######## muldiv_unit ########
Figure 1. Drive-strength map (muldiv_unit).
(2 px per µm)
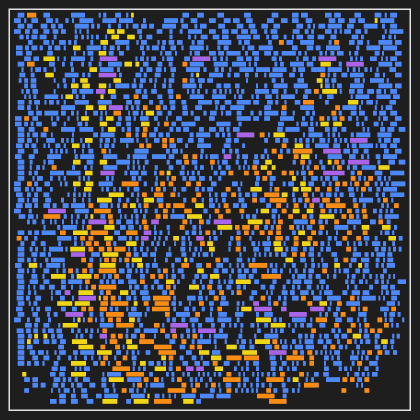

**config.mk**
```make
export PLATFORM = sky130hd
export DESIGN_NAME = muldiv_unit
export DESIGN_NICKNAME = d
export VERILOG_FILES = /design/src/rtl/mips_pkg.sv /design/src/rtl/muldiv_iter.sv /design/src/rtl/muldiv_unit.sv
export SDC_FILE = /design/constraint.sdc
export NUM_CORES = 1
export LEC_CHECK = 0
export CAP_MARGIN = 10
export CELL_PAD_IN_SITES_DETAIL_PLACEMENT = 1
export CELL_PAD_IN_SITES_GLOBAL_PLACEMENT = 1
export CORE_UTILIZATION = 38
export DETAILED_ROUTE_END_ITERATION = 10
export PLACE_DENSITY_LB_ADDON = 0.08
export SYNTH_ARGS = -nofsm -noshare
export SYNTH_HDL_FRONTEND = slang
export SYNTH_HIERARCHICAL = 1
export SYNTH_SLANG_ARGS = --single-unit
```
**constraint.sdc**
```tcl
create_clock -name clk -period 4.62 [get_ports clk]
set_input_delay 0.693 -clock clk [delete_from_list [all_inputs] [get_ports clk]]
set_output_delay 0.693 -clock clk [all_outputs]
set_load 0.01 [all_outputs]
```
**src/rtl/mips_pkg.sv**
```systemverilog
// Shared definitions for the MIPS multiply/divide unit.
//   muldiv_op_t    : operation select carried on op_ex
//   muldiv_state_t : sequencer states of muldiv_unit
//   MULDIV_CYCLES  : iterations per operation (one result bit per cycle)
package mips_pkg;

    localparam int unsigned MULDIV_CYCLES = 32;

    typedef enum logic [1:0] {
        OpMult  = 2'd0,
        OpMultu = 2'd1,
        OpDiv   = 2'd2,
        OpDivu  = 2'd3
    } muldiv_op_t;

    typedef enum logic [1:0] {
        StIdle = 2'd0,
        StRun  = 2'd1,
        StDone = 2'd2
    } muldiv_state_t;

endpackage

```
**src/rtl/muldiv_iter.sv**
```systemverilog
// One combinational iteration of the shared multiply / divide datapath.
// The operation works on unsigned magnitudes held in a 64-bit {acc_hi, acc_lo} pair.
//   is_div_i  : 1 = restoring-division step, 0 = shift-add multiply step
//   acc_hi_i  : multiply partial product high half / divide partial remainder
//   acc_lo_i  : multiply multiplier + product low half / divide dividend + quotient
//   opb_i     : multiplicand / divisor magnitude
//   acc_hi_o, acc_lo_o : accumulator after this step
module muldiv_iter (
    input  logic        is_div_i,
    input  logic [31:0] acc_hi_i,
    input  logic [31:0] acc_lo_i,
    input  logic [31:0] opb_i,
    output logic [31:0] acc_hi_o,
    output logic [31:0] acc_lo_o
);

    logic [32:0] sum;
    logic [32:0] shifted;
    logic [31:0] sub;
    logic        ge;

    always_comb begin
        // Multiply: conditionally add, then shift the 65-bit {carry, hi, lo} right.
        sum = {1'b0, acc_hi_i} + (acc_lo_i[0] ? {1'b0, opb_i} : 33'd0);

        // Divide: shift the next dividend bit into the remainder and try a subtract.
        // The remainder stays below the divisor, so a successful difference fits 32 bits.
        shifted = {acc_hi_i, acc_lo_i[31]};
        ge      = (shifted >= {1'b0, opb_i});
        sub     = shifted[31:0] - opb_i;

        if (is_div_i) begin
            acc_hi_o = ge ? sub : shifted[31:0];
            acc_lo_o = {acc_lo_i[30:0], ge};
        end else begin
            acc_hi_o = sum[32:1];
            acc_lo_o = {sum[0], acc_lo_i[31:1]};
        end
    end

endmodule

```
**src/rtl/muldiv_unit.sv**
```systemverilog
// Iterative HI/LO multiply/divide unit for a MIPS-style pipeline.
//   clk, rst_n         : clock, synchronous active-low reset
//   start_ex, op_ex    : issue request and operation (MULT/MULTU/DIV/DIVU)
//   opa_ex, opb_ex     : rs / rt operands
//   mthi_ex, mtlo_ex   : direct HI / LO writes with mt_data_ex
//   hilo_read_id       : ID stage holds MFHI/MFLO
//   flush              : abort any in-flight operation
//   hi, lo             : architectural HI / LO
//   busy, done         : in RUN / one-cycle DONE pulse
//   stall_id           : hazard request to ID
module muldiv_unit
    import mips_pkg::*;
#(
    parameter int unsigned MULDIV_CYCLES = mips_pkg::MULDIV_CYCLES
) (
    input  logic        clk,
    input  logic        rst_n,
    input  logic        start_ex,
    input  muldiv_op_t  op_ex,
    input  logic [31:0] opa_ex,
    input  logic [31:0] opb_ex,
    input  logic        mthi_ex,
    input  logic        mtlo_ex,
    input  logic [31:0] mt_data_ex,
    input  logic        hilo_read_id,
    input  logic        flush,
    output logic [31:0] hi,
    output logic [31:0] lo,
    output logic        busy,
    output logic        done,
    output logic        stall_id
);

    localparam int unsigned CntW = (MULDIV_CYCLES > 1) ? $clog2(MULDIV_CYCLES) : 1;
    localparam logic [CntW-1:0] LastCnt = CntW'(MULDIV_CYCLES - 1);

    muldiv_state_t   state_q;
    logic [CntW-1:0] cnt_q;
    logic [31:0]     acc_hi_q, acc_lo_q, opb_q;
    logic            is_div_q, neg_q, neg_rem_q, div0_q;
    logic [31:0]     hi_q, lo_q;

    // Operand preparation at issue
    logic        is_signed, sign_a, sign_b;
    logic [31:0] mag_a, mag_b;

    // Iteration step and final sign fix-up
    logic [31:0] it_hi, it_lo;
    logic [63:0] prod;
    logic [31:0] res_hi, res_lo;

    always_comb begin
        is_signed = (op_ex == OpMult) || (op_ex == OpDiv);
        sign_a    = is_signed & opa_ex[31];
        sign_b    = is_signed & opb_ex[31];
        mag_a     = sign_a ? (~opa_ex + 32'd1) : opa_ex;
        mag_b     = sign_b ? (~opb_ex + 32'd1) : opb_ex;
    end

    muldiv_iter u_iter (
        .is_div_i (is_div_q),
        .acc_hi_i (acc_hi_q),
        .acc_lo_i (acc_lo_q),
        .opb_i    (opb_q),
        .acc_hi_o (it_hi),
        .acc_lo_o (it_lo)
    );

    always_comb begin
        prod   = {it_hi, it_lo};
        res_hi = prod[63:32];
        res_lo = prod[31:0];
        if (is_div_q) begin
            // Remainder takes the dividend's sign; this also returns raw opa on divide by zero.
            res_hi = neg_rem_q ? (~it_hi + 32'd1) : it_hi;
            if (div0_q) begin
                res_lo = 32'hFFFF_FFFF;
            end else begin
                res_lo = neg_q ? (~it_lo + 32'd1) : it_lo;
            end
        end else if (neg_q) begin
            prod   = ~prod + 64'd1;
            res_hi = prod[63:32];
            res_lo = prod[31:0];
        end
    end

    always_ff @(posedge clk) begin
        if (!rst_n) begin
            state_q   <= StIdle;
            cnt_q     <= '0;
            acc_hi_q  <= '0;
            acc_lo_q  <= '0;
            opb_q     <= '0;
            is_div_q  <= 1'b0;
            neg_q     <= 1'b0;
            neg_rem_q <= 1'b0;
            div0_q    <= 1'b0;
            hi_q      <= '0;
            lo_q      <= '0;
        end else begin
            unique case (state_q)
                StIdle: begin
                    if (!flush) begin
                        if (mthi_ex) hi_q <= mt_data_ex;
                        if (mtlo_ex) lo_q <= mt_data_ex;
                        if (start_ex) begin
                            acc_hi_q  <= '0;
                            acc_lo_q  <= mag_a;
                            opb_q     <= mag_b;
                            is_div_q  <= op_ex[1];
                            neg_q     <= sign_a ^ sign_b;
                            neg_rem_q <= sign_a;
                            div0_q    <= (opb_ex == 32'd0);
                            cnt_q     <= '0;
                            state_q   <= StRun;
                        end
                    end
                end
                StRun: begin
                    // HI/LO moves and new issues are dropped while running.
                    if (flush) begin
                        state_q <= StIdle;
                    end else begin
                        acc_hi_q <= it_hi;
                        acc_lo_q <= it_lo;
                        cnt_q    <= cnt_q + 1'b1;
                        if (cnt_q == LastCnt) begin
                            hi_q    <= res_hi;
                            lo_q    <= res_lo;
                            state_q <= StDone;
                        end
                    end
                end
                StDone: begin
                    state_q <= StIdle;
                    if (!flush) begin
                        if (mthi_ex) hi_q <= mt_data_ex;
                        if (mtlo_ex) lo_q <= mt_data_ex;
                    end
                end
                default: state_q <= StIdle;
            endcase
        end
    end

    assign hi       = hi_q;
    assign lo       = lo_q;
    assign busy     = (state_q == StRun);
    assign done     = (state_q == StDone);
    assign stall_id = (hilo_read_id && ((state_q == StRun) || ((state_q == StIdle) && start_ex)))
                   || (start_ex && (state_q == StRun));

endmodule

```
######## monster_direction_ctrl ########
<file path="src/rtl/monster_pkg.sv">
// monster_pkg
//   Shared definitions for the monster movement logic and the collision probe
//   block: direction codes, coordinate widths and the legal screen bounds for
//   the monster's top-left corner (640x480 screen, 32x32 sprite).
package monster_pkg;

  localparam int DIR_W   = 2;
  localparam int COORD_W = 11;

  // Direction codes double as bit indices into the blocked-direction mask.
  typedef enum logic [DIR_W-1:0] {
    DIR_RIGHT = 2'b00,
    DIR_LEFT  = 2'b01,
    DIR_DOWN  = 2'b10,
    DIR_UP    = 2'b11
  } dir_t;

  localparam int SCREEN_X_MIN = 0;
  localparam int SCREEN_X_MAX = 607;
  localparam int SCREEN_Y_MIN = 0;
  localparam int SCREEN_Y_MAX = 447;

  typedef enum logic [1:0] {
    ST_COLLECT = 2'b00,
    ST_DECIDE  = 2'b01,
    ST_SEARCH  = 2'b10,
    ST_STEP    = 2'b11
  } state_t;

endpackage

</file>
<file path="src/rtl/monster_dir_arbiter.sv">
// monster_dir_arbiter
//   Combinational helper for the direction search: reports whether the
//   current candidate is free and produces the next candidate in rotation.
//   Ports:
//     i_mask   in  4  blocked-direction mask (bit index = direction code)
//     i_start  in  2  current candidate direction
//     o_next   out 2  candidate + 1 (mod 4)
//     o_free   out 1  1 = candidate not blocked
module monster_dir_arbiter
  import monster_pkg::*;
(
  input  logic [3:0] i_mask,
  input  dir_t       i_start,
  output dir_t       o_next,
  output logic       o_free
);

  // Two-bit add wraps naturally from UP back to RIGHT.
  assign o_next = dir_t'(i_start + 2'd1);
  assign o_free = ~i_mask[i_start];

endmodule

</file>
<file path="src/rtl/monster_direction_ctrl.sv">
// monster_direction_ctrl
//   Collects per-pixel blocked-direction reports from the collision probe over
//   a frame, picks a legal direction at each frame start and steps the
//   monster's top-left position.
//   Ports:
//     clk, reset            clock, synchronous active-high reset
//     startOfFrame          one-cycle pulse per frame
//     enable                0 freezes motion (mask collection continues)
//     probe_hit, probe_dir  blocked-direction report from the probe block
//     random_move           LFSR bits seeding the direction search
//     topLeftX, topLeftY    monster position
//     cur_dir               current direction code
//     blocked_mask          mask latched at the last frame start
//     stuck                 all four directions blocked, monster holding
//     turn_pulse            one-cycle pulse when cur_dir changes
module monster_direction_ctrl
  import monster_pkg::*;
#(
  parameter int         INIT_X      = 288,
  parameter int         INIT_Y      = 224,
  parameter logic [1:0] INIT_DIR    = 2'b00,
  parameter int         SPEED       = 2,
  parameter int         TURN_PERIOD = 64,
  parameter int         X_MIN       = SCREEN_X_MIN,
  parameter int         X_MAX       = SCREEN_X_MAX,
  parameter int         Y_MIN       = SCREEN_Y_MIN,
  parameter int         Y_MAX       = SCREEN_Y_MAX
) (
  input  logic        clk,
  input  logic        reset,
  input  logic        startOfFrame,
  input  logic        enable,
  input  logic        probe_hit,
  input  logic [1:0]  probe_dir,
  input  logic [1:0]  random_move,
  output logic [10:0] topLeftX,
  output logic [10:0] topLeftY,
  output logic [1:0]  cur_dir,
  output logic [3:0]  blocked_mask,
  output logic        stuck,
  output logic        turn_pulse
);

  localparam int CNT_W = (TURN_PERIOD > 1) ? $clog2(TURN_PERIOD) : 1;
  localparam logic [CNT_W-1:0] CNT_LAST = CNT_W'(TURN_PERIOD - 1);

  // Position arithmetic is done in 12-bit signed so LEFT/UP underflow below
  // zero is visible to the clamp instead of wrapping.
  localparam logic signed [11:0] SPEED_S = 12'(SPEED);
  localparam logic signed [11:0] X_MIN_S = 12'(X_MIN);
  localparam logic signed [11:0] X_MAX_S = 12'(X_MAX);
  localparam logic signed [11:0] Y_MIN_S = 12'(Y_MIN);
  localparam logic signed [11:0] Y_MAX_S = 12'(Y_MAX);

  state_t             r_state;
  dir_t               r_dir;
  dir_t               r_cand;
  logic [1:0]         r_tries;
  logic [3:0]         r_acc;
  logic [3:0]         r_mask;
  logic [CNT_W-1:0]   r_fcnt;
  logic [COORD_W-1:0] r_x;
  logic [COORD_W-1:0] r_y;
  logic               r_stuck;
  logic               r_turn;

  logic [3:0]         w_hit_vec;
  logic               w_repick;
  dir_t               w_next_cand;
  logic               w_cand_free;
  logic signed [11:0] w_x_sum;
  logic signed [11:0] w_y_sum;
  logic [COORD_W-1:0] w_x_new;
  logic [COORD_W-1:0] w_y_new;
  logic [3:0]         w_clamp_bits;

  assign w_hit_vec = probe_hit ? (4'b0001 << probe_dir) : 4'b0000;
  assign w_repick  = r_mask[r_dir] | (r_fcnt == CNT_LAST);

  monster_dir_arbiter u_arbiter (
    .i_mask  (r_mask),
    .i_start (r_cand),
    .o_next  (w_next_cand),
    .o_free  (w_cand_free)
  );

  // Next position with clamping; a clamp pre-blocks that direction so the
  // following frame turns away from the screen edge.
  always_comb begin
    w_x_sum      = $signed({1'b0, r_x});
    w_y_sum      = $signed({1'b0, r_y});
    w_clamp_bits = 4'b0000;
    case (r_dir)
      DIR_RIGHT: w_x_sum = $signed({1'b0, r_x}) + SPEED_S;
      DIR_LEFT:  w_x_sum = $signed({1'b0, r_x}) - SPEED_S;
      DIR_DOWN:  w_y_sum = $signed({1'b0, r_y}) + SPEED_S;
      default:   w_y_sum = $signed({1'b0, r_y}) - SPEED_S;
    endcase
    w_x_new = w_x_sum[COORD_W-1:0];
    w_y_new = w_y_sum[COORD_W-1:0];
    if (w_x_sum > X_MAX_S) begin
      w_x_new         = X_MAX_S[COORD_W-1:0];
      w_clamp_bits[0] = 1'b1;
    end else if (w_x_sum < X_MIN_S) begin
      w_x_new         = X_MIN_S[COORD_W-1:0];
      w_clamp_bits[1] = 1'b1;
    end
    if (w_y_sum > Y_MAX_S) begin
      w_y_new         = Y_MAX_S[COORD_W-1:0];
      w_clamp_bits[2] = 1'b1;
    end else if (w_y_sum < Y_MIN_S) begin
      w_y_new         = Y_MIN_S[COORD_W-1:0];
      w_clamp_bits[3] = 1'b1;
    end
  end

  always_ff @(posedge clk) begin
    if (reset) begin
      r_state <= ST_COLLECT;
      r_dir   <= dir_t'(INIT_DIR);
      r_cand  <= DIR_RIGHT;
      r_tries <= 2'd0;
      r_acc   <= 4'b0000;
      r_mask  <= 4'b0000;
      r_fcnt  <= '0;
      r_x     <= COORD_W'(INIT_X);
      r_y     <= COORD_W'(INIT_Y);
      r_stuck <= 1'b0;
      r_turn  <= 1'b0;
    end else begin
      r_turn <= 1'b0;
      // Hits outside the frame-start cycle always accumulate for the next frame.
      r_acc  <= r_acc | w_hit_vec;
      case (r_state)
        ST_COLLECT: begin
          if (startOfFrame) begin
            // A hit in the SOF cycle still belongs to the frame that is ending.
            r_mask <= r_acc | w_hit_vec;
            r_acc  <= 4'b0000;
            if (enable) r_state <= ST_DECIDE;
          end
        end
        ST_DECIDE: begin
          r_fcnt <= (r_fcnt == CNT_LAST) ? '0 : r_fcnt + 1'b1;
          if (w_repick) begin
            r_cand  <= dir_t'(random_move);
            r_tries <= 2'd0;
            r_state <= ST_SEARCH;
          end else begin
            r_state <= ST_STEP;
          end
        end
        ST_SEARCH: begin
          if (w_cand_free) begin
            r_turn  <= (r_cand != r_dir);
            r_dir   <= r_cand;
            r_state <= ST_STEP;
          end else begin
            r_cand  <= w_next_cand;
            r_tries <= r_tries + 2'd1;
            if (r_tries == 2'd3) begin
              r_stuck <= 1'b1;
              r_state <= ST_COLLECT;
            end
          end
        end
        ST_STEP: begin
          r_stuck <= 1'b0;
          r_x     <= w_x_new;
          r_y     <= w_y_new;
          r_acc   <= r_acc | w_hit_vec | w_clamp_bits;
          r_state <= ST_COLLECT;
        end
        default: r_state <= ST_COLLECT;
      endcase
    end
  end

  assign topLeftX     = r_x;
  assign topLeftY     = r_y;
  assign cur_dir      = r_dir;
  assign blocked_mask = r_mask;
  assign stuck        = r_stuck;
  assign turn_pulse   = r_turn;

endmodule

</file>
<file path="config.mk">
export PLATFORM = sky130hd
export DESIGN_NAME = monster_direction_ctrl
export DESIGN_NICKNAME = d
export VERILOG_FILES = /design/src/rtl/monster_pkg.sv /design/src/rtl/monster_dir_arbiter.sv /design/src/rtl/monster_direction_ctrl.sv
export SDC_FILE = /design/constraint.sdc
export NUM_CORES = 1
export LEC_CHECK = 0
export CAP_MARGIN = 10
export CELL_PAD_IN_SITES_DETAIL_PLACEMENT = 1
export CELL_PAD_IN_SITES_GLOBAL_PLACEMENT = 1
export CORE_AREA = 2 2 106 108
export DETAILED_ROUTE_END_ITERATION = 6
export DIE_AREA = 0 0 108 110
export PLACE_DENSITY = 0.72
export SLEW_MARGIN = 15
export SYNTH_ARGS = -nofsm -noshare
export SYNTH_HDL_FRONTEND = slang
export SYNTH_SLANG_ARGS = --single-unit
</file>
<file path="constraint.sdc">
create_clock -name clk -period 3.41 [get_ports clk]
set_clock_uncertainty 0.15 [all_clocks]
set_input_delay 0.682 -clock clk [delete_from_list [all_inputs] [get_ports clk]]
set_output_delay 0.682 -clock clk [all_outputs]
set_load 0.1 [all_outputs]
</file>
Figure 2. Track usage over the die (muldiv_unit).
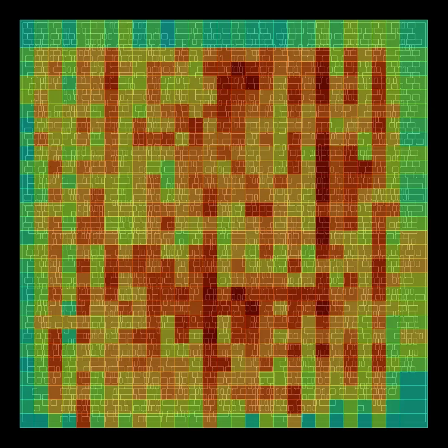
final core occ: 52.18%
WL/cell: 23.40 µm
met1 Use GR: 44.69%

About Figure 1:
size	colour	cells
drive 6 and up	purple	38
drive 1 or less	blue	1892
drive 2	yellow	146
drive 3 to 4	orange	313
area grow syn2layout: 35.63%
Plain + repair buffers: 444

==> metrics.cfg, muldiv_unit <==
[status]
status=completed

[floorplan]
chipHeight_um=199.8

[worst_setup_path]
critPathMaxFanout=8
crit_type=reg -> reg
startpoint_type=register
slowest_stage=or4b_4
slowest_delay_ps=540

[place]
globalplace.congestion=0.9637
dp_hpwl_um=52460

[cells_and_area]
comb_area_um2=11320
flops=171

[synthesis]
edf_count=0

[routing]
vias=17260
top_layer=met4

[hold_path]
worstHoldStart=lo[23]$_SDFFE_PN0P_
hold_path_end=lo[23]$_SDFFE_PN0P_

[clock_network]
cts_resized=13

[timing]
hold_viol=0
fin_crit_sh_pct=99.42

[muldiv_unit: synth_stat cells (27+ instances only)]
library cell,number,share of area [%]
nor2_1,199,5.0
a21o_1,27,1.4
a211oi_1,37,1.9
nor4_1,30,1.3
and3_1,42,1.8
a31oi_1,27,1.1
nand3_1,45,1.5
dfxtp_1,171,23
ha_1,70,5.9
xor2_1,54,3.2
xnor2_1,108,6.4
inv_1,72,1.8
o211ai_1,31,1.6
and2_1,37,1.6
a21oi_1,236,7.9
nor3_1,51,1.7
mux2_2,34,2.6
nand2_1,195,4.9
o21ai_0,120,4.0
clkbuf_1,112,2.8
[muldiv_unit: flip-flops by register name, indices dropped and copies added, names as in the netlist]
| name | cells |
|---|---|
| neg_rem_q | 1 |
| is_div_q | 1 |
| acc_lo_q | 32 |
| div0_q | 1 |
| opb_q | 32 |
| neg_q | 1 |
| state_q | 2 |
| cnt_q | 5 |
| acc_hi_q | 32 |
| lo | 32 |
| hi | 32 |
[muldiv_unit: through the flow]
step	area [µm²]	TNS [ps]
floorplan	14870	0
global placement	18640	-28.13
detailed placement	18640	-417.6
CTS	19300	-0.8824
global route	20160	-690.0
finish	20160	0
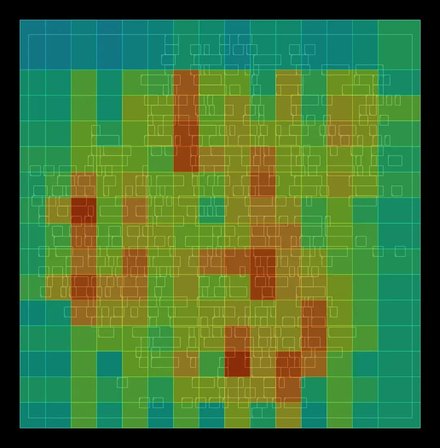
Figure 3: monster_direction_ctrl, track usage over the die.
grt peak-use layer: met2
met2 Usage GRT: 27.94%
final core occ: 34.07%
GRT met3 Usage: 2.234%
gr usage total: 15.61%

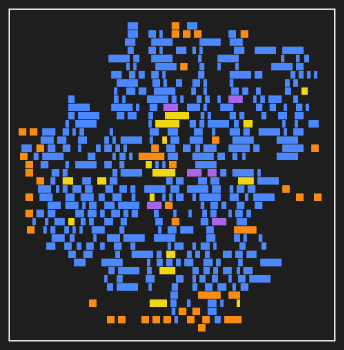
Figure 4: monster_direction_ctrl, drive-strength map.
(3 px per µm)
size	colour	cells
drive 3 to 4	orange	41
drive 2	yellow	16
drive 1 or less	blue	348
drive 6 and up	purple	6

==> metrics.cfg, monster_direction_ctrl <==
[status]
status=completed

[pwr]
powerComb_mw=0.598
clkPwrFrac_pct=21.5

[synthesis]
synth.distinct_cells=71
ys_seq_share_pct=29.45
ys_dominant_reg_cell=dfxtp_1
synth_area_um2=3127
ys_area_um2=3127

[cells_and_area]
seq_share_pct=25.40
diodes=0
nNonClkBuffers=44
seq_area_um2=925.9

[timing]
setup_violations=0
timing.hold.ws_ps=360.9
rsz0062_at_grt=false

[worst_setup_path]
endpoint_kind=register
startpoint_type=register
rr_endpoint=topLeftX[5]$_SDFFE_PP1P_

[floorplan]
chipHeight_um=110

[clock_network]
cts_resized=0

[hold_path]
hold_path_end=r_fcnt[3]$_SDFFE_PP0N_

[global_route]
first_global_vias=3033
grt_max_degree=45

==> monster_direction_ctrl: synthesized netlist by cell type (all sizes together) (4+ instances only) <==
cell    count
dfxtp      46
nor2       34
a21oi      32
nand2      27
inv        23
ha         17
a211oi     13
o21ai      12
xnor2      12
clkbuf     11
a31oi       9
buf         9
nor3        9
a21o        8
nand3       8
o31ai       8
nand4       7
a221oi      6
nand2b      6
and2        5
mux2i       5
o21a        4
o22ai       4
==> monster_direction_ctrl: layout by cell type, fill, tap and decap left out, types with 9 or more instances in the layout <==
master / Yosys / layout
a211oi_1: 13 / 13
ha_1: 17 / 17
inv_1: 22 / 22
buf_4: 2 / 36
nor3_1: 9 / 9
a21oi_1: 31 / 31
nor2_1: 34 / 34
nand2_1: 27 / 26
dfxtp_1: 46 / 44
xnor2_1: 11 / 11
==> monster_direction_ctrl: critical path: stages (launching register included) <==
cell and delay [ps]:
dfxtp_4 450, nand2b_1 240, xnor2_1 150, ha_1 230
inv_1 110, o31ai_1 380, a2111oi_2 150, o21ai_2 400
or4b_1 470, nor3_1 160, a211o_1 130

==> gallery <==
Layout detail.
panel A
Region (14, 70) to (39, 95) µm. Cells in grey, sequential cells in the stronger grey; small squares are vias.
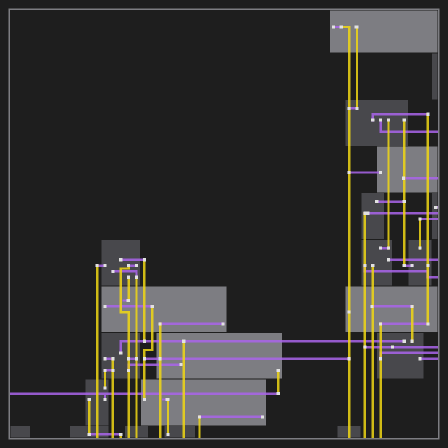
panel B
Region (37, 137) to (62, 162) µm. Cells in grey, sequential cells in the stronger grey; small squares are vias.
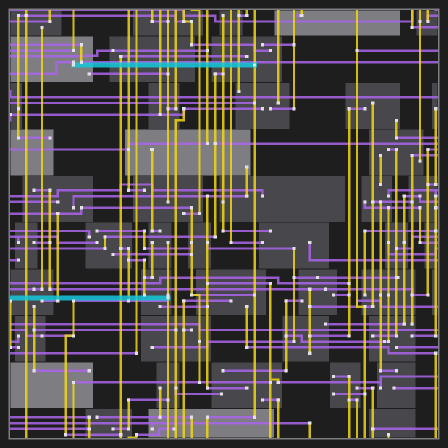
For muldiv_unit, see panel B.
For monster_direction_ctrl, see panel A.

Key to panel A:
layer	colour
met1	purple
met2	yellow
cells with their middle in the window	13
netlist names of flops here include	topLeftY (3), r_acc (2)
most frequent	dfxtp_1 (5), nand2_1 (2), a31oi_1 (2)
sequential cells in the window	5


######## scl_slave_monitor ########
Figure 5. Track usage over the die (scl_slave_monitor).
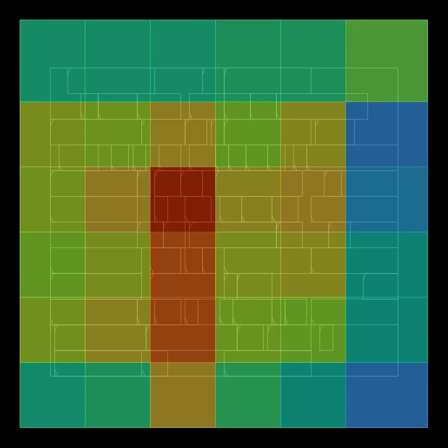

--- config.mk ---
export PLATFORM = sky130hd
export DESIGN_NAME = scl_slave_monitor
export DESIGN_NICKNAME = d
export VERILOG_FILES = /design/src/rtl/scl_slave_monitor.sv
export SDC_FILE = /design/constraint.sdc
export NUM_CORES = 1
export LEC_CHECK = 0
export CORE_MARGIN = 3
export CORE_UTILIZATION = 63
export DETAILED_ROUTE_END_ITERATION = 16
export DONT_BUFFER_PORTS = 1
export PLACE_DENSITY = 0.79
export SLEW_MARGIN = 20
export SYNTH_ARGS = -nofsm -noshare
export SYNTH_HDL_FRONTEND = slang
export SYNTH_SLANG_ARGS = --single-unit
--- constraint.sdc ---
create_clock -name clk -period 3.7 [get_ports clk]
set_input_delay 0.37 -clock clk [delete_from_list [all_inputs] [get_ports clk]]
set_output_delay 0.37 -clock clk [all_outputs]
set_load 0.01 [all_outputs]
--- src/rtl/scl_slave_monitor.sv ---
// -----------------------------------------------------------------------------
// scl_slave_monitor
//   Slave-side SCL/SDA front end sitting between the open-drain pads and the
//   slave byte/bit FSM. Synchronizes and glitch-filters both lines, flags SCL
//   edges and START/STOP conditions, tracks bus occupancy and stretches SCL
//   (holds it low) while the slave core asks for more time.
//
// Parameters
//   FILT_LEN   consecutive stable clocks before a filtered level changes (0 = bypass)
//   SETUP_CYC  clocks SCL stays held low after scl_wait drops (SDA setup time)
//
// Ports
//   clk            in   system clock
//   rst_n          in   asynchronous active-low reset
//   en             in   block enable; 0 releases the bus and clears status
//   scl_wait       in   slave core stretch request, honoured only while SCL low
//   scl_i          in   SCL pad input
//   sda_i          in   SDA pad input
//   scl_o          out  SCL pad drive (0 = pull low, 1 = release), registered
//   scl_f          out  filtered SCL level
//   sda_f          out  filtered SDA level
//   scl_rise       out  1-cycle pulse on filtered SCL 0->1
//   scl_fall       out  1-cycle pulse on filtered SCL 1->0
//   start_det      out  1-cycle pulse on START / repeated START
//   stop_det       out  1-cycle pulse on STOP
//   bus_busy       out  high from START until STOP
//   scl_stretching out  high while this block drives SCL low
// -----------------------------------------------------------------------------
module scl_slave_monitor #(
    parameter int unsigned FILT_LEN  = 3,
    parameter int unsigned SETUP_CYC = 4
) (
    input  logic clk,
    input  logic rst_n,
    input  logic en,
    input  logic scl_wait,
    input  logic scl_i,
    input  logic sda_i,
    output logic scl_o,
    output logic scl_f,
    output logic sda_f,
    output logic scl_rise,
    output logic scl_fall,
    output logic start_det,
    output logic stop_det,
    output logic bus_busy,
    output logic scl_stretching
);

    localparam int unsigned FCW   = (FILT_LEN > 2) ? $clog2(FILT_LEN) : 1;
    localparam int unsigned FLAST = (FILT_LEN > 0) ? FILT_LEN - 1 : 0;
    localparam int unsigned SCW   = (SETUP_CYC > 2) ? $clog2(SETUP_CYC) : 1;
    localparam int unsigned SLAST = (SETUP_CYC > 0) ? SETUP_CYC - 1 : 0;

    // Line indices inside the packed {sda, scl} vectors
    localparam int unsigned L_SCL = 0;
    localparam int unsigned L_SDA = 1;

    localparam logic [1:0] ST_IDLE    = 2'd0;
    localparam logic [1:0] ST_HOLD    = 2'd1;
    localparam logic [1:0] ST_SETUP   = 2'd2;
    localparam logic [1:0] ST_RELEASE = 2'd3;

    logic [1:0]     sync1;
    logic [1:0]     filt_q;
    logic [1:0]     filt_nxt;

    logic           scl_q_c;
    logic           scl_n_c;
    logic           sda_q_c;
    logic           sda_n_c;
    logic           rise_c;
    logic           fall_c;
    logic           start_c;
    logic           stop_c;

    logic [1:0]     state_q;
    logic [1:0]     state_nxt;
    logic [SCW-1:0] scnt_q;
    logic [SCW-1:0] scnt_nxt;
    logic           stretch_nxt;

    // First synchronizer stage; runs regardless of en
    always_ff @(posedge clk or negedge rst_n) begin
        if (!rst_n) begin
            sync1 <= 2'b11;
        end else begin
            sync1 <= {sda_i, scl_i};
        end
    end

    generate
        if (FILT_LEN == 0) begin : g_bypass
            // Filtered register doubles as the second synchronizer stage
            assign filt_nxt = sync1;
        end else begin : g_filt
            logic [1:0]     sync2;
            logic [FCW-1:0] cnt [2];

            // Second sync stage plus per-line stability counters
            always_ff @(posedge clk or negedge rst_n) begin
                if (!rst_n) begin
                    sync2 <= 2'b11;
                    for (int i = 0; i < 2; i++) begin
                        cnt[i] <= '0;
                    end
                end else begin
                    sync2 <= sync1;
                    for (int i = 0; i < 2; i++) begin
                        if (sync2[i] != filt_q[i]) begin
                            if (cnt[i] == FCW'(FLAST)) begin
                                cnt[i] <= '0;
                            end else begin
                                cnt[i] <= cnt[i] + FCW'(1);
                            end
                        end else begin
                            cnt[i] <= '0;
                        end
                    end
                end
            end

            // Level follows sync only after FILT_LEN consecutive differing clocks
            always_comb begin
                filt_nxt = filt_q;
                for (int i = 0; i < 2; i++) begin
                    if ((sync2[i] != filt_q[i]) && (cnt[i] == FCW'(FLAST))) begin
                        filt_nxt[i] = sync2[i];
                    end
                end
            end
        end
    endgenerate

    // Filtered levels
    always_ff @(posedge clk or negedge rst_n) begin
        if (!rst_n) begin
            filt_q <= 2'b11;
        end else begin
            filt_q <= filt_nxt;
        end
    end

    assign scl_f = filt_q[L_SCL];
    assign sda_f = filt_q[L_SDA];

    // Events compare the held filtered value with the one being loaded, so
    // each pulse lines up with the filtered level change itself
    assign scl_q_c = filt_q[L_SCL];
    assign scl_n_c = filt_nxt[L_SCL];
    assign sda_q_c = filt_q[L_SDA];
    assign sda_n_c = filt_nxt[L_SDA];

    assign rise_c  = ~scl_q_c &  scl_n_c;
    assign fall_c  =  scl_q_c & ~scl_n_c;
    // SCL must be high on both sides, so a simultaneous SCL change suppresses it
    assign start_c =  scl_q_c &  scl_n_c &  sda_q_c & ~sda_n_c;
    assign stop_c  =  scl_q_c &  scl_n_c & ~sda_q_c &  sda_n_c;

    // Status pulses and bus occupancy; en=0 silences everything
    always_ff @(posedge clk or negedge rst_n) begin
        if (!rst_n) begin
            scl_rise  <= 1'b0;
            scl_fall  <= 1'b0;
            start_det <= 1'b0;
            stop_det  <= 1'b0;
            bus_busy  <= 1'b0;
        end else begin
            scl_rise  <= en & rise_c;
            scl_fall  <= en & fall_c;
            start_det <= en & start_c;
            stop_det  <= en & stop_c;
            bus_busy  <= en & (start_c | (bus_busy & ~stop_c));
        end
    end

    // Stretch FSM state register with registered pad drive
    always_ff @(posedge clk or negedge rst_n) begin
        if (!rst_n) begin
            state_q        <= ST_IDLE;
            scnt_q         <= '0;
            scl_o          <= 1'b1;
            scl_stretching <= 1'b0;
        end else begin
            state_q        <= state_nxt;
            scnt_q         <= scnt_nxt;
            scl_o          <= ~stretch_nxt;
            scl_stretching <= stretch_nxt;
        end
    end

    // Stretch FSM next state
    always_comb begin
        state_nxt   = state_q;
        scnt_nxt    = scnt_q;
        stretch_nxt = 1'b0;

        if (!en || stop_det) begin
            state_nxt = ST_IDLE;
            scnt_nxt  = '0;
        end else begin
            case (state_q)
                ST_IDLE: begin
                    // A request made while SCL is high waits for the low phase
                    if (scl_wait && !scl_f) begin
                        state_nxt = ST_HOLD;
                    end
                end
                ST_HOLD: begin
                    if (!scl_wait) begin
                        scnt_nxt  = '0;
                        state_nxt = (SETUP_CYC == 0) ? ST_RELEASE : ST_SETUP;
                    end
                end
                ST_SETUP: begin
                    if (scnt_q == SCW'(SLAST)) begin
                        state_nxt = ST_RELEASE;
                    end else begin
                        scnt_nxt = scnt_q + SCW'(1);
                    end
                end
                ST_RELEASE: begin
                    // Wait for SCL to really go high so one low phase is
                    // never stretched twice, even if another device holds it
                    if (scl_f) begin
                        state_nxt = ST_IDLE;
                    end
                end
                default: begin
                    state_nxt = ST_IDLE;
                end
            endcase
        end

        stretch_nxt = (state_nxt == ST_HOLD) || (state_nxt == ST_SETUP);
    end

endmodule
######## rename_stage_flat ########
===== src/rtl/rename_stage_if.sv =====
// rtl/rename_stage_if.sv - decode/free-list/commit/dispatch signal bundle for rename_stage
interface rename_stage_if #(
    parameter int WIDTH     = 2,
    parameter int ARCH_REGS = 32,
    parameter int PHY_REGS  = 64
);
    localparam int AREG_W = $clog2(ARCH_REGS);
    localparam int PREG_W = $clog2(PHY_REGS);
    localparam int CNT_W  = $clog2(PHY_REGS) + 1;
    localparam int POP_W  = $clog2(WIDTH) + 1;

    logic                      flush;
    logic                      in_valid;
    logic                      in_ready;
    logic [WIDTH-1:0]          in_uses_rs1;
    logic [WIDTH-1:0]          in_uses_rs2;
    logic [WIDTH-1:0]          in_dst_valid;
    logic [WIDTH*AREG_W-1:0]   in_rs1;
    logic [WIDTH*AREG_W-1:0]   in_rs2;
    logic [WIDTH*AREG_W-1:0]   in_rd;
    logic [CNT_W-1:0]          fl_count;
    logic [WIDTH*PREG_W-1:0]   fl_preg;
    logic [POP_W-1:0]          fl_pop;
    logic [WIDTH-1:0]          commit_valid;
    logic [WIDTH*AREG_W-1:0]   commit_rd;
    logic [WIDTH*PREG_W-1:0]   commit_preg;
    logic                      out_valid;
    logic                      out_ready;
    logic [WIDTH-1:0]          out_dst_valid;
    logic [WIDTH*PREG_W-1:0]   out_psrc1;
    logic [WIDTH*PREG_W-1:0]   out_psrc2;
    logic [WIDTH*PREG_W-1:0]   out_pdst;
    logic [WIDTH*PREG_W-1:0]   out_pdst_old;
    logic [WIDTH-1:0]          out_waw;

    modport slave (
        input  flush, in_valid, in_uses_rs1, in_uses_rs2, in_dst_valid,
               in_rs1, in_rs2, in_rd, fl_count, fl_preg,
               commit_valid, commit_rd, commit_preg, out_ready,
        output in_ready, fl_pop, out_valid, out_dst_valid,
               out_psrc1, out_psrc2, out_pdst, out_pdst_old, out_waw
    );

    modport master (
        output flush, in_valid, in_uses_rs1, in_uses_rs2, in_dst_valid,
               in_rs1, in_rs2, in_rd, fl_count, fl_preg,
               commit_valid, commit_rd, commit_preg, out_ready,
        input  in_ready, fl_pop, out_valid, out_dst_valid,
               out_psrc1, out_psrc2, out_pdst, out_pdst_old, out_waw
    );
endinterface


===== src/rtl/rename_stage.sv =====
// rtl/rename_stage.sv - N-wide register rename stage with speculative and committed RATs
// Optional feature macro: RENAME_X0_ZERO_EN (x0 hardwired to p0, never renamed)
module rename_stage #(
    parameter int WIDTH     = 2,
    parameter int ARCH_REGS = 32,
    parameter int PHY_REGS  = 64
) (
    input logic           clk,
    input logic           reset,
    rename_stage_if.slave bus
);
    localparam int AREG_W = $clog2(ARCH_REGS);
    localparam int PREG_W = $clog2(PHY_REGS);
    localparam int CNT_W  = $clog2(PHY_REGS) + 1;
    localparam int POP_W  = $clog2(WIDTH) + 1;

    logic [PREG_W-1:0]       srat      [ARCH_REGS];
    logic [PREG_W-1:0]       crat      [ARCH_REGS];
    logic [PREG_W-1:0]       crat_next [ARCH_REGS];
    logic [WIDTH-1:0]        wr;
    logic [WIDTH-1:0]        waw;
    logic [POP_W-1:0]        need;
    logic [WIDTH*PREG_W-1:0] pdst_new;
    logic [WIDTH*PREG_W-1:0] psrc1;
    logic [WIDTH*PREG_W-1:0] psrc2;
    logic [WIDTH*PREG_W-1:0] pdst_old;
    logic                    accept;

    function automatic logic [AREG_W-1:0] areg(input logic [WIDTH*AREG_W-1:0] v, input int k);
        return v[k*AREG_W +: AREG_W];
    endfunction

    always_comb begin
        wr   = bus.in_dst_valid;
`ifdef RENAME_X0_ZERO_EN
        for (int k = 0; k < WIDTH; k++) begin
            if (areg(bus.in_rd, k) == '0) wr[k] = 1'b0;
        end
`endif
        need = '0;
        for (int k = 0; k < WIDTH; k++) need = need + POP_W'(wr[k]);
    end

    // The j-th writing slot takes the j-th free-list head entry.
    always_comb begin
        int j;
        j        = 0;
        pdst_new = '0;
        for (int k = 0; k < WIDTH; k++) begin
            if (wr[k]) begin
                pdst_new[k*PREG_W +: PREG_W] = bus.fl_preg[j*PREG_W +: PREG_W];
                j = j + 1;
            end
        end
    end

    // Ascending scan of older slots leaves the youngest matching writer in place.
    always_comb begin
        psrc1    = '0;
        psrc2    = '0;
        pdst_old = '0;
        waw      = '0;
        for (int k = 0; k < WIDTH; k++) begin
            psrc1[k*PREG_W +: PREG_W] = srat[areg(bus.in_rs1, k)];
            psrc2[k*PREG_W +: PREG_W] = srat[areg(bus.in_rs2, k)];
            if (wr[k]) pdst_old[k*PREG_W +: PREG_W] = srat[areg(bus.in_rd, k)];
            for (int i = 0; i < k; i++) begin
                if (wr[i] && bus.in_uses_rs1[k] && areg(bus.in_rd, i) == areg(bus.in_rs1, k))
                    psrc1[k*PREG_W +: PREG_W] = pdst_new[i*PREG_W +: PREG_W];
                if (wr[i] && bus.in_uses_rs2[k] && areg(bus.in_rd, i) == areg(bus.in_rs2, k))
                    psrc2[k*PREG_W +: PREG_W] = pdst_new[i*PREG_W +: PREG_W];
                if (wr[i] && wr[k] && areg(bus.in_rd, i) == areg(bus.in_rd, k))
                    pdst_old[k*PREG_W +: PREG_W] = pdst_new[i*PREG_W +: PREG_W];
            end
            for (int i = k + 1; i < WIDTH; i++) begin
                if (wr[i] && wr[k] && areg(bus.in_rd, i) == areg(bus.in_rd, k)) waw[k] = 1'b1;
            end
`ifdef RENAME_X0_ZERO_EN
            if (areg(bus.in_rs1, k) == '0) psrc1[k*PREG_W +: PREG_W] = '0;
            if (areg(bus.in_rs2, k) == '0) psrc2[k*PREG_W +: PREG_W] = '0;
`endif
        end
    end

    always_comb begin
        crat_next = crat;
        for (int k = 0; k < WIDTH; k++) begin
            if (bus.commit_valid[k])
                crat_next[areg(bus.commit_rd, k)] = bus.commit_preg[k*PREG_W +: PREG_W];
        end
`ifdef RENAME_X0_ZERO_EN
        crat_next[0] = '0;
`endif
    end

    assign bus.in_ready = !bus.flush && (!bus.out_valid || bus.out_ready) &&
                          (bus.fl_count >= CNT_W'(need));
    assign accept       = bus.in_valid && bus.in_ready;
    assign bus.fl_pop   = accept ? need : '0;

    always_ff @(posedge clk or negedge reset) begin
        if (!reset) begin
            for (int i = 0; i < ARCH_REGS; i++) begin
                srat[i] <= PREG_W'(i);
                crat[i] <= PREG_W'(i);
            end
        end else begin
            crat <= crat_next;
            if (bus.flush) begin
                srat <= crat_next;
            end else if (accept) begin
                for (int k = 0; k < WIDTH; k++) begin
                    if (wr[k] && !waw[k])
                        srat[areg(bus.in_rd, k)] <= pdst_new[k*PREG_W +: PREG_W];
                end
            end
        end
    end

    always_ff @(posedge clk or negedge reset) begin
        if (!reset) begin
            bus.out_valid     <= 1'b0;
            bus.out_dst_valid <= '0;
            bus.out_psrc1     <= '0;
            bus.out_psrc2     <= '0;
            bus.out_pdst      <= '0;
            bus.out_pdst_old  <= '0;
            bus.out_waw       <= '0;
        end else if (bus.flush) begin
            bus.out_valid <= 1'b0;
        end else if (accept) begin
            bus.out_valid     <= 1'b1;
            bus.out_dst_valid <= wr;
            bus.out_psrc1     <= psrc1;
            bus.out_psrc2     <= psrc2;
            bus.out_pdst      <= pdst_new;
            bus.out_pdst_old  <= pdst_old;
            bus.out_waw       <= waw;
        end else if (bus.out_ready) begin
            bus.out_valid <= 1'b0;
        end
    end
endmodule

===== src/flat_wrapper.sv =====
// flat-port wrapper written by rule: the top's interface ports become plain ports
module rename_stage_flat 
#(
    parameter int WIDTH     = 2,
    parameter int ARCH_REGS = 32,
    parameter int PHY_REGS  = 64
)
  (clk, reset, bus_flush, bus_in_valid, bus_in_uses_rs1, bus_in_uses_rs2, bus_in_dst_valid, bus_in_rs1, bus_in_rs2, bus_in_rd, bus_fl_count, bus_fl_preg, bus_commit_valid, bus_commit_rd, bus_commit_preg, bus_out_ready, bus_in_ready, bus_fl_pop, bus_out_valid, bus_out_dst_valid, bus_out_psrc1, bus_out_psrc2, bus_out_pdst, bus_out_pdst_old, bus_out_waw);
  rename_stage_if #(.WIDTH(WIDTH), .ARCH_REGS(ARCH_REGS), .PHY_REGS(PHY_REGS)) bus_i ();
  input logic clk;
  input logic reset;
  input wire logic [$bits(bus_i.flush)-1:0] bus_flush;
  input wire logic [$bits(bus_i.in_valid)-1:0] bus_in_valid;
  input wire logic [$bits(bus_i.in_uses_rs1)-1:0] bus_in_uses_rs1;
  input wire logic [$bits(bus_i.in_uses_rs2)-1:0] bus_in_uses_rs2;
  input wire logic [$bits(bus_i.in_dst_valid)-1:0] bus_in_dst_valid;
  input wire logic [$bits(bus_i.in_rs1)-1:0] bus_in_rs1;
  input wire logic [$bits(bus_i.in_rs2)-1:0] bus_in_rs2;
  input wire logic [$bits(bus_i.in_rd)-1:0] bus_in_rd;
  input wire logic [$bits(bus_i.fl_count)-1:0] bus_fl_count;
  input wire logic [$bits(bus_i.fl_preg)-1:0] bus_fl_preg;
  input wire logic [$bits(bus_i.commit_valid)-1:0] bus_commit_valid;
  input wire logic [$bits(bus_i.commit_rd)-1:0] bus_commit_rd;
  input wire logic [$bits(bus_i.commit_preg)-1:0] bus_commit_preg;
  input wire logic [$bits(bus_i.out_ready)-1:0] bus_out_ready;
  output wire logic [$bits(bus_i.in_ready)-1:0] bus_in_ready;
  output wire logic [$bits(bus_i.fl_pop)-1:0] bus_fl_pop;
  output wire logic [$bits(bus_i.out_valid)-1:0] bus_out_valid;
  output wire logic [$bits(bus_i.out_dst_valid)-1:0] bus_out_dst_valid;
  output wire logic [$bits(bus_i.out_psrc1)-1:0] bus_out_psrc1;
  output wire logic [$bits(bus_i.out_psrc2)-1:0] bus_out_psrc2;
  output wire logic [$bits(bus_i.out_pdst)-1:0] bus_out_pdst;
  output wire logic [$bits(bus_i.out_pdst_old)-1:0] bus_out_pdst_old;
  output wire logic [$bits(bus_i.out_waw)-1:0] bus_out_waw;
  assign bus_i.flush = bus_flush;
  assign bus_i.in_valid = bus_in_valid;
  assign bus_i.in_uses_rs1 = bus_in_uses_rs1;
  assign bus_i.in_uses_rs2 = bus_in_uses_rs2;
  assign bus_i.in_dst_valid = bus_in_dst_valid;
  assign bus_i.in_rs1 = bus_in_rs1;
  assign bus_i.in_rs2 = bus_in_rs2;
  assign bus_i.in_rd = bus_in_rd;
  assign bus_i.fl_count = bus_fl_count;
  assign bus_i.fl_preg = bus_fl_preg;
  assign bus_i.commit_valid = bus_commit_valid;
  assign bus_i.commit_rd = bus_commit_rd;
  assign bus_i.commit_preg = bus_commit_preg;
  assign bus_i.out_ready = bus_out_ready;
  assign bus_in_ready = bus_i.in_ready;
  assign bus_fl_pop = bus_i.fl_pop;
  assign bus_out_valid = bus_i.out_valid;
  assign bus_out_dst_valid = bus_i.out_dst_valid;
  assign bus_out_psrc1 = bus_i.out_psrc1;
  assign bus_out_psrc2 = bus_i.out_psrc2;
  assign bus_out_pdst = bus_i.out_pdst;
  assign bus_out_pdst_old = bus_i.out_pdst_old;
  assign bus_out_waw = bus_i.out_waw;
  rename_stage #(.WIDTH(WIDTH), .ARCH_REGS(ARCH_REGS), .PHY_REGS(PHY_REGS)) u_core (.clk(clk), .reset(reset), .bus(bus_i));
endmodule

===== config.mk =====
export PLATFORM = sky130hd
export DESIGN_NAME = rename_stage_flat
export DESIGN_NICKNAME = d
export VERILOG_FILES = /design/src/rtl/rename_stage_if.sv /design/src/rtl/rename_stage.sv /design/src/flat_wrapper.sv
export SDC_FILE = /design/constraint.sdc
export NUM_CORES = 2
export LEC_CHECK = 0
export CORE_MARGIN = 2
export CORE_UTILIZATION = 40
export DETAILED_ROUTE_END_ITERATION = 12
export HOLD_SLACK_MARGIN = 0.05
export PLACE_DENSITY_LB_ADDON = 0.25
export SLEW_MARGIN = 20
export SYNTH_ARGS = -nofsm -noshare
export SYNTH_HDL_FRONTEND = slang
export SYNTH_SLANG_ARGS = --single-unit

===== constraint.sdc =====
create_clock -name clk -period 4.41 [get_ports clk]
set_input_delay 0.441 -clock clk [delete_from_list [all_inputs] [get_ports clk]]
set_output_delay 0.441 -clock clk [all_outputs]
set_load 0.01 [all_outputs]

######## sw_debounce ########
**src/rtl/sw_debounce.sv**
```systemverilog
// Switch conditioner: 2-flop synchroniser + per-bit debounce, with registered edge strobes.
// Define SW_DEBOUNCE_EDGE_EN to build sw_rise/sw_fall/mode_change; otherwise they are tied to 0.

module sw_debounce_bit #(
  parameter int STABLE_CYCLES = 4,
  parameter int CNT_W         = 2
) (
  input  logic clk,
  input  logic rst,
  input  logic sw_raw,
  output logic stable,
  output logic accept
);
  typedef enum logic {IDLE, CHECK} state_e;

  localparam logic [CNT_W-1:0] CNT_LAST = CNT_W'(STABLE_CYCLES - 1);

  logic             s1_q, s2_q;
  logic             stable_q, stable_d;
  logic [CNT_W-1:0] cnt_q, cnt_d;
  state_e           state;

  always_ff @(posedge clk or posedge rst) begin
    if (rst) begin
      s1_q <= 1'b0;
      s2_q <= 1'b0;
    end else begin
      s1_q <= sw_raw;
      s2_q <= s1_q;
    end
  end

  // The state is the s2/stable comparison itself, so the first mismatch
  // cycle already counts; the counter is the only stored FSM context.
  always_comb state = (s2_q != stable_q) ? CHECK : IDLE;

  always_comb begin
    cnt_d    = '0;
    stable_d = stable_q;
    accept   = 1'b0;
    if (state == CHECK) begin
      if (cnt_q == CNT_LAST) begin
        stable_d = s2_q;
        accept   = 1'b1;
      end else begin
        cnt_d = cnt_q + CNT_W'(1);
      end
    end
  end

  always_ff @(posedge clk or posedge rst) begin
    if (rst) begin
      cnt_q    <= '0;
      stable_q <= 1'b0;
    end else begin
      cnt_q    <= cnt_d;
      stable_q <= stable_d;
    end
  end

  assign stable = stable_q;
endmodule

module sw_debounce #(
  parameter  int WIDTH         = 4,
  parameter  int STABLE_CYCLES = 1000000,
  localparam int CNT_W         = $clog2(STABLE_CYCLES)
) (
  input  logic             clk,
  input  logic             rst,
  input  logic [WIDTH-1:0] sw_raw,
  output logic [WIDTH-1:0] sw_stable,
  output logic [WIDTH-1:0] sw_rise,
  output logic [WIDTH-1:0] sw_fall,
  output logic [2:0]       mode,
  output logic             mode_change
);
  logic [WIDTH-1:0] stable, accept;

  sw_debounce_bit #(
    .STABLE_CYCLES(STABLE_CYCLES),
    .CNT_W        (CNT_W)
  ) u_bit [WIDTH-1:0] (
    .clk   (clk),
    .rst   (rst),
    .sw_raw(sw_raw),
    .stable(stable),
    .accept(accept)
  );

`ifdef SW_DEBOUNCE_EDGE_EN
  logic [WIDTH-1:0] rise_q, rise_d, fall_q, fall_d;
  logic             mc_q, mc_d;

  // stable still holds the pre-accept value here, so it tells the direction.
  always_comb begin
    rise_d = accept & ~stable;
    fall_d = accept & stable;
    mc_d   = |accept[2:0];
  end

  always_ff @(posedge clk or posedge rst) begin
    if (rst) begin
      rise_q <= '0;
      fall_q <= '0;
      mc_q   <= 1'b0;
    end else begin
      rise_q <= rise_d;
      fall_q <= fall_d;
      mc_q   <= mc_d;
    end
  end

  assign sw_rise     = rise_q;
  assign sw_fall     = fall_q;
  assign mode_change = mc_q;
`else
  logic unused_accept;
  assign unused_accept = ^accept;
  assign sw_rise       = '0;
  assign sw_fall       = '0;
  assign mode_change   = 1'b0;
`endif

  assign sw_stable = stable;
  assign mode      = stable[2:0];
endmodule

```
**config.mk**
```make
export PLATFORM = sky130hd
export DESIGN_NAME = sw_debounce
export DESIGN_NICKNAME = d
export VERILOG_FILES = /design/src/rtl/sw_debounce.sv
export SDC_FILE = /design/constraint.sdc
export NUM_CORES = 1
export LEC_CHECK = 0
export CORE_MARGIN = 8
export CORE_UTILIZATION = 45
export CTS_BUF_LIST = sky130_fd_sc_hd__clkbuf_8
export CTS_CLUSTER_DIAMETER = 40
export DETAILED_ROUTE_END_ITERATION = 8
export HOLD_SLACK_MARGIN = 0.1
export PLACE_DENSITY = 0.63
export SLEW_MARGIN = 20
export SYNTH_ARGS = -nofsm -noshare
export SYNTH_HDL_FRONTEND = slang
export SYNTH_HIERARCHICAL = 1
export SYNTH_SLANG_ARGS = --single-unit
```
**constraint.sdc**
```tcl
create_clock -name clk -period 2.4 [get_ports clk]
set_input_delay 0.24 -clock clk [delete_from_list [all_inputs] [get_ports clk]]
set_output_delay 0.24 -clock clk [all_outputs]
set_load 0.005 [all_outputs]
```
Figure 6. Track usage over the die (sw_debounce).
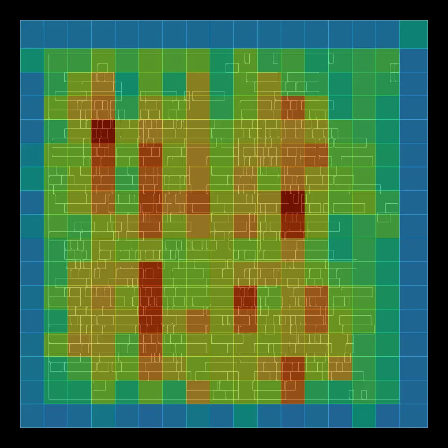
met2 Usage GRT: 19.99%
met1 Use GR: 16.65%

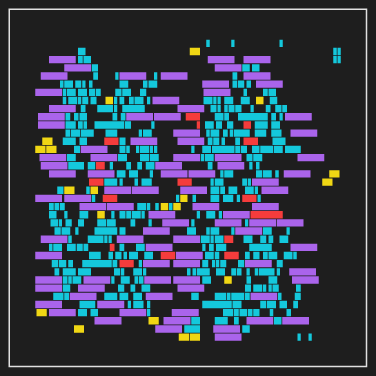
Figure 7: sw_debounce, placed cells, one colour a class.
(3 px per µm)
class	colour	cells
clock drivers and dummy loads	red	16
flip-flops	purple	92
other buffers and delay cells	yellow	20
all other logic	cyan	337
final core occ: 50.40%
Seq area share: 44.44%
standard-cell rows: 37
area of the core: 10280 µm²

==> metrics.cfg, sw_debounce <==
[worst_setup_path]
cp_num_buf_inv=1
cp_top_family=AND-OR/OR-AND gates
crit_type=reg -> reg
startpoint_type=register
slowest_delay_ps=530

[pwr]
p_comb_share_pct=4.1
seq_power_mw=1.59
power.leakage_nw=2.161

[timing]
fin_tns_setup_ps=0
timing.hold.ws_ps=313.6
worstMarginPinSlew_ps=520.6
hold_viol=0
fin_crit_sh_pct=77.46
clock.fmax_mhz=537.9
slew_headroom_pct=65.17

[cells_and_area]
final_cells=601
final_nets=470
seq_area_um2=2302
comb_area_um2=2311

[clock_network]
postCtsSetupBuffers=0
clock-root-buffer=clkbuf_8

[global_route]
grt_pass1_wl_um=15270
grt_overflow=0
antenna_found_initial=0

[synthesis]
synth_area_per_cell_um2=10.73
synthCells=441

[routing]
wl_um=8617
firstDrtPassIters=4
antenna_left=0
wl_per_cell_um=14.34
drc_errors=0
drtIter0Drc=126
viasPerCell=5.409
vias=3251

[floorplan]
fp.dieW_um=118.6

[job]
warnings=26

[place]
place_area_um2=4979
portBuffers=12

[status]
status=completed

## sw_debounce: final cells by class
cell class	count	area share [%]
Inverter	4	0.2899
Timing Repair Buffer	20	3.478
Sequential cell	92	44.44
Clock inverter	6	1.232
Tap cell	136	3.285
Multi-Input combinational cell	333	44.61
Clock buffer	10	2.657
## sw_debounce: state kept, by name (all words and copies together) (netlist names)
register and flops:
u_bit/cnt_q 80, u_bit/stable 4, u_bit/s2_q 4, u_bit/s1_q 4
## sw_debounce: worst paths after layout
check                                             start                            to  slack, ps  cells after the start
max                        u_bit[3]/cnt_q[10]$_DFF_PP0_  u_bit[3]/cnt_q[11]$_DFF_PP0_        540                      5
min                                           sw_raw[0]       u_bit[0]/s1_q$_DFF_PP0_        310                      1
max reg2reg                u_bit[3]/cnt_q[10]$_DFF_PP0_  u_bit[3]/cnt_q[11]$_DFF_PP0_        540                      5
min in group asynchronous                           rst  u_bit[3]/cnt_q[10]$_DFF_PP0_        340                      3
max in group asynchronous                           rst   u_bit[0]/cnt_q[2]$_DFF_PP0_       1810                      3
min reg2reg                     u_bit[1]/s1_q$_DFF_PP0_       u_bit[1]/s2_q$_DFF_PP0_        350                      0
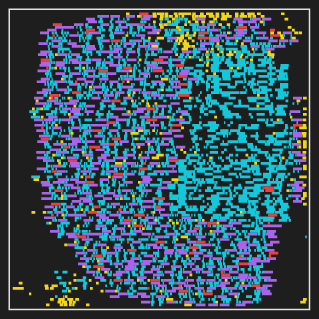
Figure 8: rename_stage_flat, placed cells, one colour a class.
(1 px per µm)
class	colour	cells
clock drivers and dummy loads	red	95
all other logic	cyan	2879
flip-flops	purple	436
other buffers and delay cells	yellow	318

==> metrics.cfg, rename_stage_flat <==
[clock_network]
cts_tree=done
cts.sinks=436
cts-buffers-inserted=51

[timing]
clock.fmax_mhz=268.0
slew_viol_final=0
slew_headroom_pct=23.66
worstMarginPinSlew_ps=1133

[worst_setup_path]
endpoint=bus_fl_pop[1]
rr_endpoint=u_core.bus.out_psrc1[8]$_DFFE_PN0P_
crit_chain=clkdlybuf4s50_1, ha_1, ha_1, nand2b_1, a2111oi_4, or2_4, nor2_1, clkdlybuf4s50_1
crit_type=in -> out

[cells_and_area]
layout-drive-gt1-share_pct=22.75
stdcell_area_um2=38940
seq_area_um2=11110

[routing]
wl_met3_um=26240
top_layer=met5
drtIter0Drc=6514

[hold_path]
whs_path_depth=2
hold_path_end=u_core.bus.out_valid$_DFFE_PN0P_

[synthesis]
ys_area_um2=34780
ys_dominant_reg_cell=dfrtp_1
synthesis.nets=3895
synthCells=3808

[pwr]
clkPwrFrac_pct=27.1
maxPowerGroup=registers
power.density_nw_per_um2=447.7
powerComb_mw=5.56

[place]
portBuffers=136
dp.cells=4786

[global_route]
antenna_found_initial=8

[status]
status=completed

rename_stage_flat: synthesized netlist by cell type, drive strengths merged (60+ instances only):
cell,n
nor2,139
o21ai,385
clkbuf,351
inv,97
or3,60
o221ai,92
nand2,273
a31oi,331
o22ai,104
nand3,211
nor3,215
mux4,262
buf,142
dfstp,160
a22oi,225
dfrtp,276
rename_stage_flat: metal layers:
layer | global-route usage (%) | up-vias
met2 | 53.52 | 3189
met3 | 12.23 | 516
met1 | 53.28 | 18260
li1 | - | 14710
met5 | 0 | -
met4 | 18.06 | 6
rename_stage_flat: final cells by class:
type                            instances  area share [%]
Antenna cell                            5         0.03213
Clock buffer                           69           3.682
Clock inverter                         26          0.9574
Inverter                               97          0.9349
Multi-Input combinational cell       2782           54.85
Sequential cell                       436           28.53
Tap cell                             1155           3.711
Timing Repair Buffer                  318           7.303
rename_stage_flat: logic make-up after synthesis:
family | Yosys count | share of synthesized area [%]
AOI/OAI and AO/OA | 1314 | 24.77
DFF | 436 | 31.95
muxes | 341 | 19.44
other | 1 | 0.01078
buffers and inverters | 590 | 7.257
and+or+nand+nor | 1108 | 16.09
adders and majority gates | 3 | 0.1079
xor gates and xnor gates | 15 | 0.3778
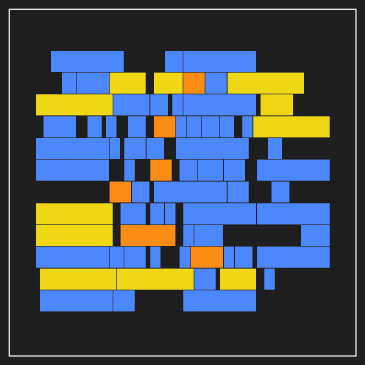
Figure 9: scl_slave_monitor, drive-strength map.
(8 px per µm)
size	colour	cells
drive 3 to 4	orange	6
drive 2	yellow	11
drive 1 or less	blue	56

About Figure 5:
gr usage total: 16.87%
met1 Use GR: 22.44%
met2 Usage GRT: 26.84%
grt peak-use layer: met2

==> metrics.cfg, scl_slave_monitor <==
[status]
status=completed

[timing]
setup_violations=0
clock.fmax_mhz=687.9
fin_crit_sh_pct=39.29
rsz0062_at_grt=false

[cells_and_area]
seq_area_um2=534.3
logic_gates=43
final_cells=87
buf_share_pct=1.088
nNonClkBuffers=1

[pwr]
powerComb_mw=0.104
power.density_nw_per_um2=612.6
power_mw=0.5634
p_comb_share_pct=18.4
power.leakage_nw=0.4173

[synthesis]
synth.area.top_cells=dfrtp_1 (40%), dfstp_2 (21%), nand2b_1 (4.3%)
synthMuxAreaShare_pct=3.885
synth.distinct_cells=27
ys_dominant_reg_cell=dfrtp_1
yosys_warnings=0
synth.most_common_cell=dfrtp_1
ys_seq_share_pct=61.44
adder_share_pct=1.439
yosysTopAreaCell=dfrtp_1

[place]
dp_hpwl_um=992.8
post-place-ws_ps=2272
place_area_um2=879.6

[clock_network]
cts_resized=0
clk_pin_slew_worst_paths_ps=120

[floorplan]
num_io_pins=15
num_rows=12
tap_cells=14

[routing]
antenna_left=0
viasPerCell=5.770
wl_met3_um=75

[worst_setup_path]
crit_chain=ha_1, nor3b_4, a211oi_2, mux2_1
endpoint_kind=register
slowest_stage=dfrtp_1

scl_slave_monitor: path summary, 6_finish.rpt:
kind                       cells past startpoint                  start                        end  slack [ps]
max                                            4  scnt_q[0]$_DFFE_PN0P_      scnt_q[0]$_DFFE_PN0P_        2250
min                                            0                  sda_i         sync1[1]$_DFF_PN1_          50
max reg2reg                                    4  scnt_q[0]$_DFFE_PN0P_      scnt_q[0]$_DFFE_PN0P_        2250
min reg2reg                                    0     sync1[1]$_DFF_PN1_  g_filt.sync2[1]$_DFF_PN1_         370
max in group asynchronous                      1                  rst_n      scnt_q[0]$_DFFE_PN0P_        2550
min in group asynchronous                      1                  rst_n         scl_fall$_DFF_PN0_         610
scl_slave_monitor: flip-flops by register name, summed over array words and instances, names as in the netlist, 2 cells and up:
signal / count
scnt_q: 2
sync1: 2
g_filt.cnt: 4
state_q: 2
g_filt.sync2: 2
filt_q: 2
scl_slave_monitor: worst register-to-register path, delay by kind of cell, from the launching register on:
family / cells / cell delay (ps)
flops: 1 / 420
mux: 1 / 320
simple gates: 1 / 280
fa+ha+maj: 1 / 240
compound gates: 1 / 100

## Gallery

Met1 routing.
Plate I
(4 px per µm)
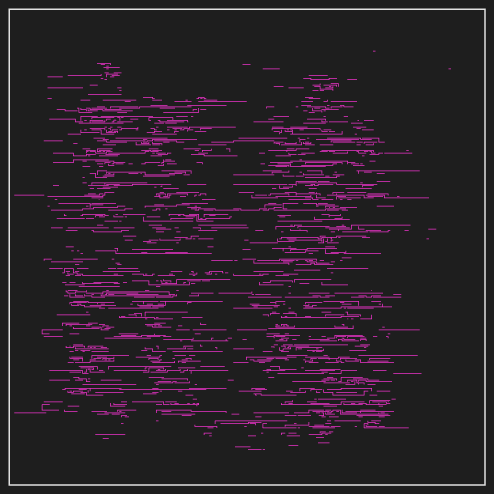
Plate II
(12 px per µm)
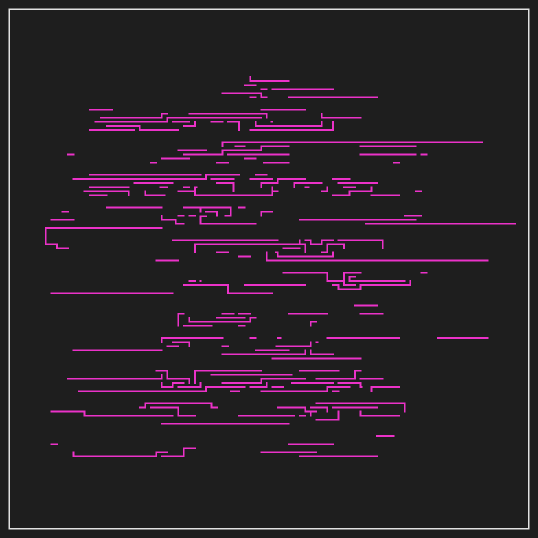
Plate III
(1.5 px per µm)
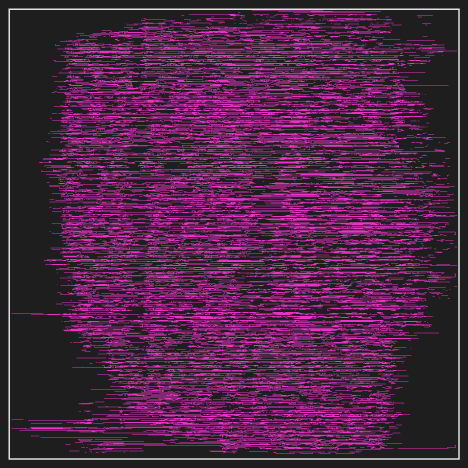
- rename_stage_flat = Plate III
- sw_debounce = Plate I
- scl_slave_monitor = Plate II


######## spx_sign_seq ########
Figure 10. Met1 routing (spx_sign_seq).
(4 px per µm)
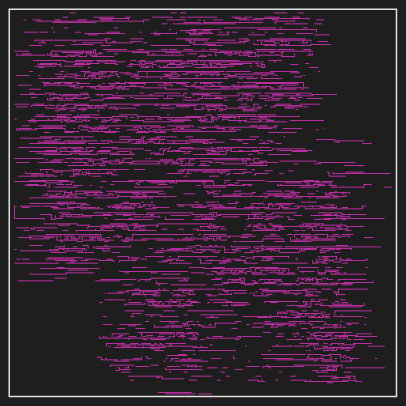

<file path="config.mk">
export PLATFORM = sky130hd
export DESIGN_NAME = spx_sign_seq
export DESIGN_NICKNAME = d
export VERILOG_FILES = /design/src/rtl/spx_sign_seq.sv
export SDC_FILE = /design/constraint.sdc
export NUM_CORES = 1
export LEC_CHECK = 0
export CORE_UTILIZATION = 48
export CTS_CLUSTER_DIAMETER = 120
export DETAILED_ROUTE_END_ITERATION = 7
export PLACE_DENSITY = 0.95
export SYNTH_ARGS = -nofsm -noshare
export SYNTH_HDL_FRONTEND = slang
export SYNTH_SLANG_ARGS = --single-unit
</file>
<file path="constraint.sdc">
create_clock -name clk -period 5.25 [get_ports clk]
set_input_delay 0.7875 -clock clk [delete_from_list [all_inputs] [get_ports clk]]
set_output_delay 0.7875 -clock clk [all_outputs]
set_load 0.02 [all_outputs]
</file>
<file path="src/rtl/spx_sign_seq.sv">
// SPHINCS+ signing sequencer: gen_r, hash_msg, FORS, then per layer WOTS + treehash.
// Enables are registered one cycle after the triggering pulse; no backpressure, stray pulses ignored.
module spx_sign_seq #(
  parameter int SPX_D     = 8,
  parameter int TREE_H    = 8,
  parameter int TREE_BITS = (SPX_D - 1) * TREE_H,
  parameter int LAYER_W   = 4,
  parameter int WDOG_W    = 16
) (
  input  logic                 clk,
  input  logic                 rstn,
  input  logic                 start,
  input  logic                 abort,
  input  logic                 skip_fors,
  input  logic                 gen_r_done,
  input  logic                 hash_msg_done,
  input  logic [TREE_BITS-1:0] msg_tree,
  input  logic [TREE_H-1:0]    msg_leaf_idx,
  input  logic                 fors_done,
  input  logic                 wots_done,
  input  logic                 wots_thash_mode,
  input  logic                 treehash_done,
  input  logic                 sig_word_vld,
  output logic                 en_gen_r,
  output logic                 en_hash_msg,
  output logic                 en_fors,
  output logic                 en_wots,
  output logic                 en_treehash,
  output logic                 treehash_mode,
  output logic                 rst_auth,
  output logic                 root_sel,
  output logic [LAYER_W-1:0]   layer,
  output logic [TREE_BITS-1:0] wots_tree,
  output logic [TREE_H-1:0]    wots_leaf,
  output logic [2:0]           sha_sel,
  output logic                 busy,
  output logic                 done,
  output logic                 err,
  output logic [15:0]          sig_words
);

  typedef enum logic [2:0] {
    S_IDLE  = 3'd0,
    S_GEN_R = 3'd1,
    S_HASH  = 3'd2,
    S_FORS  = 3'd3,
    S_WOTS  = 3'd4,
    S_TREE  = 3'd5
  } state_t;

  localparam logic [LAYER_W-1:0] LAST_LAYER = LAYER_W'(SPX_D - 1);
  // Expiry is taken one count early so err lands in the cycle the counter would read all-ones.
  localparam logic [WDOG_W-1:0]  WD_TERM    = {{(WDOG_W-1){1'b1}}, 1'b0};

  state_t              state;
  logic [WDOG_W-1:0]   wdog;
  logic                adv;
  logic                start_acc;

  assign start_acc     = (state == S_IDLE) && start;
  assign busy          = (state != S_IDLE);
  assign treehash_mode = (state == S_TREE);

  always_comb begin
    adv = 1'b0;
    case (state)
      S_GEN_R: adv = gen_r_done;
      S_HASH:  adv = hash_msg_done;
      S_FORS:  adv = fors_done;
      S_WOTS:  adv = wots_done;
      S_TREE:  adv = treehash_done;
      default: adv = 1'b0;
    endcase
  end

  assign rst_auth = !abort && (((state == S_HASH) && hash_msg_done && root_sel) ||
                               ((state == S_FORS) && fors_done));

  always_comb begin
    wots_tree = msg_tree >> (32'(layer) * TREE_H);
    if (layer == '0) wots_leaf = msg_leaf_idx;
    else             wots_leaf = TREE_H'(msg_tree >> ((32'(layer) - 32'd1) * TREE_H));
  end

  always_comb begin
    sha_sel = 3'd0;
    case (state)
      S_GEN_R: sha_sel = 3'd1;
      S_HASH:  sha_sel = 3'd2;
      S_FORS:  sha_sel = 3'd3;
      S_TREE:  sha_sel = 3'd3;
      S_WOTS:  sha_sel = wots_thash_mode ? 3'd3 : 3'd4;
      default: sha_sel = 3'd0;
    endcase
  end

  always_ff @(posedge clk) begin
    if (!rstn) begin
      state       <= S_IDLE;
      wdog        <= '0;
      layer       <= '0;
      root_sel    <= 1'b0;
      sig_words   <= '0;
      en_gen_r    <= 1'b0;
      en_hash_msg <= 1'b0;
      en_fors     <= 1'b0;
      en_wots     <= 1'b0;
      en_treehash <= 1'b0;
      done        <= 1'b0;
      err         <= 1'b0;
    end else begin
      en_gen_r    <= 1'b0;
      en_hash_msg <= 1'b0;
      en_fors     <= 1'b0;
      en_wots     <= 1'b0;
      en_treehash <= 1'b0;
      done        <= 1'b0;
      err         <= 1'b0;

      if (start_acc)
        sig_words <= {15'd0, sig_word_vld};
      else if (sig_word_vld && (sig_words != 16'hFFFF))
        sig_words <= sig_words + 16'd1;

      if (start_acc) root_sel <= skip_fors;

      if (state == S_IDLE) begin
        wdog  <= '0;
        layer <= '0;
        if (start) begin
          state    <= S_GEN_R;
          en_gen_r <= 1'b1;
        end
      end else if (abort) begin
        state <= S_IDLE;
        wdog  <= '0;
        layer <= '0;
      end else if (adv) begin
        wdog <= '0;
        case (state)
          S_GEN_R: begin
            state       <= S_HASH;
            en_hash_msg <= 1'b1;
          end
          S_HASH: begin
            if (root_sel) begin
              state   <= S_WOTS;
              en_wots <= 1'b1;
            end else begin
              state   <= S_FORS;
              en_fors <= 1'b1;
            end
          end
          S_FORS: begin
            state   <= S_WOTS;
            en_wots <= 1'b1;
          end
          S_WOTS: begin
            state       <= S_TREE;
            en_treehash <= 1'b1;
          end
          default: begin
            if (layer == LAST_LAYER) begin
              state <= S_IDLE;
              done  <= 1'b1;
              layer <= '0;
            end else begin
              state   <= S_WOTS;
              en_wots <= 1'b1;
              layer   <= layer + 1'b1;
            end
          end
        endcase
      end else if (wdog == WD_TERM) begin
        state <= S_IDLE;
        err   <= 1'b1;
        wdog  <= '0;
        layer <= '0;
      end else begin
        wdog <= wdog + 1'b1;
      end
    end
  end

endmodule

</file>
######## hsv_core_commit ########
File: src/rtl/hsv_core_pkg.sv
// Shared types for the hsv core.
// Provides the machine word and register-address types, the commit-channel
// payload carried from the exec-mem units to commit, and the commit port
// enumeration used to index the arbiter.
package hsv_core_pkg;

  localparam int unsigned XLEN      = 32;
  localparam int unsigned RegAddrW  = 5;
  localparam int unsigned NumPorts  = 4;
  localparam int unsigned PortIdxW  = 2;

  typedef logic [XLEN-1:0]     word;
  typedef logic [RegAddrW-1:0] reg_addr;

  typedef struct packed {
    word     pc;
    reg_addr rd_addr;
    word     rd_value;
    logic    writeback;
    logic    jump;
    word     jump_target;
  } commit_data_t;

  // Arbiter index of each exec-mem result channel.
  typedef enum logic [PortIdxW-1:0] {
    ALU         = 2'd0,
    BRANCH      = 2'd1,
    CTRL_STATUS = 2'd2,
    MEM         = 2'd3
  } commit_port_e;

endpackage

File: src/rtl/hsv_core_commit_arbiter.sv
// 4-way round-robin arbiter for the commit stage.
// Ports:
//   clk_core, rst_core_n : clock, asynchronous active-low reset
//   req_i                : per-channel request (already masked by commit state)
//   advance_i            : a handshake happened; move the pointer past the grant
//   grant_o              : one-hot grant, combinational from req_i and the pointer
module hsv_core_commit_arbiter
  import hsv_core_pkg::*;
(
  input  logic                clk_core,
  input  logic                rst_core_n,
  input  logic [NumPorts-1:0] req_i,
  input  logic                advance_i,
  output logic [NumPorts-1:0] grant_o
);

  logic [PortIdxW-1:0] ptr_q, ptr_d;
  logic [PortIdxW-1:0] idx;
  logic [PortIdxW-1:0] gnt_idx;
  logic                found;

  // Search starts at the pointer and wraps; first requester wins.
  always_comb begin
    grant_o = '0;
    gnt_idx = '0;
    found   = 1'b0;
    idx     = '0;
    for (int i = 0; i < NumPorts; i++) begin
      idx = ptr_q + PortIdxW'(i);
      if (!found && req_i[idx]) begin
        grant_o[idx] = 1'b1;
        gnt_idx      = idx;
        found        = 1'b1;
      end
    end
  end

  always_comb begin
    ptr_d = ptr_q;
    if (advance_i && found) begin
      ptr_d = gnt_idx + PortIdxW'(1);
    end
  end

  always_ff @(posedge clk_core or negedge rst_core_n) begin
    if (!rst_core_n) begin
      ptr_q <= PortIdxW'(ALU);
    end else begin
      ptr_q <= ptr_d;
    end
  end

endmodule

File: src/rtl/hsv_core_commit.sv
// Commit/writeback stage of the hsv core.
// Sinks results from the ALU, branch, control-status and memory units
// (valid/ready, round-robin arbitrated, at most one per cycle), drives the
// register-file write port, starts the flush handshake on taken jumps with a
// one-cycle redirect pulse, and counts retired instructions.
// Ports:
//   clk_core, rst_core_n          : clock, asynchronous active-low reset
//   <unit>_commit/_valid_i/_ready_o : result channels (alu, branch, ctrl_status, mem)
//   wr_addr, wr_data, wr_en       : register-file write port
//   flush_req, flush_ack          : pipeline flush handshake
//   redirect_valid, redirect_pc   : fetch restart pulse and address
//   retired                       : committed instruction count (wraps)
module hsv_core_commit
  import hsv_core_pkg::*;
#(
  parameter int unsigned RETIRE_W = 64
) (
  input  logic                clk_core,
  input  logic                rst_core_n,
  input  commit_data_t        alu_commit,
  input  logic                alu_valid_i,
  output logic                alu_ready_o,
  input  commit_data_t        branch_commit,
  input  logic                branch_valid_i,
  output logic                branch_ready_o,
  input  commit_data_t        ctrl_status_commit,
  input  logic                ctrl_status_valid_i,
  output logic                ctrl_status_ready_o,
  input  commit_data_t        mem_commit,
  input  logic                mem_valid_i,
  output logic                mem_ready_o,
  output reg_addr             wr_addr,
  output word                 wr_data,
  output logic                wr_en,
  output logic                flush_req,
  input  logic                flush_ack,
  output logic                redirect_valid,
  output word                 redirect_pc,
  output logic [RETIRE_W-1:0] retired
);

  typedef enum logic [0:0] {StRun, StFlush} state_e;

  state_e              state_q, state_d;
  logic                run_en_q;
  logic [NumPorts-1:0] req, grant;
  logic                handshake;
  commit_data_t        sel;

  reg_addr             wr_addr_q, wr_addr_d;
  word                 wr_data_q, wr_data_d;
  logic                wr_en_q, wr_en_d;
  logic                flush_req_q, flush_req_d;
  logic                redirect_valid_q, redirect_valid_d;
  word                 redirect_pc_q, redirect_pc_d;
  logic [RETIRE_W-1:0] retired_q, retired_d;

  // run_en_q holds ready low for the cycle in which reset is released.
  always_comb begin
    req = '0;
    if (state_q == StRun && run_en_q) begin
      req = {mem_valid_i, ctrl_status_valid_i, branch_valid_i, alu_valid_i};
    end
  end

  hsv_core_commit_arbiter u_arbiter (
    .clk_core   (clk_core),
    .rst_core_n (rst_core_n),
    .req_i      (req),
    .advance_i  (handshake),
    .grant_o    (grant)
  );

  assign handshake           = |grant;
  assign alu_ready_o         = grant[ALU];
  assign branch_ready_o      = grant[BRANCH];
  assign ctrl_status_ready_o = grant[CTRL_STATUS];
  assign mem_ready_o         = grant[MEM];

  always_comb begin
    sel = '0;
    unique case (grant)
      4'b0001: sel = alu_commit;
      4'b0010: sel = branch_commit;
      4'b0100: sel = ctrl_status_commit;
      4'b1000: sel = mem_commit;
      default: sel = '0;
    endcase
  end

  always_comb begin
    state_d          = state_q;
    wr_en_d          = 1'b0;
    wr_addr_d        = wr_addr_q;
    wr_data_d        = wr_data_q;
    flush_req_d      = flush_req_q;
    redirect_valid_d = 1'b0;
    redirect_pc_d    = redirect_pc_q;
    retired_d        = retired_q;
    unique case (state_q)
      StRun: begin
        if (handshake) begin
          // Link writeback of a jump still commits alongside the flush.
          wr_en_d   = sel.writeback && (sel.rd_addr != '0);
          wr_addr_d = sel.rd_addr;
          wr_data_d = sel.rd_value;
          retired_d = retired_q + RETIRE_W'(1);
          if (sel.jump) begin
            flush_req_d      = 1'b1;
            redirect_valid_d = 1'b1;
            redirect_pc_d    = sel.jump_target;
            state_d          = StFlush;
          end
        end
      end
      StFlush: begin
        if (flush_ack) begin
          flush_req_d = 1'b0;
          state_d     = StRun;
        end
      end
      default: state_d = StRun;
    endcase
  end

  always_ff @(posedge clk_core or negedge rst_core_n) begin
    if (!rst_core_n) begin
      state_q          <= StRun;
      run_en_q         <= 1'b0;
      wr_en_q          <= 1'b0;
      wr_addr_q        <= '0;
      wr_data_q        <= '0;
      flush_req_q      <= 1'b0;
      redirect_valid_q <= 1'b0;
      redirect_pc_q    <= '0;
      retired_q        <= '0;
    end else begin
      state_q          <= state_d;
      run_en_q         <= 1'b1;
      wr_en_q          <= wr_en_d;
      wr_addr_q        <= wr_addr_d;
      wr_data_q        <= wr_data_d;
      flush_req_q      <= flush_req_d;
      redirect_valid_q <= redirect_valid_d;
      redirect_pc_q    <= redirect_pc_d;
      retired_q        <= retired_d;
    end
  end

  assign wr_en          = wr_en_q;
  assign wr_addr        = wr_addr_q;
  assign wr_data        = wr_data_q;
  assign flush_req      = flush_req_q;
  assign redirect_valid = redirect_valid_q;
  assign redirect_pc    = redirect_pc_q;
  assign retired        = retired_q;

endmodule

File: config.mk
export PLATFORM = sky130hd
export DESIGN_NAME = hsv_core_commit
export DESIGN_NICKNAME = d
export VERILOG_FILES = /design/src/rtl/hsv_core_pkg.sv /design/src/rtl/hsv_core_commit_arbiter.sv /design/src/rtl/hsv_core_commit.sv
export SDC_FILE = /design/constraint.sdc
export NUM_CORES = 1
export LEC_CHECK = 0
export CORE_AREA = 2 2 215 217
export CTS_BUF_LIST = sky130_fd_sc_hd__clkbuf_4 sky130_fd_sc_hd__clkbuf_8
export DETAILED_ROUTE_END_ITERATION = 8
export DIE_AREA = 0 0 217 219
export PLACE_DENSITY = 0.47
export REMOVE_ABC_BUFFERS = 1
export SYNTH_ARGS = -nofsm -noshare
export SYNTH_HDL_FRONTEND = slang
export SYNTH_HIERARCHICAL = 1
export SYNTH_SLANG_ARGS = --single-unit
File: constraint.sdc
create_clock -name clk_core -period 5.04 [get_ports clk_core]
set_input_delay 1.26 -clock clk_core [delete_from_list [all_inputs] [get_ports clk_core]]
set_output_delay 1.26 -clock clk_core [all_outputs]
set_load 0.01 [all_outputs]
######## vxc_add_sequencer_flat ########
## config.mk

```make
export PLATFORM = sky130hd
export DESIGN_NAME = vxc_add_sequencer_flat
export DESIGN_NICKNAME = d
export VERILOG_FILES = /design/src/rtl/vxc_add_sequencer_if.sv /design/src/rtl/vxc_add_sequencer.sv /design/src/flat_wrapper.sv
export SDC_FILE = /design/constraint.sdc
export NUM_CORES = 2
export LEC_CHECK = 0
export CORE_AREA = 10 10 663 665
export CTS_BUF_LIST = sky130_fd_sc_hd__clkbuf_16
export CTS_CLUSTER_DIAMETER = 40
export CTS_CLUSTER_SIZE = 25
export DETAILED_ROUTE_END_ITERATION = 10
export DIE_AREA = 0 0 673 675
export PLACE_DENSITY = 0.38
export SYNTH_ARGS = -nofsm -noshare
export SYNTH_HDL_FRONTEND = slang
export SYNTH_SLANG_ARGS = --single-unit
```

## constraint.sdc

```tcl
create_clock -name clk -period 28.2 [get_ports clk]
set_input_delay 5.64 -clock clk [delete_from_list [all_inputs] [get_ports clk]]
set_output_delay 5.64 -clock clk [all_outputs]
set_load 0.02 [all_outputs]
```

## src/rtl/vxc_add_sequencer_if.sv

```systemverilog
// Bundle of the stream and compute-unit signals around vxc_add_sequencer.
// master: the sequencer itself (accepts operand beats, drives the unit, emits results).
// slave:  the surroundings (operand source, result sink and the vXc-add unit).
interface vxc_add_sequencer_if #(
    parameter int NI            = 8,
    parameter int element_width = 64
);
    // operand input stream
    logic                        cfg_op;
    logic                        in_valid;
    logic                        in_ready;
    logic [element_width-1:0]    in_data;

    // result output stream
    logic                        out_valid;
    logic                        out_ready;
    logic [element_width-1:0]    out_data;
    logic                        out_last;

    // compute unit side
    logic                        unit_reset;
    logic [element_width*NI-1:0] unit_first_row;
    logic [element_width*NI-1:0] unit_second_row;
    logic [element_width-1:0]    unit_constant;
    logic                        unit_op;
    logic [element_width*NI-1:0] unit_result;
    logic                        unit_finish;

    // status
    logic                        timeout_err;

    modport master (
        input  cfg_op, in_valid, in_data, out_ready, unit_result, unit_finish,
        output in_ready, out_valid, out_data, out_last,
               unit_reset, unit_first_row, unit_second_row, unit_constant, unit_op,
               timeout_err
    );

    modport slave (
        output cfg_op, in_valid, in_data, out_ready, unit_result, unit_finish,
        input  in_ready, out_valid, out_data, out_last,
               unit_reset, unit_first_row, unit_second_row, unit_constant, unit_op,
               timeout_err
    );
endinterface

```

## src/rtl/vxc_add_sequencer.sv

```systemverilog
// Initiator/drain for the 8-lane conjugate-complex vXc-add unit.
// Packs a serial operand stream (NI first-row elements, NI second-row elements,
// one constant) onto the unit's wide buses, runs the unit, captures its result
// vector and streams the NI result elements back out one per handshake.
// Lane k (k-th accepted element of a row) sits at the MSB end first:
//   bits [element_width*(NI-k)-1 -: element_width].
// Optional feature macro: VXC_SEQ_TIMEOUT_EN
//   defined   -> RUN watchdog; a run without unit_finish for TIMEOUT cycles is
//                abandoned, timeout_err set (sticky until reset), back to LOAD.
//   undefined -> RUN waits indefinitely and timeout_err is tied low.
// NI must be a power of two: the low bits of the beat counter double as the lane index.
module vxc_add_sequencer #(
    parameter int NI            = 8,
    parameter int element_width = 64,
    parameter int TIMEOUT       = 64
) (
    input  logic                clk,
    input  logic                reset,
    vxc_add_sequencer_if.master bus
);

    localparam int CNT_W  = $clog2(2*NI + 1);
    localparam int LANE_W = (NI > 1) ? $clog2(NI) : 1;

    localparam logic [CNT_W-1:0] BEAT_CONST = CNT_W'(2*NI);
    localparam logic [CNT_W-1:0] LANE_LAST  = CNT_W'(NI - 1);
    localparam logic [CNT_W-1:0] ROW_SPLIT  = CNT_W'(NI);

    typedef enum logic [1:0] {
        LOAD  = 2'd0,
        RUN   = 2'd1,
        DRAIN = 2'd2
    } state_t;

    state_t                   state_q;
    state_t                   state_d;
    logic [CNT_W-1:0]         cnt_q;
    logic [CNT_W-1:0]         cnt_d;

    logic                     in_ready_q;
    logic                     unit_reset_q;
    logic                     run_armed_q;

    logic [element_width-1:0] first_q  [NI];
    logic [element_width-1:0] second_q [NI];
    logic [element_width-1:0] constant_q;
    logic                     op_q;
    logic [element_width-1:0] result_q [NI];

    logic [element_width*NI-1:0] first_packed;
    logic [element_width*NI-1:0] second_packed;

    logic                     in_fire;
    logic                     out_fire;
    logic                     finish_seen;
    logic                     timeout_hit;
    logic [LANE_W-1:0]        lane_idx;

    assign lane_idx    = cnt_q[LANE_W-1:0];
    assign in_fire     = bus.in_valid && in_ready_q;
    assign out_fire    = (state_q == DRAIN) && bus.out_ready;
    // The first RUN cycle is skipped so a finish left over from a previous run cannot be taken.
    assign finish_seen = (state_q == RUN) && run_armed_q && bus.unit_finish;

`ifdef VXC_SEQ_TIMEOUT_EN
    localparam int RUN_W = (TIMEOUT > 1) ? $clog2(TIMEOUT) : 1;
    localparam logic [RUN_W-1:0] RUN_LAST = RUN_W'(TIMEOUT - 1);

    logic [RUN_W-1:0] run_cnt_q;
    logic             timeout_q;

    assign timeout_hit = (state_q == RUN) && !finish_seen && (run_cnt_q == RUN_LAST);

    // Watchdog: counts RUN cycles from zero on entry, latches a sticky error when it expires.
    always_ff @(posedge clk) begin
        if (reset) begin
            run_cnt_q <= '0;
            timeout_q <= 1'b0;
        end else begin
            if (state_q == RUN) begin
                run_cnt_q <= run_cnt_q + 1'b1;
            end else begin
                run_cnt_q <= '0;
            end
            if (timeout_hit) begin
                timeout_q <= 1'b1;
            end
        end
    end

    assign bus.timeout_err = timeout_q;
`else
    assign timeout_hit     = 1'b0;
    assign bus.timeout_err = 1'b0;
`endif

    // Next-state and beat counter: LOAD counts operand beats, DRAIN counts result lanes.
    always_comb begin
        state_d = state_q;
        cnt_d   = cnt_q;
        unique case (state_q)
            LOAD: begin
                if (in_fire) begin
                    if (cnt_q == BEAT_CONST) begin
                        cnt_d   = '0;
                        state_d = RUN;
                    end else begin
                        cnt_d = cnt_q + 1'b1;
                    end
                end
            end
            RUN: begin
                if (finish_seen) begin
                    cnt_d   = '0;
                    state_d = DRAIN;
                end else if (timeout_hit) begin
                    cnt_d   = '0;
                    state_d = LOAD;
                end
            end
            DRAIN: begin
                if (out_fire) begin
                    if (cnt_q == LANE_LAST) begin
                        cnt_d   = '0;
                        state_d = LOAD;
                    end else begin
                        cnt_d = cnt_q + 1'b1;
                    end
                end
            end
            default: begin
                cnt_d   = '0;
                state_d = LOAD;
            end
        endcase
    end

    // State register plus registered control outputs derived from the upcoming state.
    always_ff @(posedge clk) begin
        if (reset) begin
            state_q      <= LOAD;
            cnt_q        <= '0;
            in_ready_q   <= 1'b0;
            unit_reset_q <= 1'b1;
            run_armed_q  <= 1'b0;
        end else begin
            state_q      <= state_d;
            cnt_q        <= cnt_d;
            in_ready_q   <= (state_d == LOAD);
            unit_reset_q <= (state_d != RUN);
            run_armed_q  <= (state_q == RUN) && (state_d == RUN);
        end
    end

    // Operand capture: beat selects first row, second row or constant; op latched on beat 0.
    always_ff @(posedge clk) begin
        if (reset) begin
            for (int k = 0; k < NI; k++) begin
                first_q[k]  <= '0;
                second_q[k] <= '0;
            end
            constant_q <= '0;
            op_q       <= 1'b0;
        end else if (in_fire) begin
            if (cnt_q == '0) begin
                op_q <= bus.cfg_op;
            end
            if (cnt_q < ROW_SPLIT) begin
                first_q[lane_idx] <= bus.in_data;
            end else if (cnt_q < BEAT_CONST) begin
                second_q[lane_idx] <= bus.in_data;
            end else begin
                constant_q <= bus.in_data;
            end
        end
    end

    // Result capture: the unit's vector is snapshotted once, on the accepted finish.
    always_ff @(posedge clk) begin
        if (reset) begin
            for (int k = 0; k < NI; k++) begin
                result_q[k] <= '0;
            end
        end else if (finish_seen) begin
            for (int k = 0; k < NI; k++) begin
                result_q[k] <= bus.unit_result[element_width*(NI-k)-1 -: element_width];
            end
        end
    end

    // Wide operand buses: lane 0 lands in the most significant slice.
    always_comb begin
        first_packed  = '0;
        second_packed = '0;
        for (int k = 0; k < NI; k++) begin
            first_packed[element_width*(NI-k)-1 -: element_width]  = first_q[k];
            second_packed[element_width*(NI-k)-1 -: element_width] = second_q[k];
        end
    end

    assign bus.in_ready        = in_ready_q;
    assign bus.unit_reset      = unit_reset_q;
    assign bus.unit_first_row  = first_packed;
    assign bus.unit_second_row = second_packed;
    assign bus.unit_constant   = constant_q;
    assign bus.unit_op         = op_q;

    assign bus.out_valid = (state_q == DRAIN);
    assign bus.out_data  = (state_q == DRAIN) ? result_q[lane_idx] : '0;
    assign bus.out_last  = (state_q == DRAIN) && (cnt_q == LANE_LAST);

endmodule

```

## src/flat_wrapper.sv

```systemverilog
// flat-port wrapper written by rule: the top's interface ports become plain ports
module vxc_add_sequencer_flat 
#(
    parameter int NI            = 8,
    parameter int element_width = 64,
    parameter int TIMEOUT       = 64
)
  (clk, reset, bus_cfg_op, bus_in_valid, bus_in_data, bus_out_ready, bus_unit_result, bus_unit_finish, bus_in_ready, bus_out_valid, bus_out_data, bus_out_last, bus_unit_reset, bus_unit_first_row, bus_unit_second_row, bus_unit_constant, bus_unit_op, bus_timeout_err);
  vxc_add_sequencer_if #(.NI(NI), .element_width(element_width)) bus_i ();
  input  logic clk;
  input  logic reset;
  input wire logic [$bits(bus_i.cfg_op)-1:0] bus_cfg_op;
  input wire logic [$bits(bus_i.in_valid)-1:0] bus_in_valid;
  input wire logic [$bits(bus_i.in_data)-1:0] bus_in_data;
  input wire logic [$bits(bus_i.out_ready)-1:0] bus_out_ready;
  input wire logic [$bits(bus_i.unit_result)-1:0] bus_unit_result;
  input wire logic [$bits(bus_i.unit_finish)-1:0] bus_unit_finish;
  output wire logic [$bits(bus_i.in_ready)-1:0] bus_in_ready;
  output wire logic [$bits(bus_i.out_valid)-1:0] bus_out_valid;
  output wire logic [$bits(bus_i.out_data)-1:0] bus_out_data;
  output wire logic [$bits(bus_i.out_last)-1:0] bus_out_last;
  output wire logic [$bits(bus_i.unit_reset)-1:0] bus_unit_reset;
  output wire logic [$bits(bus_i.unit_first_row)-1:0] bus_unit_first_row;
  output wire logic [$bits(bus_i.unit_second_row)-1:0] bus_unit_second_row;
  output wire logic [$bits(bus_i.unit_constant)-1:0] bus_unit_constant;
  output wire logic [$bits(bus_i.unit_op)-1:0] bus_unit_op;
  output wire logic [$bits(bus_i.timeout_err)-1:0] bus_timeout_err;
  assign bus_i.cfg_op = bus_cfg_op;
  assign bus_i.in_valid = bus_in_valid;
  assign bus_i.in_data = bus_in_data;
  assign bus_i.out_ready = bus_out_ready;
  assign bus_i.unit_result = bus_unit_result;
  assign bus_i.unit_finish = bus_unit_finish;
  assign bus_in_ready = bus_i.in_ready;
  assign bus_out_valid = bus_i.out_valid;
  assign bus_out_data = bus_i.out_data;
  assign bus_out_last = bus_i.out_last;
  assign bus_unit_reset = bus_i.unit_reset;
  assign bus_unit_first_row = bus_i.unit_first_row;
  assign bus_unit_second_row = bus_i.unit_second_row;
  assign bus_unit_constant = bus_i.unit_constant;
  assign bus_unit_op = bus_i.unit_op;
  assign bus_timeout_err = bus_i.timeout_err;
  vxc_add_sequencer #(.NI(NI), .element_width(element_width), .TIMEOUT(TIMEOUT)) u_core (.clk(clk), .reset(reset), .bus(bus_i));
endmodule
```

######## cdb_arbiter ########
<file path="config.mk">
export PLATFORM = sky130hd
export DESIGN_NAME = cdb_arbiter
export DESIGN_NICKNAME = d
export VERILOG_FILES = /design/src/rtl/cdb_arbiter.sv
export SDC_FILE = /design/constraint.sdc
export NUM_CORES = 1
export LEC_CHECK = 0
export CORE_UTILIZATION = 43
export CTS_CLUSTER_SIZE = 24
export DETAILED_ROUTE_END_ITERATION = 12
export PLACE_DENSITY_LB_ADDON = 0.05
export SLEW_MARGIN = 5
export SYNTH_ARGS = -nofsm -noshare
export SYNTH_HDL_FRONTEND = slang
export SYNTH_SLANG_ARGS = --single-unit
export TNS_END_PERCENT = 5
</file>
<file path="constraint.sdc">
create_clock -name clk -period 4.55 [get_ports clk]
set_clock_uncertainty 0.1 [all_clocks]
set_input_delay 0.6825 -clock clk [delete_from_list [all_inputs] [get_ports clk]]
set_output_delay 0.6825 -clock clk [all_outputs]
set_load 0.01 [all_outputs]
</file>
<file path="src/rtl/cdb_arbiter.sv">
// ============================================================================
// Module  : cdb_arbiter
// Brief   : Round-robin arbiter placing up to N_PORTS FU writebacks per cycle
//           onto registered common-data-bus slots; flush kills new grants.
// Revision: 1.0 - initial release
// ============================================================================
`default_nettype none

module cdb_arbiter #(
  parameter int N_REQ     = 4,
  parameter int N_PORTS   = 2,
  parameter int ROB_DEPTH = 8,
  parameter int PREG_W    = 6,
  parameter int DATA_W    = 32,
  localparam int RID_W    = (ROB_DEPTH > 1) ? $clog2(ROB_DEPTH) : 1
) (
  input  logic                            clk,
  input  logic                            rst,
  input  logic                            flush,
  input  logic [N_REQ-1:0]                req_valid,
  input  logic [N_REQ-1:0][RID_W-1:0]     req_rob_id,
  input  logic [N_REQ-1:0][PREG_W-1:0]    req_pd,
  input  logic [N_REQ-1:0][DATA_W-1:0]    req_data,
  output logic [N_REQ-1:0]                req_ready,
  output logic [N_PORTS-1:0]              cdb_valid,
  output logic [N_PORTS-1:0][RID_W-1:0]   cdb_rob_id,
  output logic [N_PORTS-1:0][PREG_W-1:0]  cdb_pd,
  output logic [N_PORTS-1:0][DATA_W-1:0]  cdb_data
);

  localparam int PTR_W = (N_REQ > 1) ? $clog2(N_REQ) : 1;
  localparam int CNT_W = $clog2(N_PORTS + 1);
  localparam logic [PTR_W:0]   c_nreq   = (PTR_W+1)'(N_REQ);
  localparam logic [CNT_W-1:0] c_nports = CNT_W'(N_PORTS);

  logic [PTR_W-1:0]              r_rr_ptr;
  logic [N_PORTS-1:0]            r_cdb_valid;
  logic [N_PORTS-1:0][RID_W-1:0] r_cdb_rob_id;
  logic [N_PORTS-1:0][PREG_W-1:0] r_cdb_pd;
  logic [N_PORTS-1:0][DATA_W-1:0] r_cdb_data;

  logic [N_REQ-1:0]              w_grant;
  logic [N_PORTS-1:0]            w_slot_vld;
  logic [N_PORTS-1:0][PTR_W-1:0] w_slot_src;
  logic [PTR_W-1:0]              w_last;
  logic [PTR_W-1:0]              w_idx;
  logic [PTR_W:0]                w_sum;
  logic [PTR_W:0]                w_nsum;
  logic [PTR_W-1:0]              w_next_ptr;
  logic [CNT_W-1:0]              w_cnt;
  logic                          w_any;

  // Scan from r_rr_ptr with wraparound; the k-th winner lands on slot k.
  always_comb begin
    w_grant    = '0;
    w_slot_vld = '0;
    w_slot_src = '0;
    w_last     = r_rr_ptr;
    w_idx      = '0;
    w_sum      = '0;
    w_cnt      = '0;
    w_any      = 1'b0;
    if (!rst && !flush) begin
      for (int k = 0; k < N_REQ; k++) begin
        w_sum = {1'b0, r_rr_ptr} + (PTR_W+1)'(k);
        if (w_sum >= c_nreq) w_sum = w_sum - c_nreq;
        w_idx = w_sum[PTR_W-1:0];
        if (req_valid[w_idx] && (w_cnt < c_nports)) begin
          w_grant[w_idx] = 1'b1;
          for (int p = 0; p < N_PORTS; p++) begin
            if (w_cnt == CNT_W'(p)) begin
              w_slot_vld[p] = 1'b1;
              w_slot_src[p] = w_idx;
            end
          end
          w_last = w_idx;
          w_any  = 1'b1;
          w_cnt  = w_cnt + CNT_W'(1);
        end
      end
    end
  end

  always_comb begin
    w_nsum     = {1'b0, w_last} + (PTR_W+1)'(1);
    w_next_ptr = (w_nsum >= c_nreq) ? '0 : w_nsum[PTR_W-1:0];
  end

  // Payload registers hold their last value on idle slots; only valid is cleared.
  always_ff @(posedge clk) begin
    if (rst) begin
      r_rr_ptr     <= '0;
      r_cdb_valid  <= '0;
      r_cdb_rob_id <= '0;
      r_cdb_pd     <= '0;
      r_cdb_data   <= '0;
    end else begin
      r_cdb_valid <= w_slot_vld;
      for (int p = 0; p < N_PORTS; p++) begin
        if (w_slot_vld[p]) begin
          r_cdb_rob_id[p] <= req_rob_id[w_slot_src[p]];
          r_cdb_pd[p]     <= req_pd[w_slot_src[p]];
          r_cdb_data[p]   <= req_data[w_slot_src[p]];
        end
      end
      if (w_any) r_rr_ptr <= w_next_ptr;
    end
  end

  assign req_ready  = w_grant;
  assign cdb_valid  = r_cdb_valid;
  assign cdb_rob_id = r_cdb_rob_id;
  assign cdb_pd     = r_cdb_pd;
  assign cdb_data   = r_cdb_data;

endmodule

`default_nettype wire

</file>
Figure 11. Track usage over the die (hsv_core_commit).
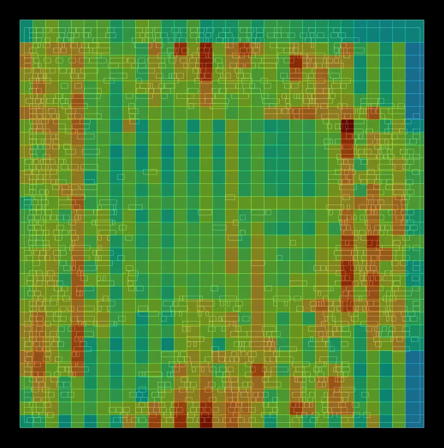
final core occ: 30.13%
met2 Usage GRT: 25.37%
WL/cell: 20.21 µm
gr usage total: 14.91%
grt peak-use layer: met2

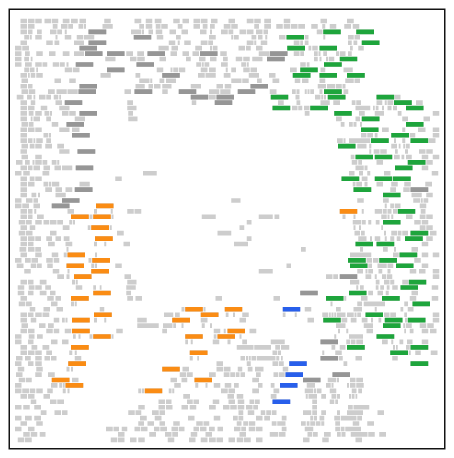
Figure 12: hsv_core_commit, sequential cells grouped by signal name.
(2 px per µm) Other sequential cells in the stronger grey, the rest of the logic in the fainter grey.
signal	colour	sequential cells
wr_data	orange	32
wr_addr	blue	5
retired	green	64

==> metrics.cfg, hsv_core_commit <==
[status]
status=completed

[worst_setup_path]
crit_cells=7
rr_worst_depth=15
cp_num_buf_inv=2
crit-reg2reg-launch=u_arbiter/ptr_q[1]$_DFFE_PN0P_
slowest_delay_ps=590
endpoint_kind=output pin

[hold_path]
hold_path_end=retired[63]$_DFFE_PN0P_

[cells_and_area]
flops=140
nNonClkBuffers=470
syn2layout_area_growth_pct=70.83
largest_register_ff_count=64

[timing]
clock.fmax_mhz=201.2

[synthesis]
async_flop_share_pct=100.0
ys.flops=140
common_cells=dfrtp_1 (140), nand2_1 (90), a22oi_1 (74), xnor2_1 (43), a22o_1 (37)

[routing]
wl_um=36540

[global_route]
grt_overflow=0

[pwr]
ir_worst_vdd_mv=0.3460

[floorplan]
chipHeight_um=219
fp.dieW_um=217

## hsv_core_commit: kinds of logic (layout without fill, tap and decap cells)
kind of cell / after synthesis / in the layout / share of synthesized area [%]
buffers and inverters: 61 / 513 / 3.855
XOR/XNOR: 64 / 64 / 7.050
AND/OR/NAND/NOR: 237 / 237 / 16.70
other: 1 / 1 / 0.04716
multiplexers: 37 / 37 / 7.128
AND-OR/OR-AND: 210 / 210 / 20.22
adder cells (fa/ha/maj): 6 / 6 / 0.9441
flip-flops: 140 / 140 / 44.06
## hsv_core_commit: cell usage in the layout (no fill, tap or decap), drive strengths merged, types with 7 or more instances in the layout
master	n
clkdlybuf4s50	427
dfrtp	140
nand2	90
a22oi	74
xnor2	43
buf	41
o21ai	39
a22o	37
a221oi	35
mux2	33
nand4	31
nor2	25
nand3	23
clkbuf	22
xor2	21
inv	14
nand3b	11
nor3	10
nor4	9
and3	8
and2	8
a211oi	7
## hsv_core_commit: power breakdown
group          switching (mW)  internal (mW)
logic                    2.47           2.01
clock network           0.469          0.576
registers               0.143           1.33
total                    3.08           3.92
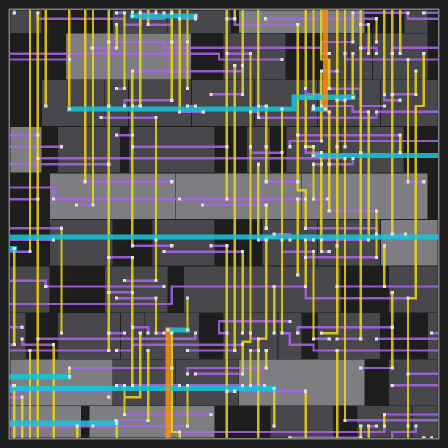
Figure 13: cdb_arbiter, layout detail.
Region (17, 77) to (42, 102) µm. Cells in grey, sequential cells in the stronger grey; small squares are vias.
layer	colour
met3	cyan
met4	orange
met2	yellow
met1	purple
netlist names of flops here include	cdb_data (8)
cells with their middle in the window	43
sequential cells in the window	8
most frequent	mux2i_1 (11), clkdlybuf4s50_1 (10), dfxtp_1 (8)

==> metrics.cfg, cdb_arbiter <==
[hold_path]
whs_path_depth=2
hold_class=reg -> reg
worstHoldStart=cdb_data[37]$_SDFFE_PP0P_

[clock_network]
cts.sinks=86
cts_tree=done
cts_resized=0
clk_pin_slew_worst_paths_ps=70
cts-buffers-inserted=9
clock-root-buffer=clkbuf_16

[timing]
fin_crit_sh_pct=95.40
hold_viol=0

[routing]
drc_errors=0
wl_met3_um=1622
drt-met1-wl_um=8532

[synthesis]
yosys-stat-cells=643
synth_top_area_share_pct=28.76
yosysTopAreaCell=dfxtp_1
simple_gate_area_share_pct=10.45
edf_count=0
adder_share_pct=2.508

[worst_setup_path]
crit_cells=11
ff2ff_setup_slack_ps=750
crit_chain=clkdlybuf4s50_1, mux2i_1, a21oi_2, ha_1, nor2b_1, a22o_1, mux2i_1, and2_2, nand2_1, a21oi_1, clkdlybuf4s50_1
startpoint_type=input port
slowest_stage=clkdlybuf4s50_1
cp-startpoint=req_valid[1]

[global_route]
grt_overflow=0
use_met2_pct=55.42
grt_max_degree=42
first_global_vias=6560
grt.busiest_layer=met2

[status]
status=completed

[place]
globalplace.congestion=0.9293

-- cdb_arbiter: area by class of cell --
class,count,share of cell area [%]
tap,176,2.405
clock inverter,5,0.6287
inverter,10,0.4100
sequential,86,18.81
timing repair buffer,287,31.82
multi-input combinational,494,43.28
clock buffer,11,2.651
-- cdb_arbiter: stage by stage --
step	std cells	setup TNS, ps	worst slack, ps	power (mW)	area [µm²]
after floorplan	643	0	735.1	3.222	5986
after detailed placement	1049	0	111.8	4.615	8820
final	1069	0	209.3	5.425	9155
after CTS	1065	0	108.6	5.394	9120
after global routing	1069	-34.25	-22.44	5.718	9155
after global placement	1049	0	220.8	4.557	8820
-- cdb_arbiter: flip-flops by register name, indices dropped and copies added (netlist names) --
| register | count |
|---|---|
| cdb_pd | 12 |
| cdb_data | 64 |
| cdb_rob_id | 6 |
| r_rr_ptr | 2 |
| cdb_valid | 2 |
-- cdb_arbiter: report_power, final --
part	internal [mW]	leakage [nW]	switching (mW)
combinational	1.65	2.73	1.70
sequential	1.11	0.708	0.200
clock	0.442	0.150	0.321
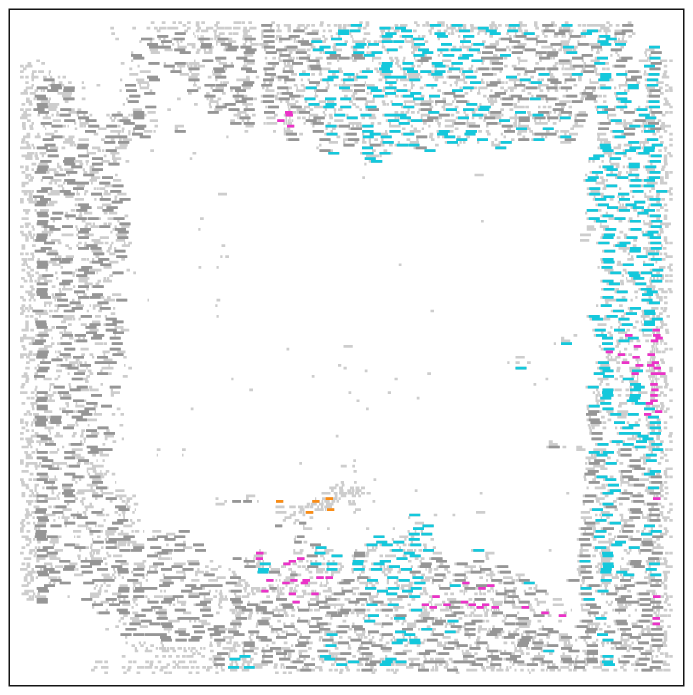
Figure 14: vxc_add_sequencer_flat, sequential cells grouped by signal name.
(1 px per µm) Other sequential cells in the stronger grey, the rest of the logic in the fainter grey.
signal	colour	sequential cells
u_core.first_q	cyan	512
u_core.bus.unit_constant	magenta	64
u_core.cnt_q	orange	5

==> metrics.cfg, vxc_add_sequencer_flat <==
[cells_and_area]
stdcell_area_um2=98790
layout_top_cell=clkdlybuf4s50_1
fin_util_pct=23.18
syn2layout_area_growth_pct=55.10
buf_share_pct=18.15
largest_cell_class=flip-flops and latches
diodes=58
fill_cells=44650
seq_area_um2=47700

[timing]
rsz0062_at_grt=false
fin_tns_setup_ps=0
skew_ps=42.45
slew_viol_final=0

[global_route]
grt_overflow=0
gr-usage-all-layers_pct=14.59
grt_max_degree=135

[status]
status=completed

[routing]
wl_per_cell_um=29.32

[clock_network]
cts_tree=done
holdBufCountCts=0
insertion_delay_ps=880
clockBufferDepth=4

[synthesis]
ys.flops=1614
yosys_warnings=0
synth.most_common_cell=edfxtp_1
ys_dominant_reg_cell=edfxtp_1
yosysTopAreaCell=edfxtp_1
synth.area.top_cells=edfxtp_1 (72%), and2_1 (14%), mux4_2 (4.5%)
synthesis.nets=4586
ys_seq_share_pct=74.86
synthMuxAreaShare_pct=5.547
synth_top_area_share_pct=72.41

[pwr]
maxPowerGroup=clock
power.leakage_nw=34.58
p_comb_share_pct=7.4

[place]
globalplace.congestion=0.8429

[floorplan]
chip_area_um2=454300
tap_cells=5687

[worst_setup_path]
crit_top_cell=buf_4
slowest_stage=buf_4

==> vxc_add_sequencer_flat: metal layers <==
metal,global-route usage (%),share of wire (%),up-vias
met3,4.150,7.2,540
met2,28.78,56,1895
met1,14.67,34,20570
met5,0,0.19,-
met4,4.271,3.2,96
li1,-,-,17970
==> vxc_add_sequencer_flat: worst paths after layout <==
check	from	end	slack (ps)	cells past startpoint
max	register	bus_out_data[56]	17270	7
min	u_core.bus.unit_constant[35]$_SDFFE_PP0P_	u_core.bus.unit_constant[35]$_SDFFE_PP0P_	450	2
max reg2reg	u_core.state_q[0]$_SDFF_PP0_	u_core.result_q[5][52]$_SDFFCE_PN0P_	22070	8
min reg2reg	u_core.bus.unit_constant[35]$_SDFFE_PP0P_	u_core.bus.unit_constant[35]$_SDFFE_PP0P_	450	2
==> vxc_add_sequencer_flat: flip-flops by register name, summed over array words and instances (netlist names), named ones only <==
signal / cells
u_core.state_q: 2
u_core.bus.unit_op: 1
u_core.bus.in_ready: 1
u_core.first_q: 512
u_core.bus.unit_reset: 1
u_core.cnt_q: 5
u_core.second_q: 512
u_core.run_armed_q: 1
u_core.result_q: 512
u_core.bus.unit_constant: 64
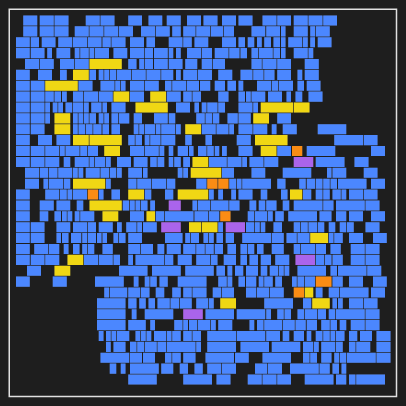
Figure 15: spx_sign_seq, drive-strength map.
(4 px per µm)
size	colour	cells
drive 1 or less	blue	669
drive 6 and up	purple	6
drive 2	yellow	34
drive 3 to 4	orange	7
Final Cell Area: 6110 µm²
Plain + repair buffers: 177

## Picture notes: Figure 10
main direction	horizontal
share of all routed wire	38%
met1 Use GR: 39.78%
via count: 5296

==> metrics.cfg, spx_sign_seq <==
[synthesis]
simple_gate_area_share_pct=28.83
edf_count=0
yosys_warnings=0
ys_top_logic_family=simple AND/OR/NAND/NOR gates
adder_share_pct=1.753
synth-compound-area-share_pct=21.24
ys.flops=47

[worst_setup_path]
cp_num_buf_inv=2
cp_top_family=adder cells
crit_chain=clkinv_1, ha_1, nor2b_1, o2bb2ai_1, a22oi_1, o21ai_0, clkdlybuf4s50_1

[routing]
firstDrtPassIters=5
wl_per_cell_um=18.97
wl_um=15630

[timing]
hold_viol=0
setup_violations=0
skew_ps=8.135
slew_viol_final=0
slew_headroom_pct=22.81
timing.hold.ws_ps=534.8

[cells_and_area]
largest_cell_class=combinational gates
flops=47
inverters=6
top_regs=sig_words x16, wdog x16, layer x4
clock_buffers=5

[floorplan]
core_um2=8678

[place]
globalplace.congestion=1.129
dp_hpwl_um=11760

[clock_network]
cts_resized=0
cts.sinks=47
clk_pin_slew_worst_paths_ps=90
cts_tree=done

[pwr]
sw_frac_of_total_pct=32.08
powerComb_mw=0.281

[global_route]
grt_overflow=0

[hold_path]
hold_class=reg -> reg

[status]
status=completed

==> spx_sign_seq: layer usage <==
layer,vias to the layer above,part of all wire (%),global-route usage [%]
li1,2420,-,-
met1,2474,38,39.78
met2,344,48,52.17
met3,58,9.9,6.964
met4,0,4.4,18.87
met5,-,0,0
==> spx_sign_seq: cells in the mapped netlist, drive strengths merged (8+ instances only) <==
master,number
mux2i,42
o22ai,9
nor3,13
mux4,8
o21ai,38
or3,8
and3,8
buf,11
nand3,15
dfxtp,47
a22oi,8
mux2,18
xor2,9
nand2,39
or4,8
a21oi,42
and2,18
nand4,17
o2bb2ai,9
o211ai,11
a211oi,11
clkbuf,30
nor2,85
==> spx_sign_seq: worst paths after layout <==
path	end	slack, ps	depth (start not counted)	start
setup / recovery	wots_leaf[4]	1110	7	layer[0]$_SDFFE_PP0P_
hold / removal	sig_words[13]$_SDFFE_PP0P_	530	2	sig_words[13]$_SDFFE_PP0P_
setup reg to reg	state[2]$_SDFFE_PN0P_	2710	4	state[0]$_SDFFE_PN0P_
hold reg to reg	sig_words[13]$_SDFFE_PP0P_	530	2	sig_words[13]$_SDFFE_PP0P_


==> gallery <==
Placed cells, one colour a class.
picture 1
(1 px per µm)
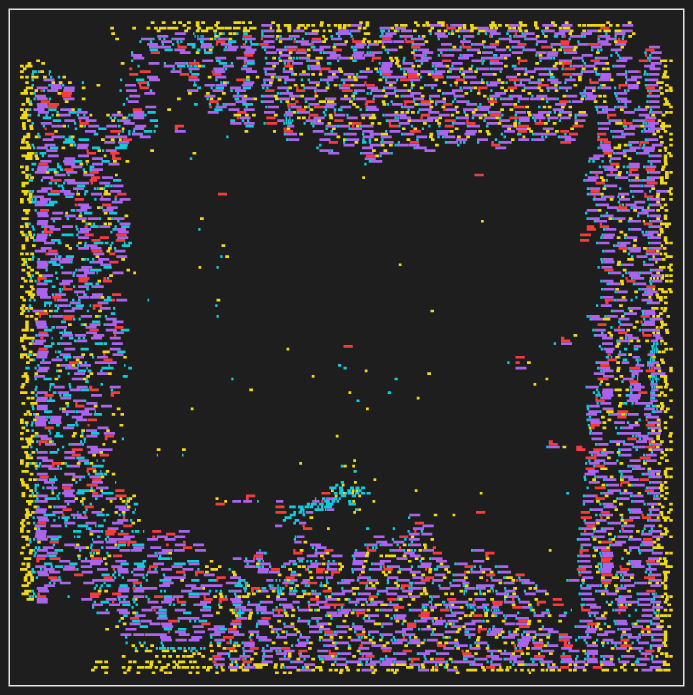
picture 2
(1.5 px per µm)
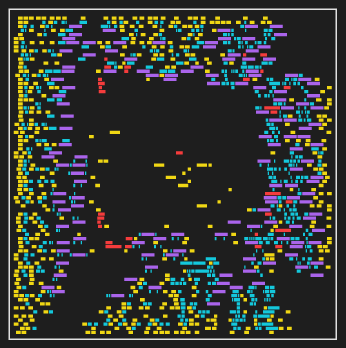
picture 3
(3 px per µm)
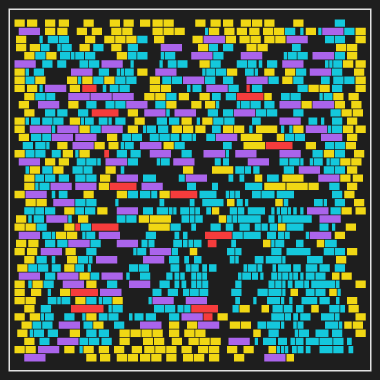
picture 4
(4 px per µm)
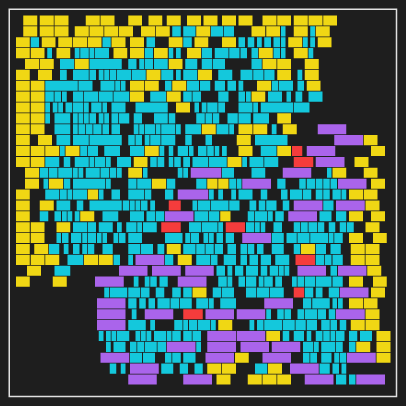
picture 5
(2 px per µm)
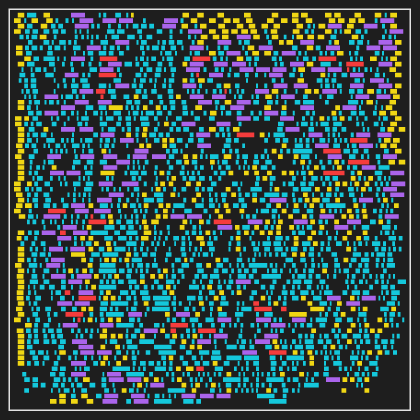
picture 6
(3 px per µm)
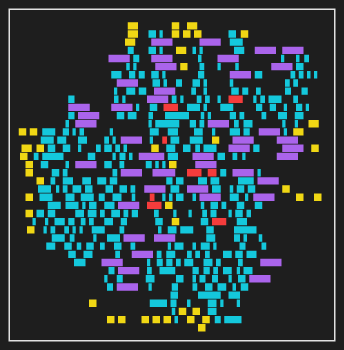
Picture 5 is muldiv_unit.
Picture 6 is monster_direction_ctrl.
Picture 2 is hsv_core_commit.
Picture 3 is cdb_arbiter.
Picture 4 is spx_sign_seq.
Picture 1 is vxc_add_sequencer_flat.


==> layout pictures side by side <==
Layout detail.
(a)
Region (0, 18) to (25, 43) µm. Cells in grey, sequential cells in the stronger grey; small squares are vias.
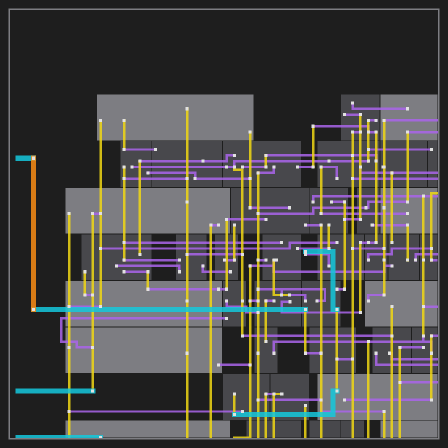
(b)
Region (17, 76) to (42, 101) µm. Cells in grey, sequential cells in the stronger grey; small squares are vias.
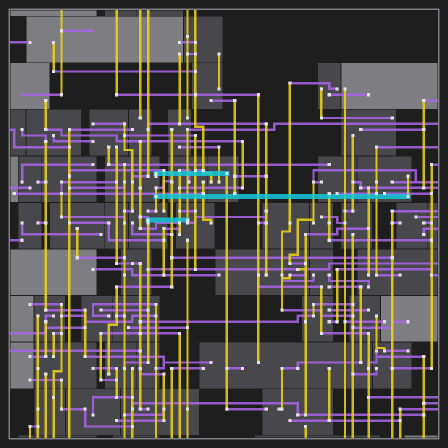
(c)
Region (62, 212) to (87, 237) µm. Cells in grey, sequential cells in the stronger grey; small squares are vias.
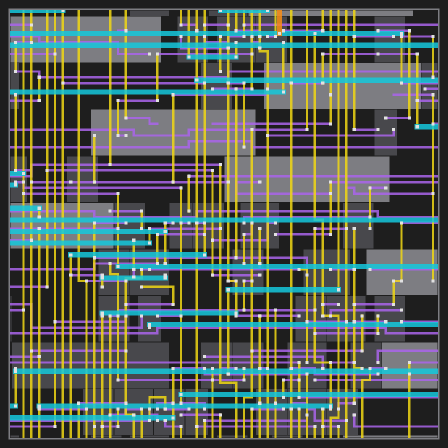
(d)
Region (12, 60) to (37, 85) µm. Cells in grey, sequential cells in the stronger grey; small squares are vias.
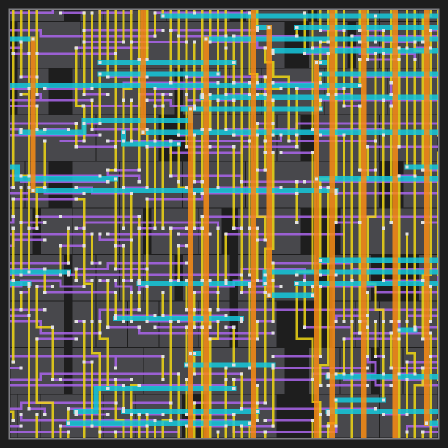
spx_sign_seq: (d)
scl_slave_monitor: (a)
rename_stage_flat: (c)
sw_debounce: (b)

Key to (d):
layer	colour
met3	cyan
met4	orange
met2	yellow
met1	purple
sequential cells in the window	0
most frequent	nor2_1 (16), mux2i_1 (10)
cells with their middle in the window	70

No activity file was given, so power comes from the tool's default toggle rates.
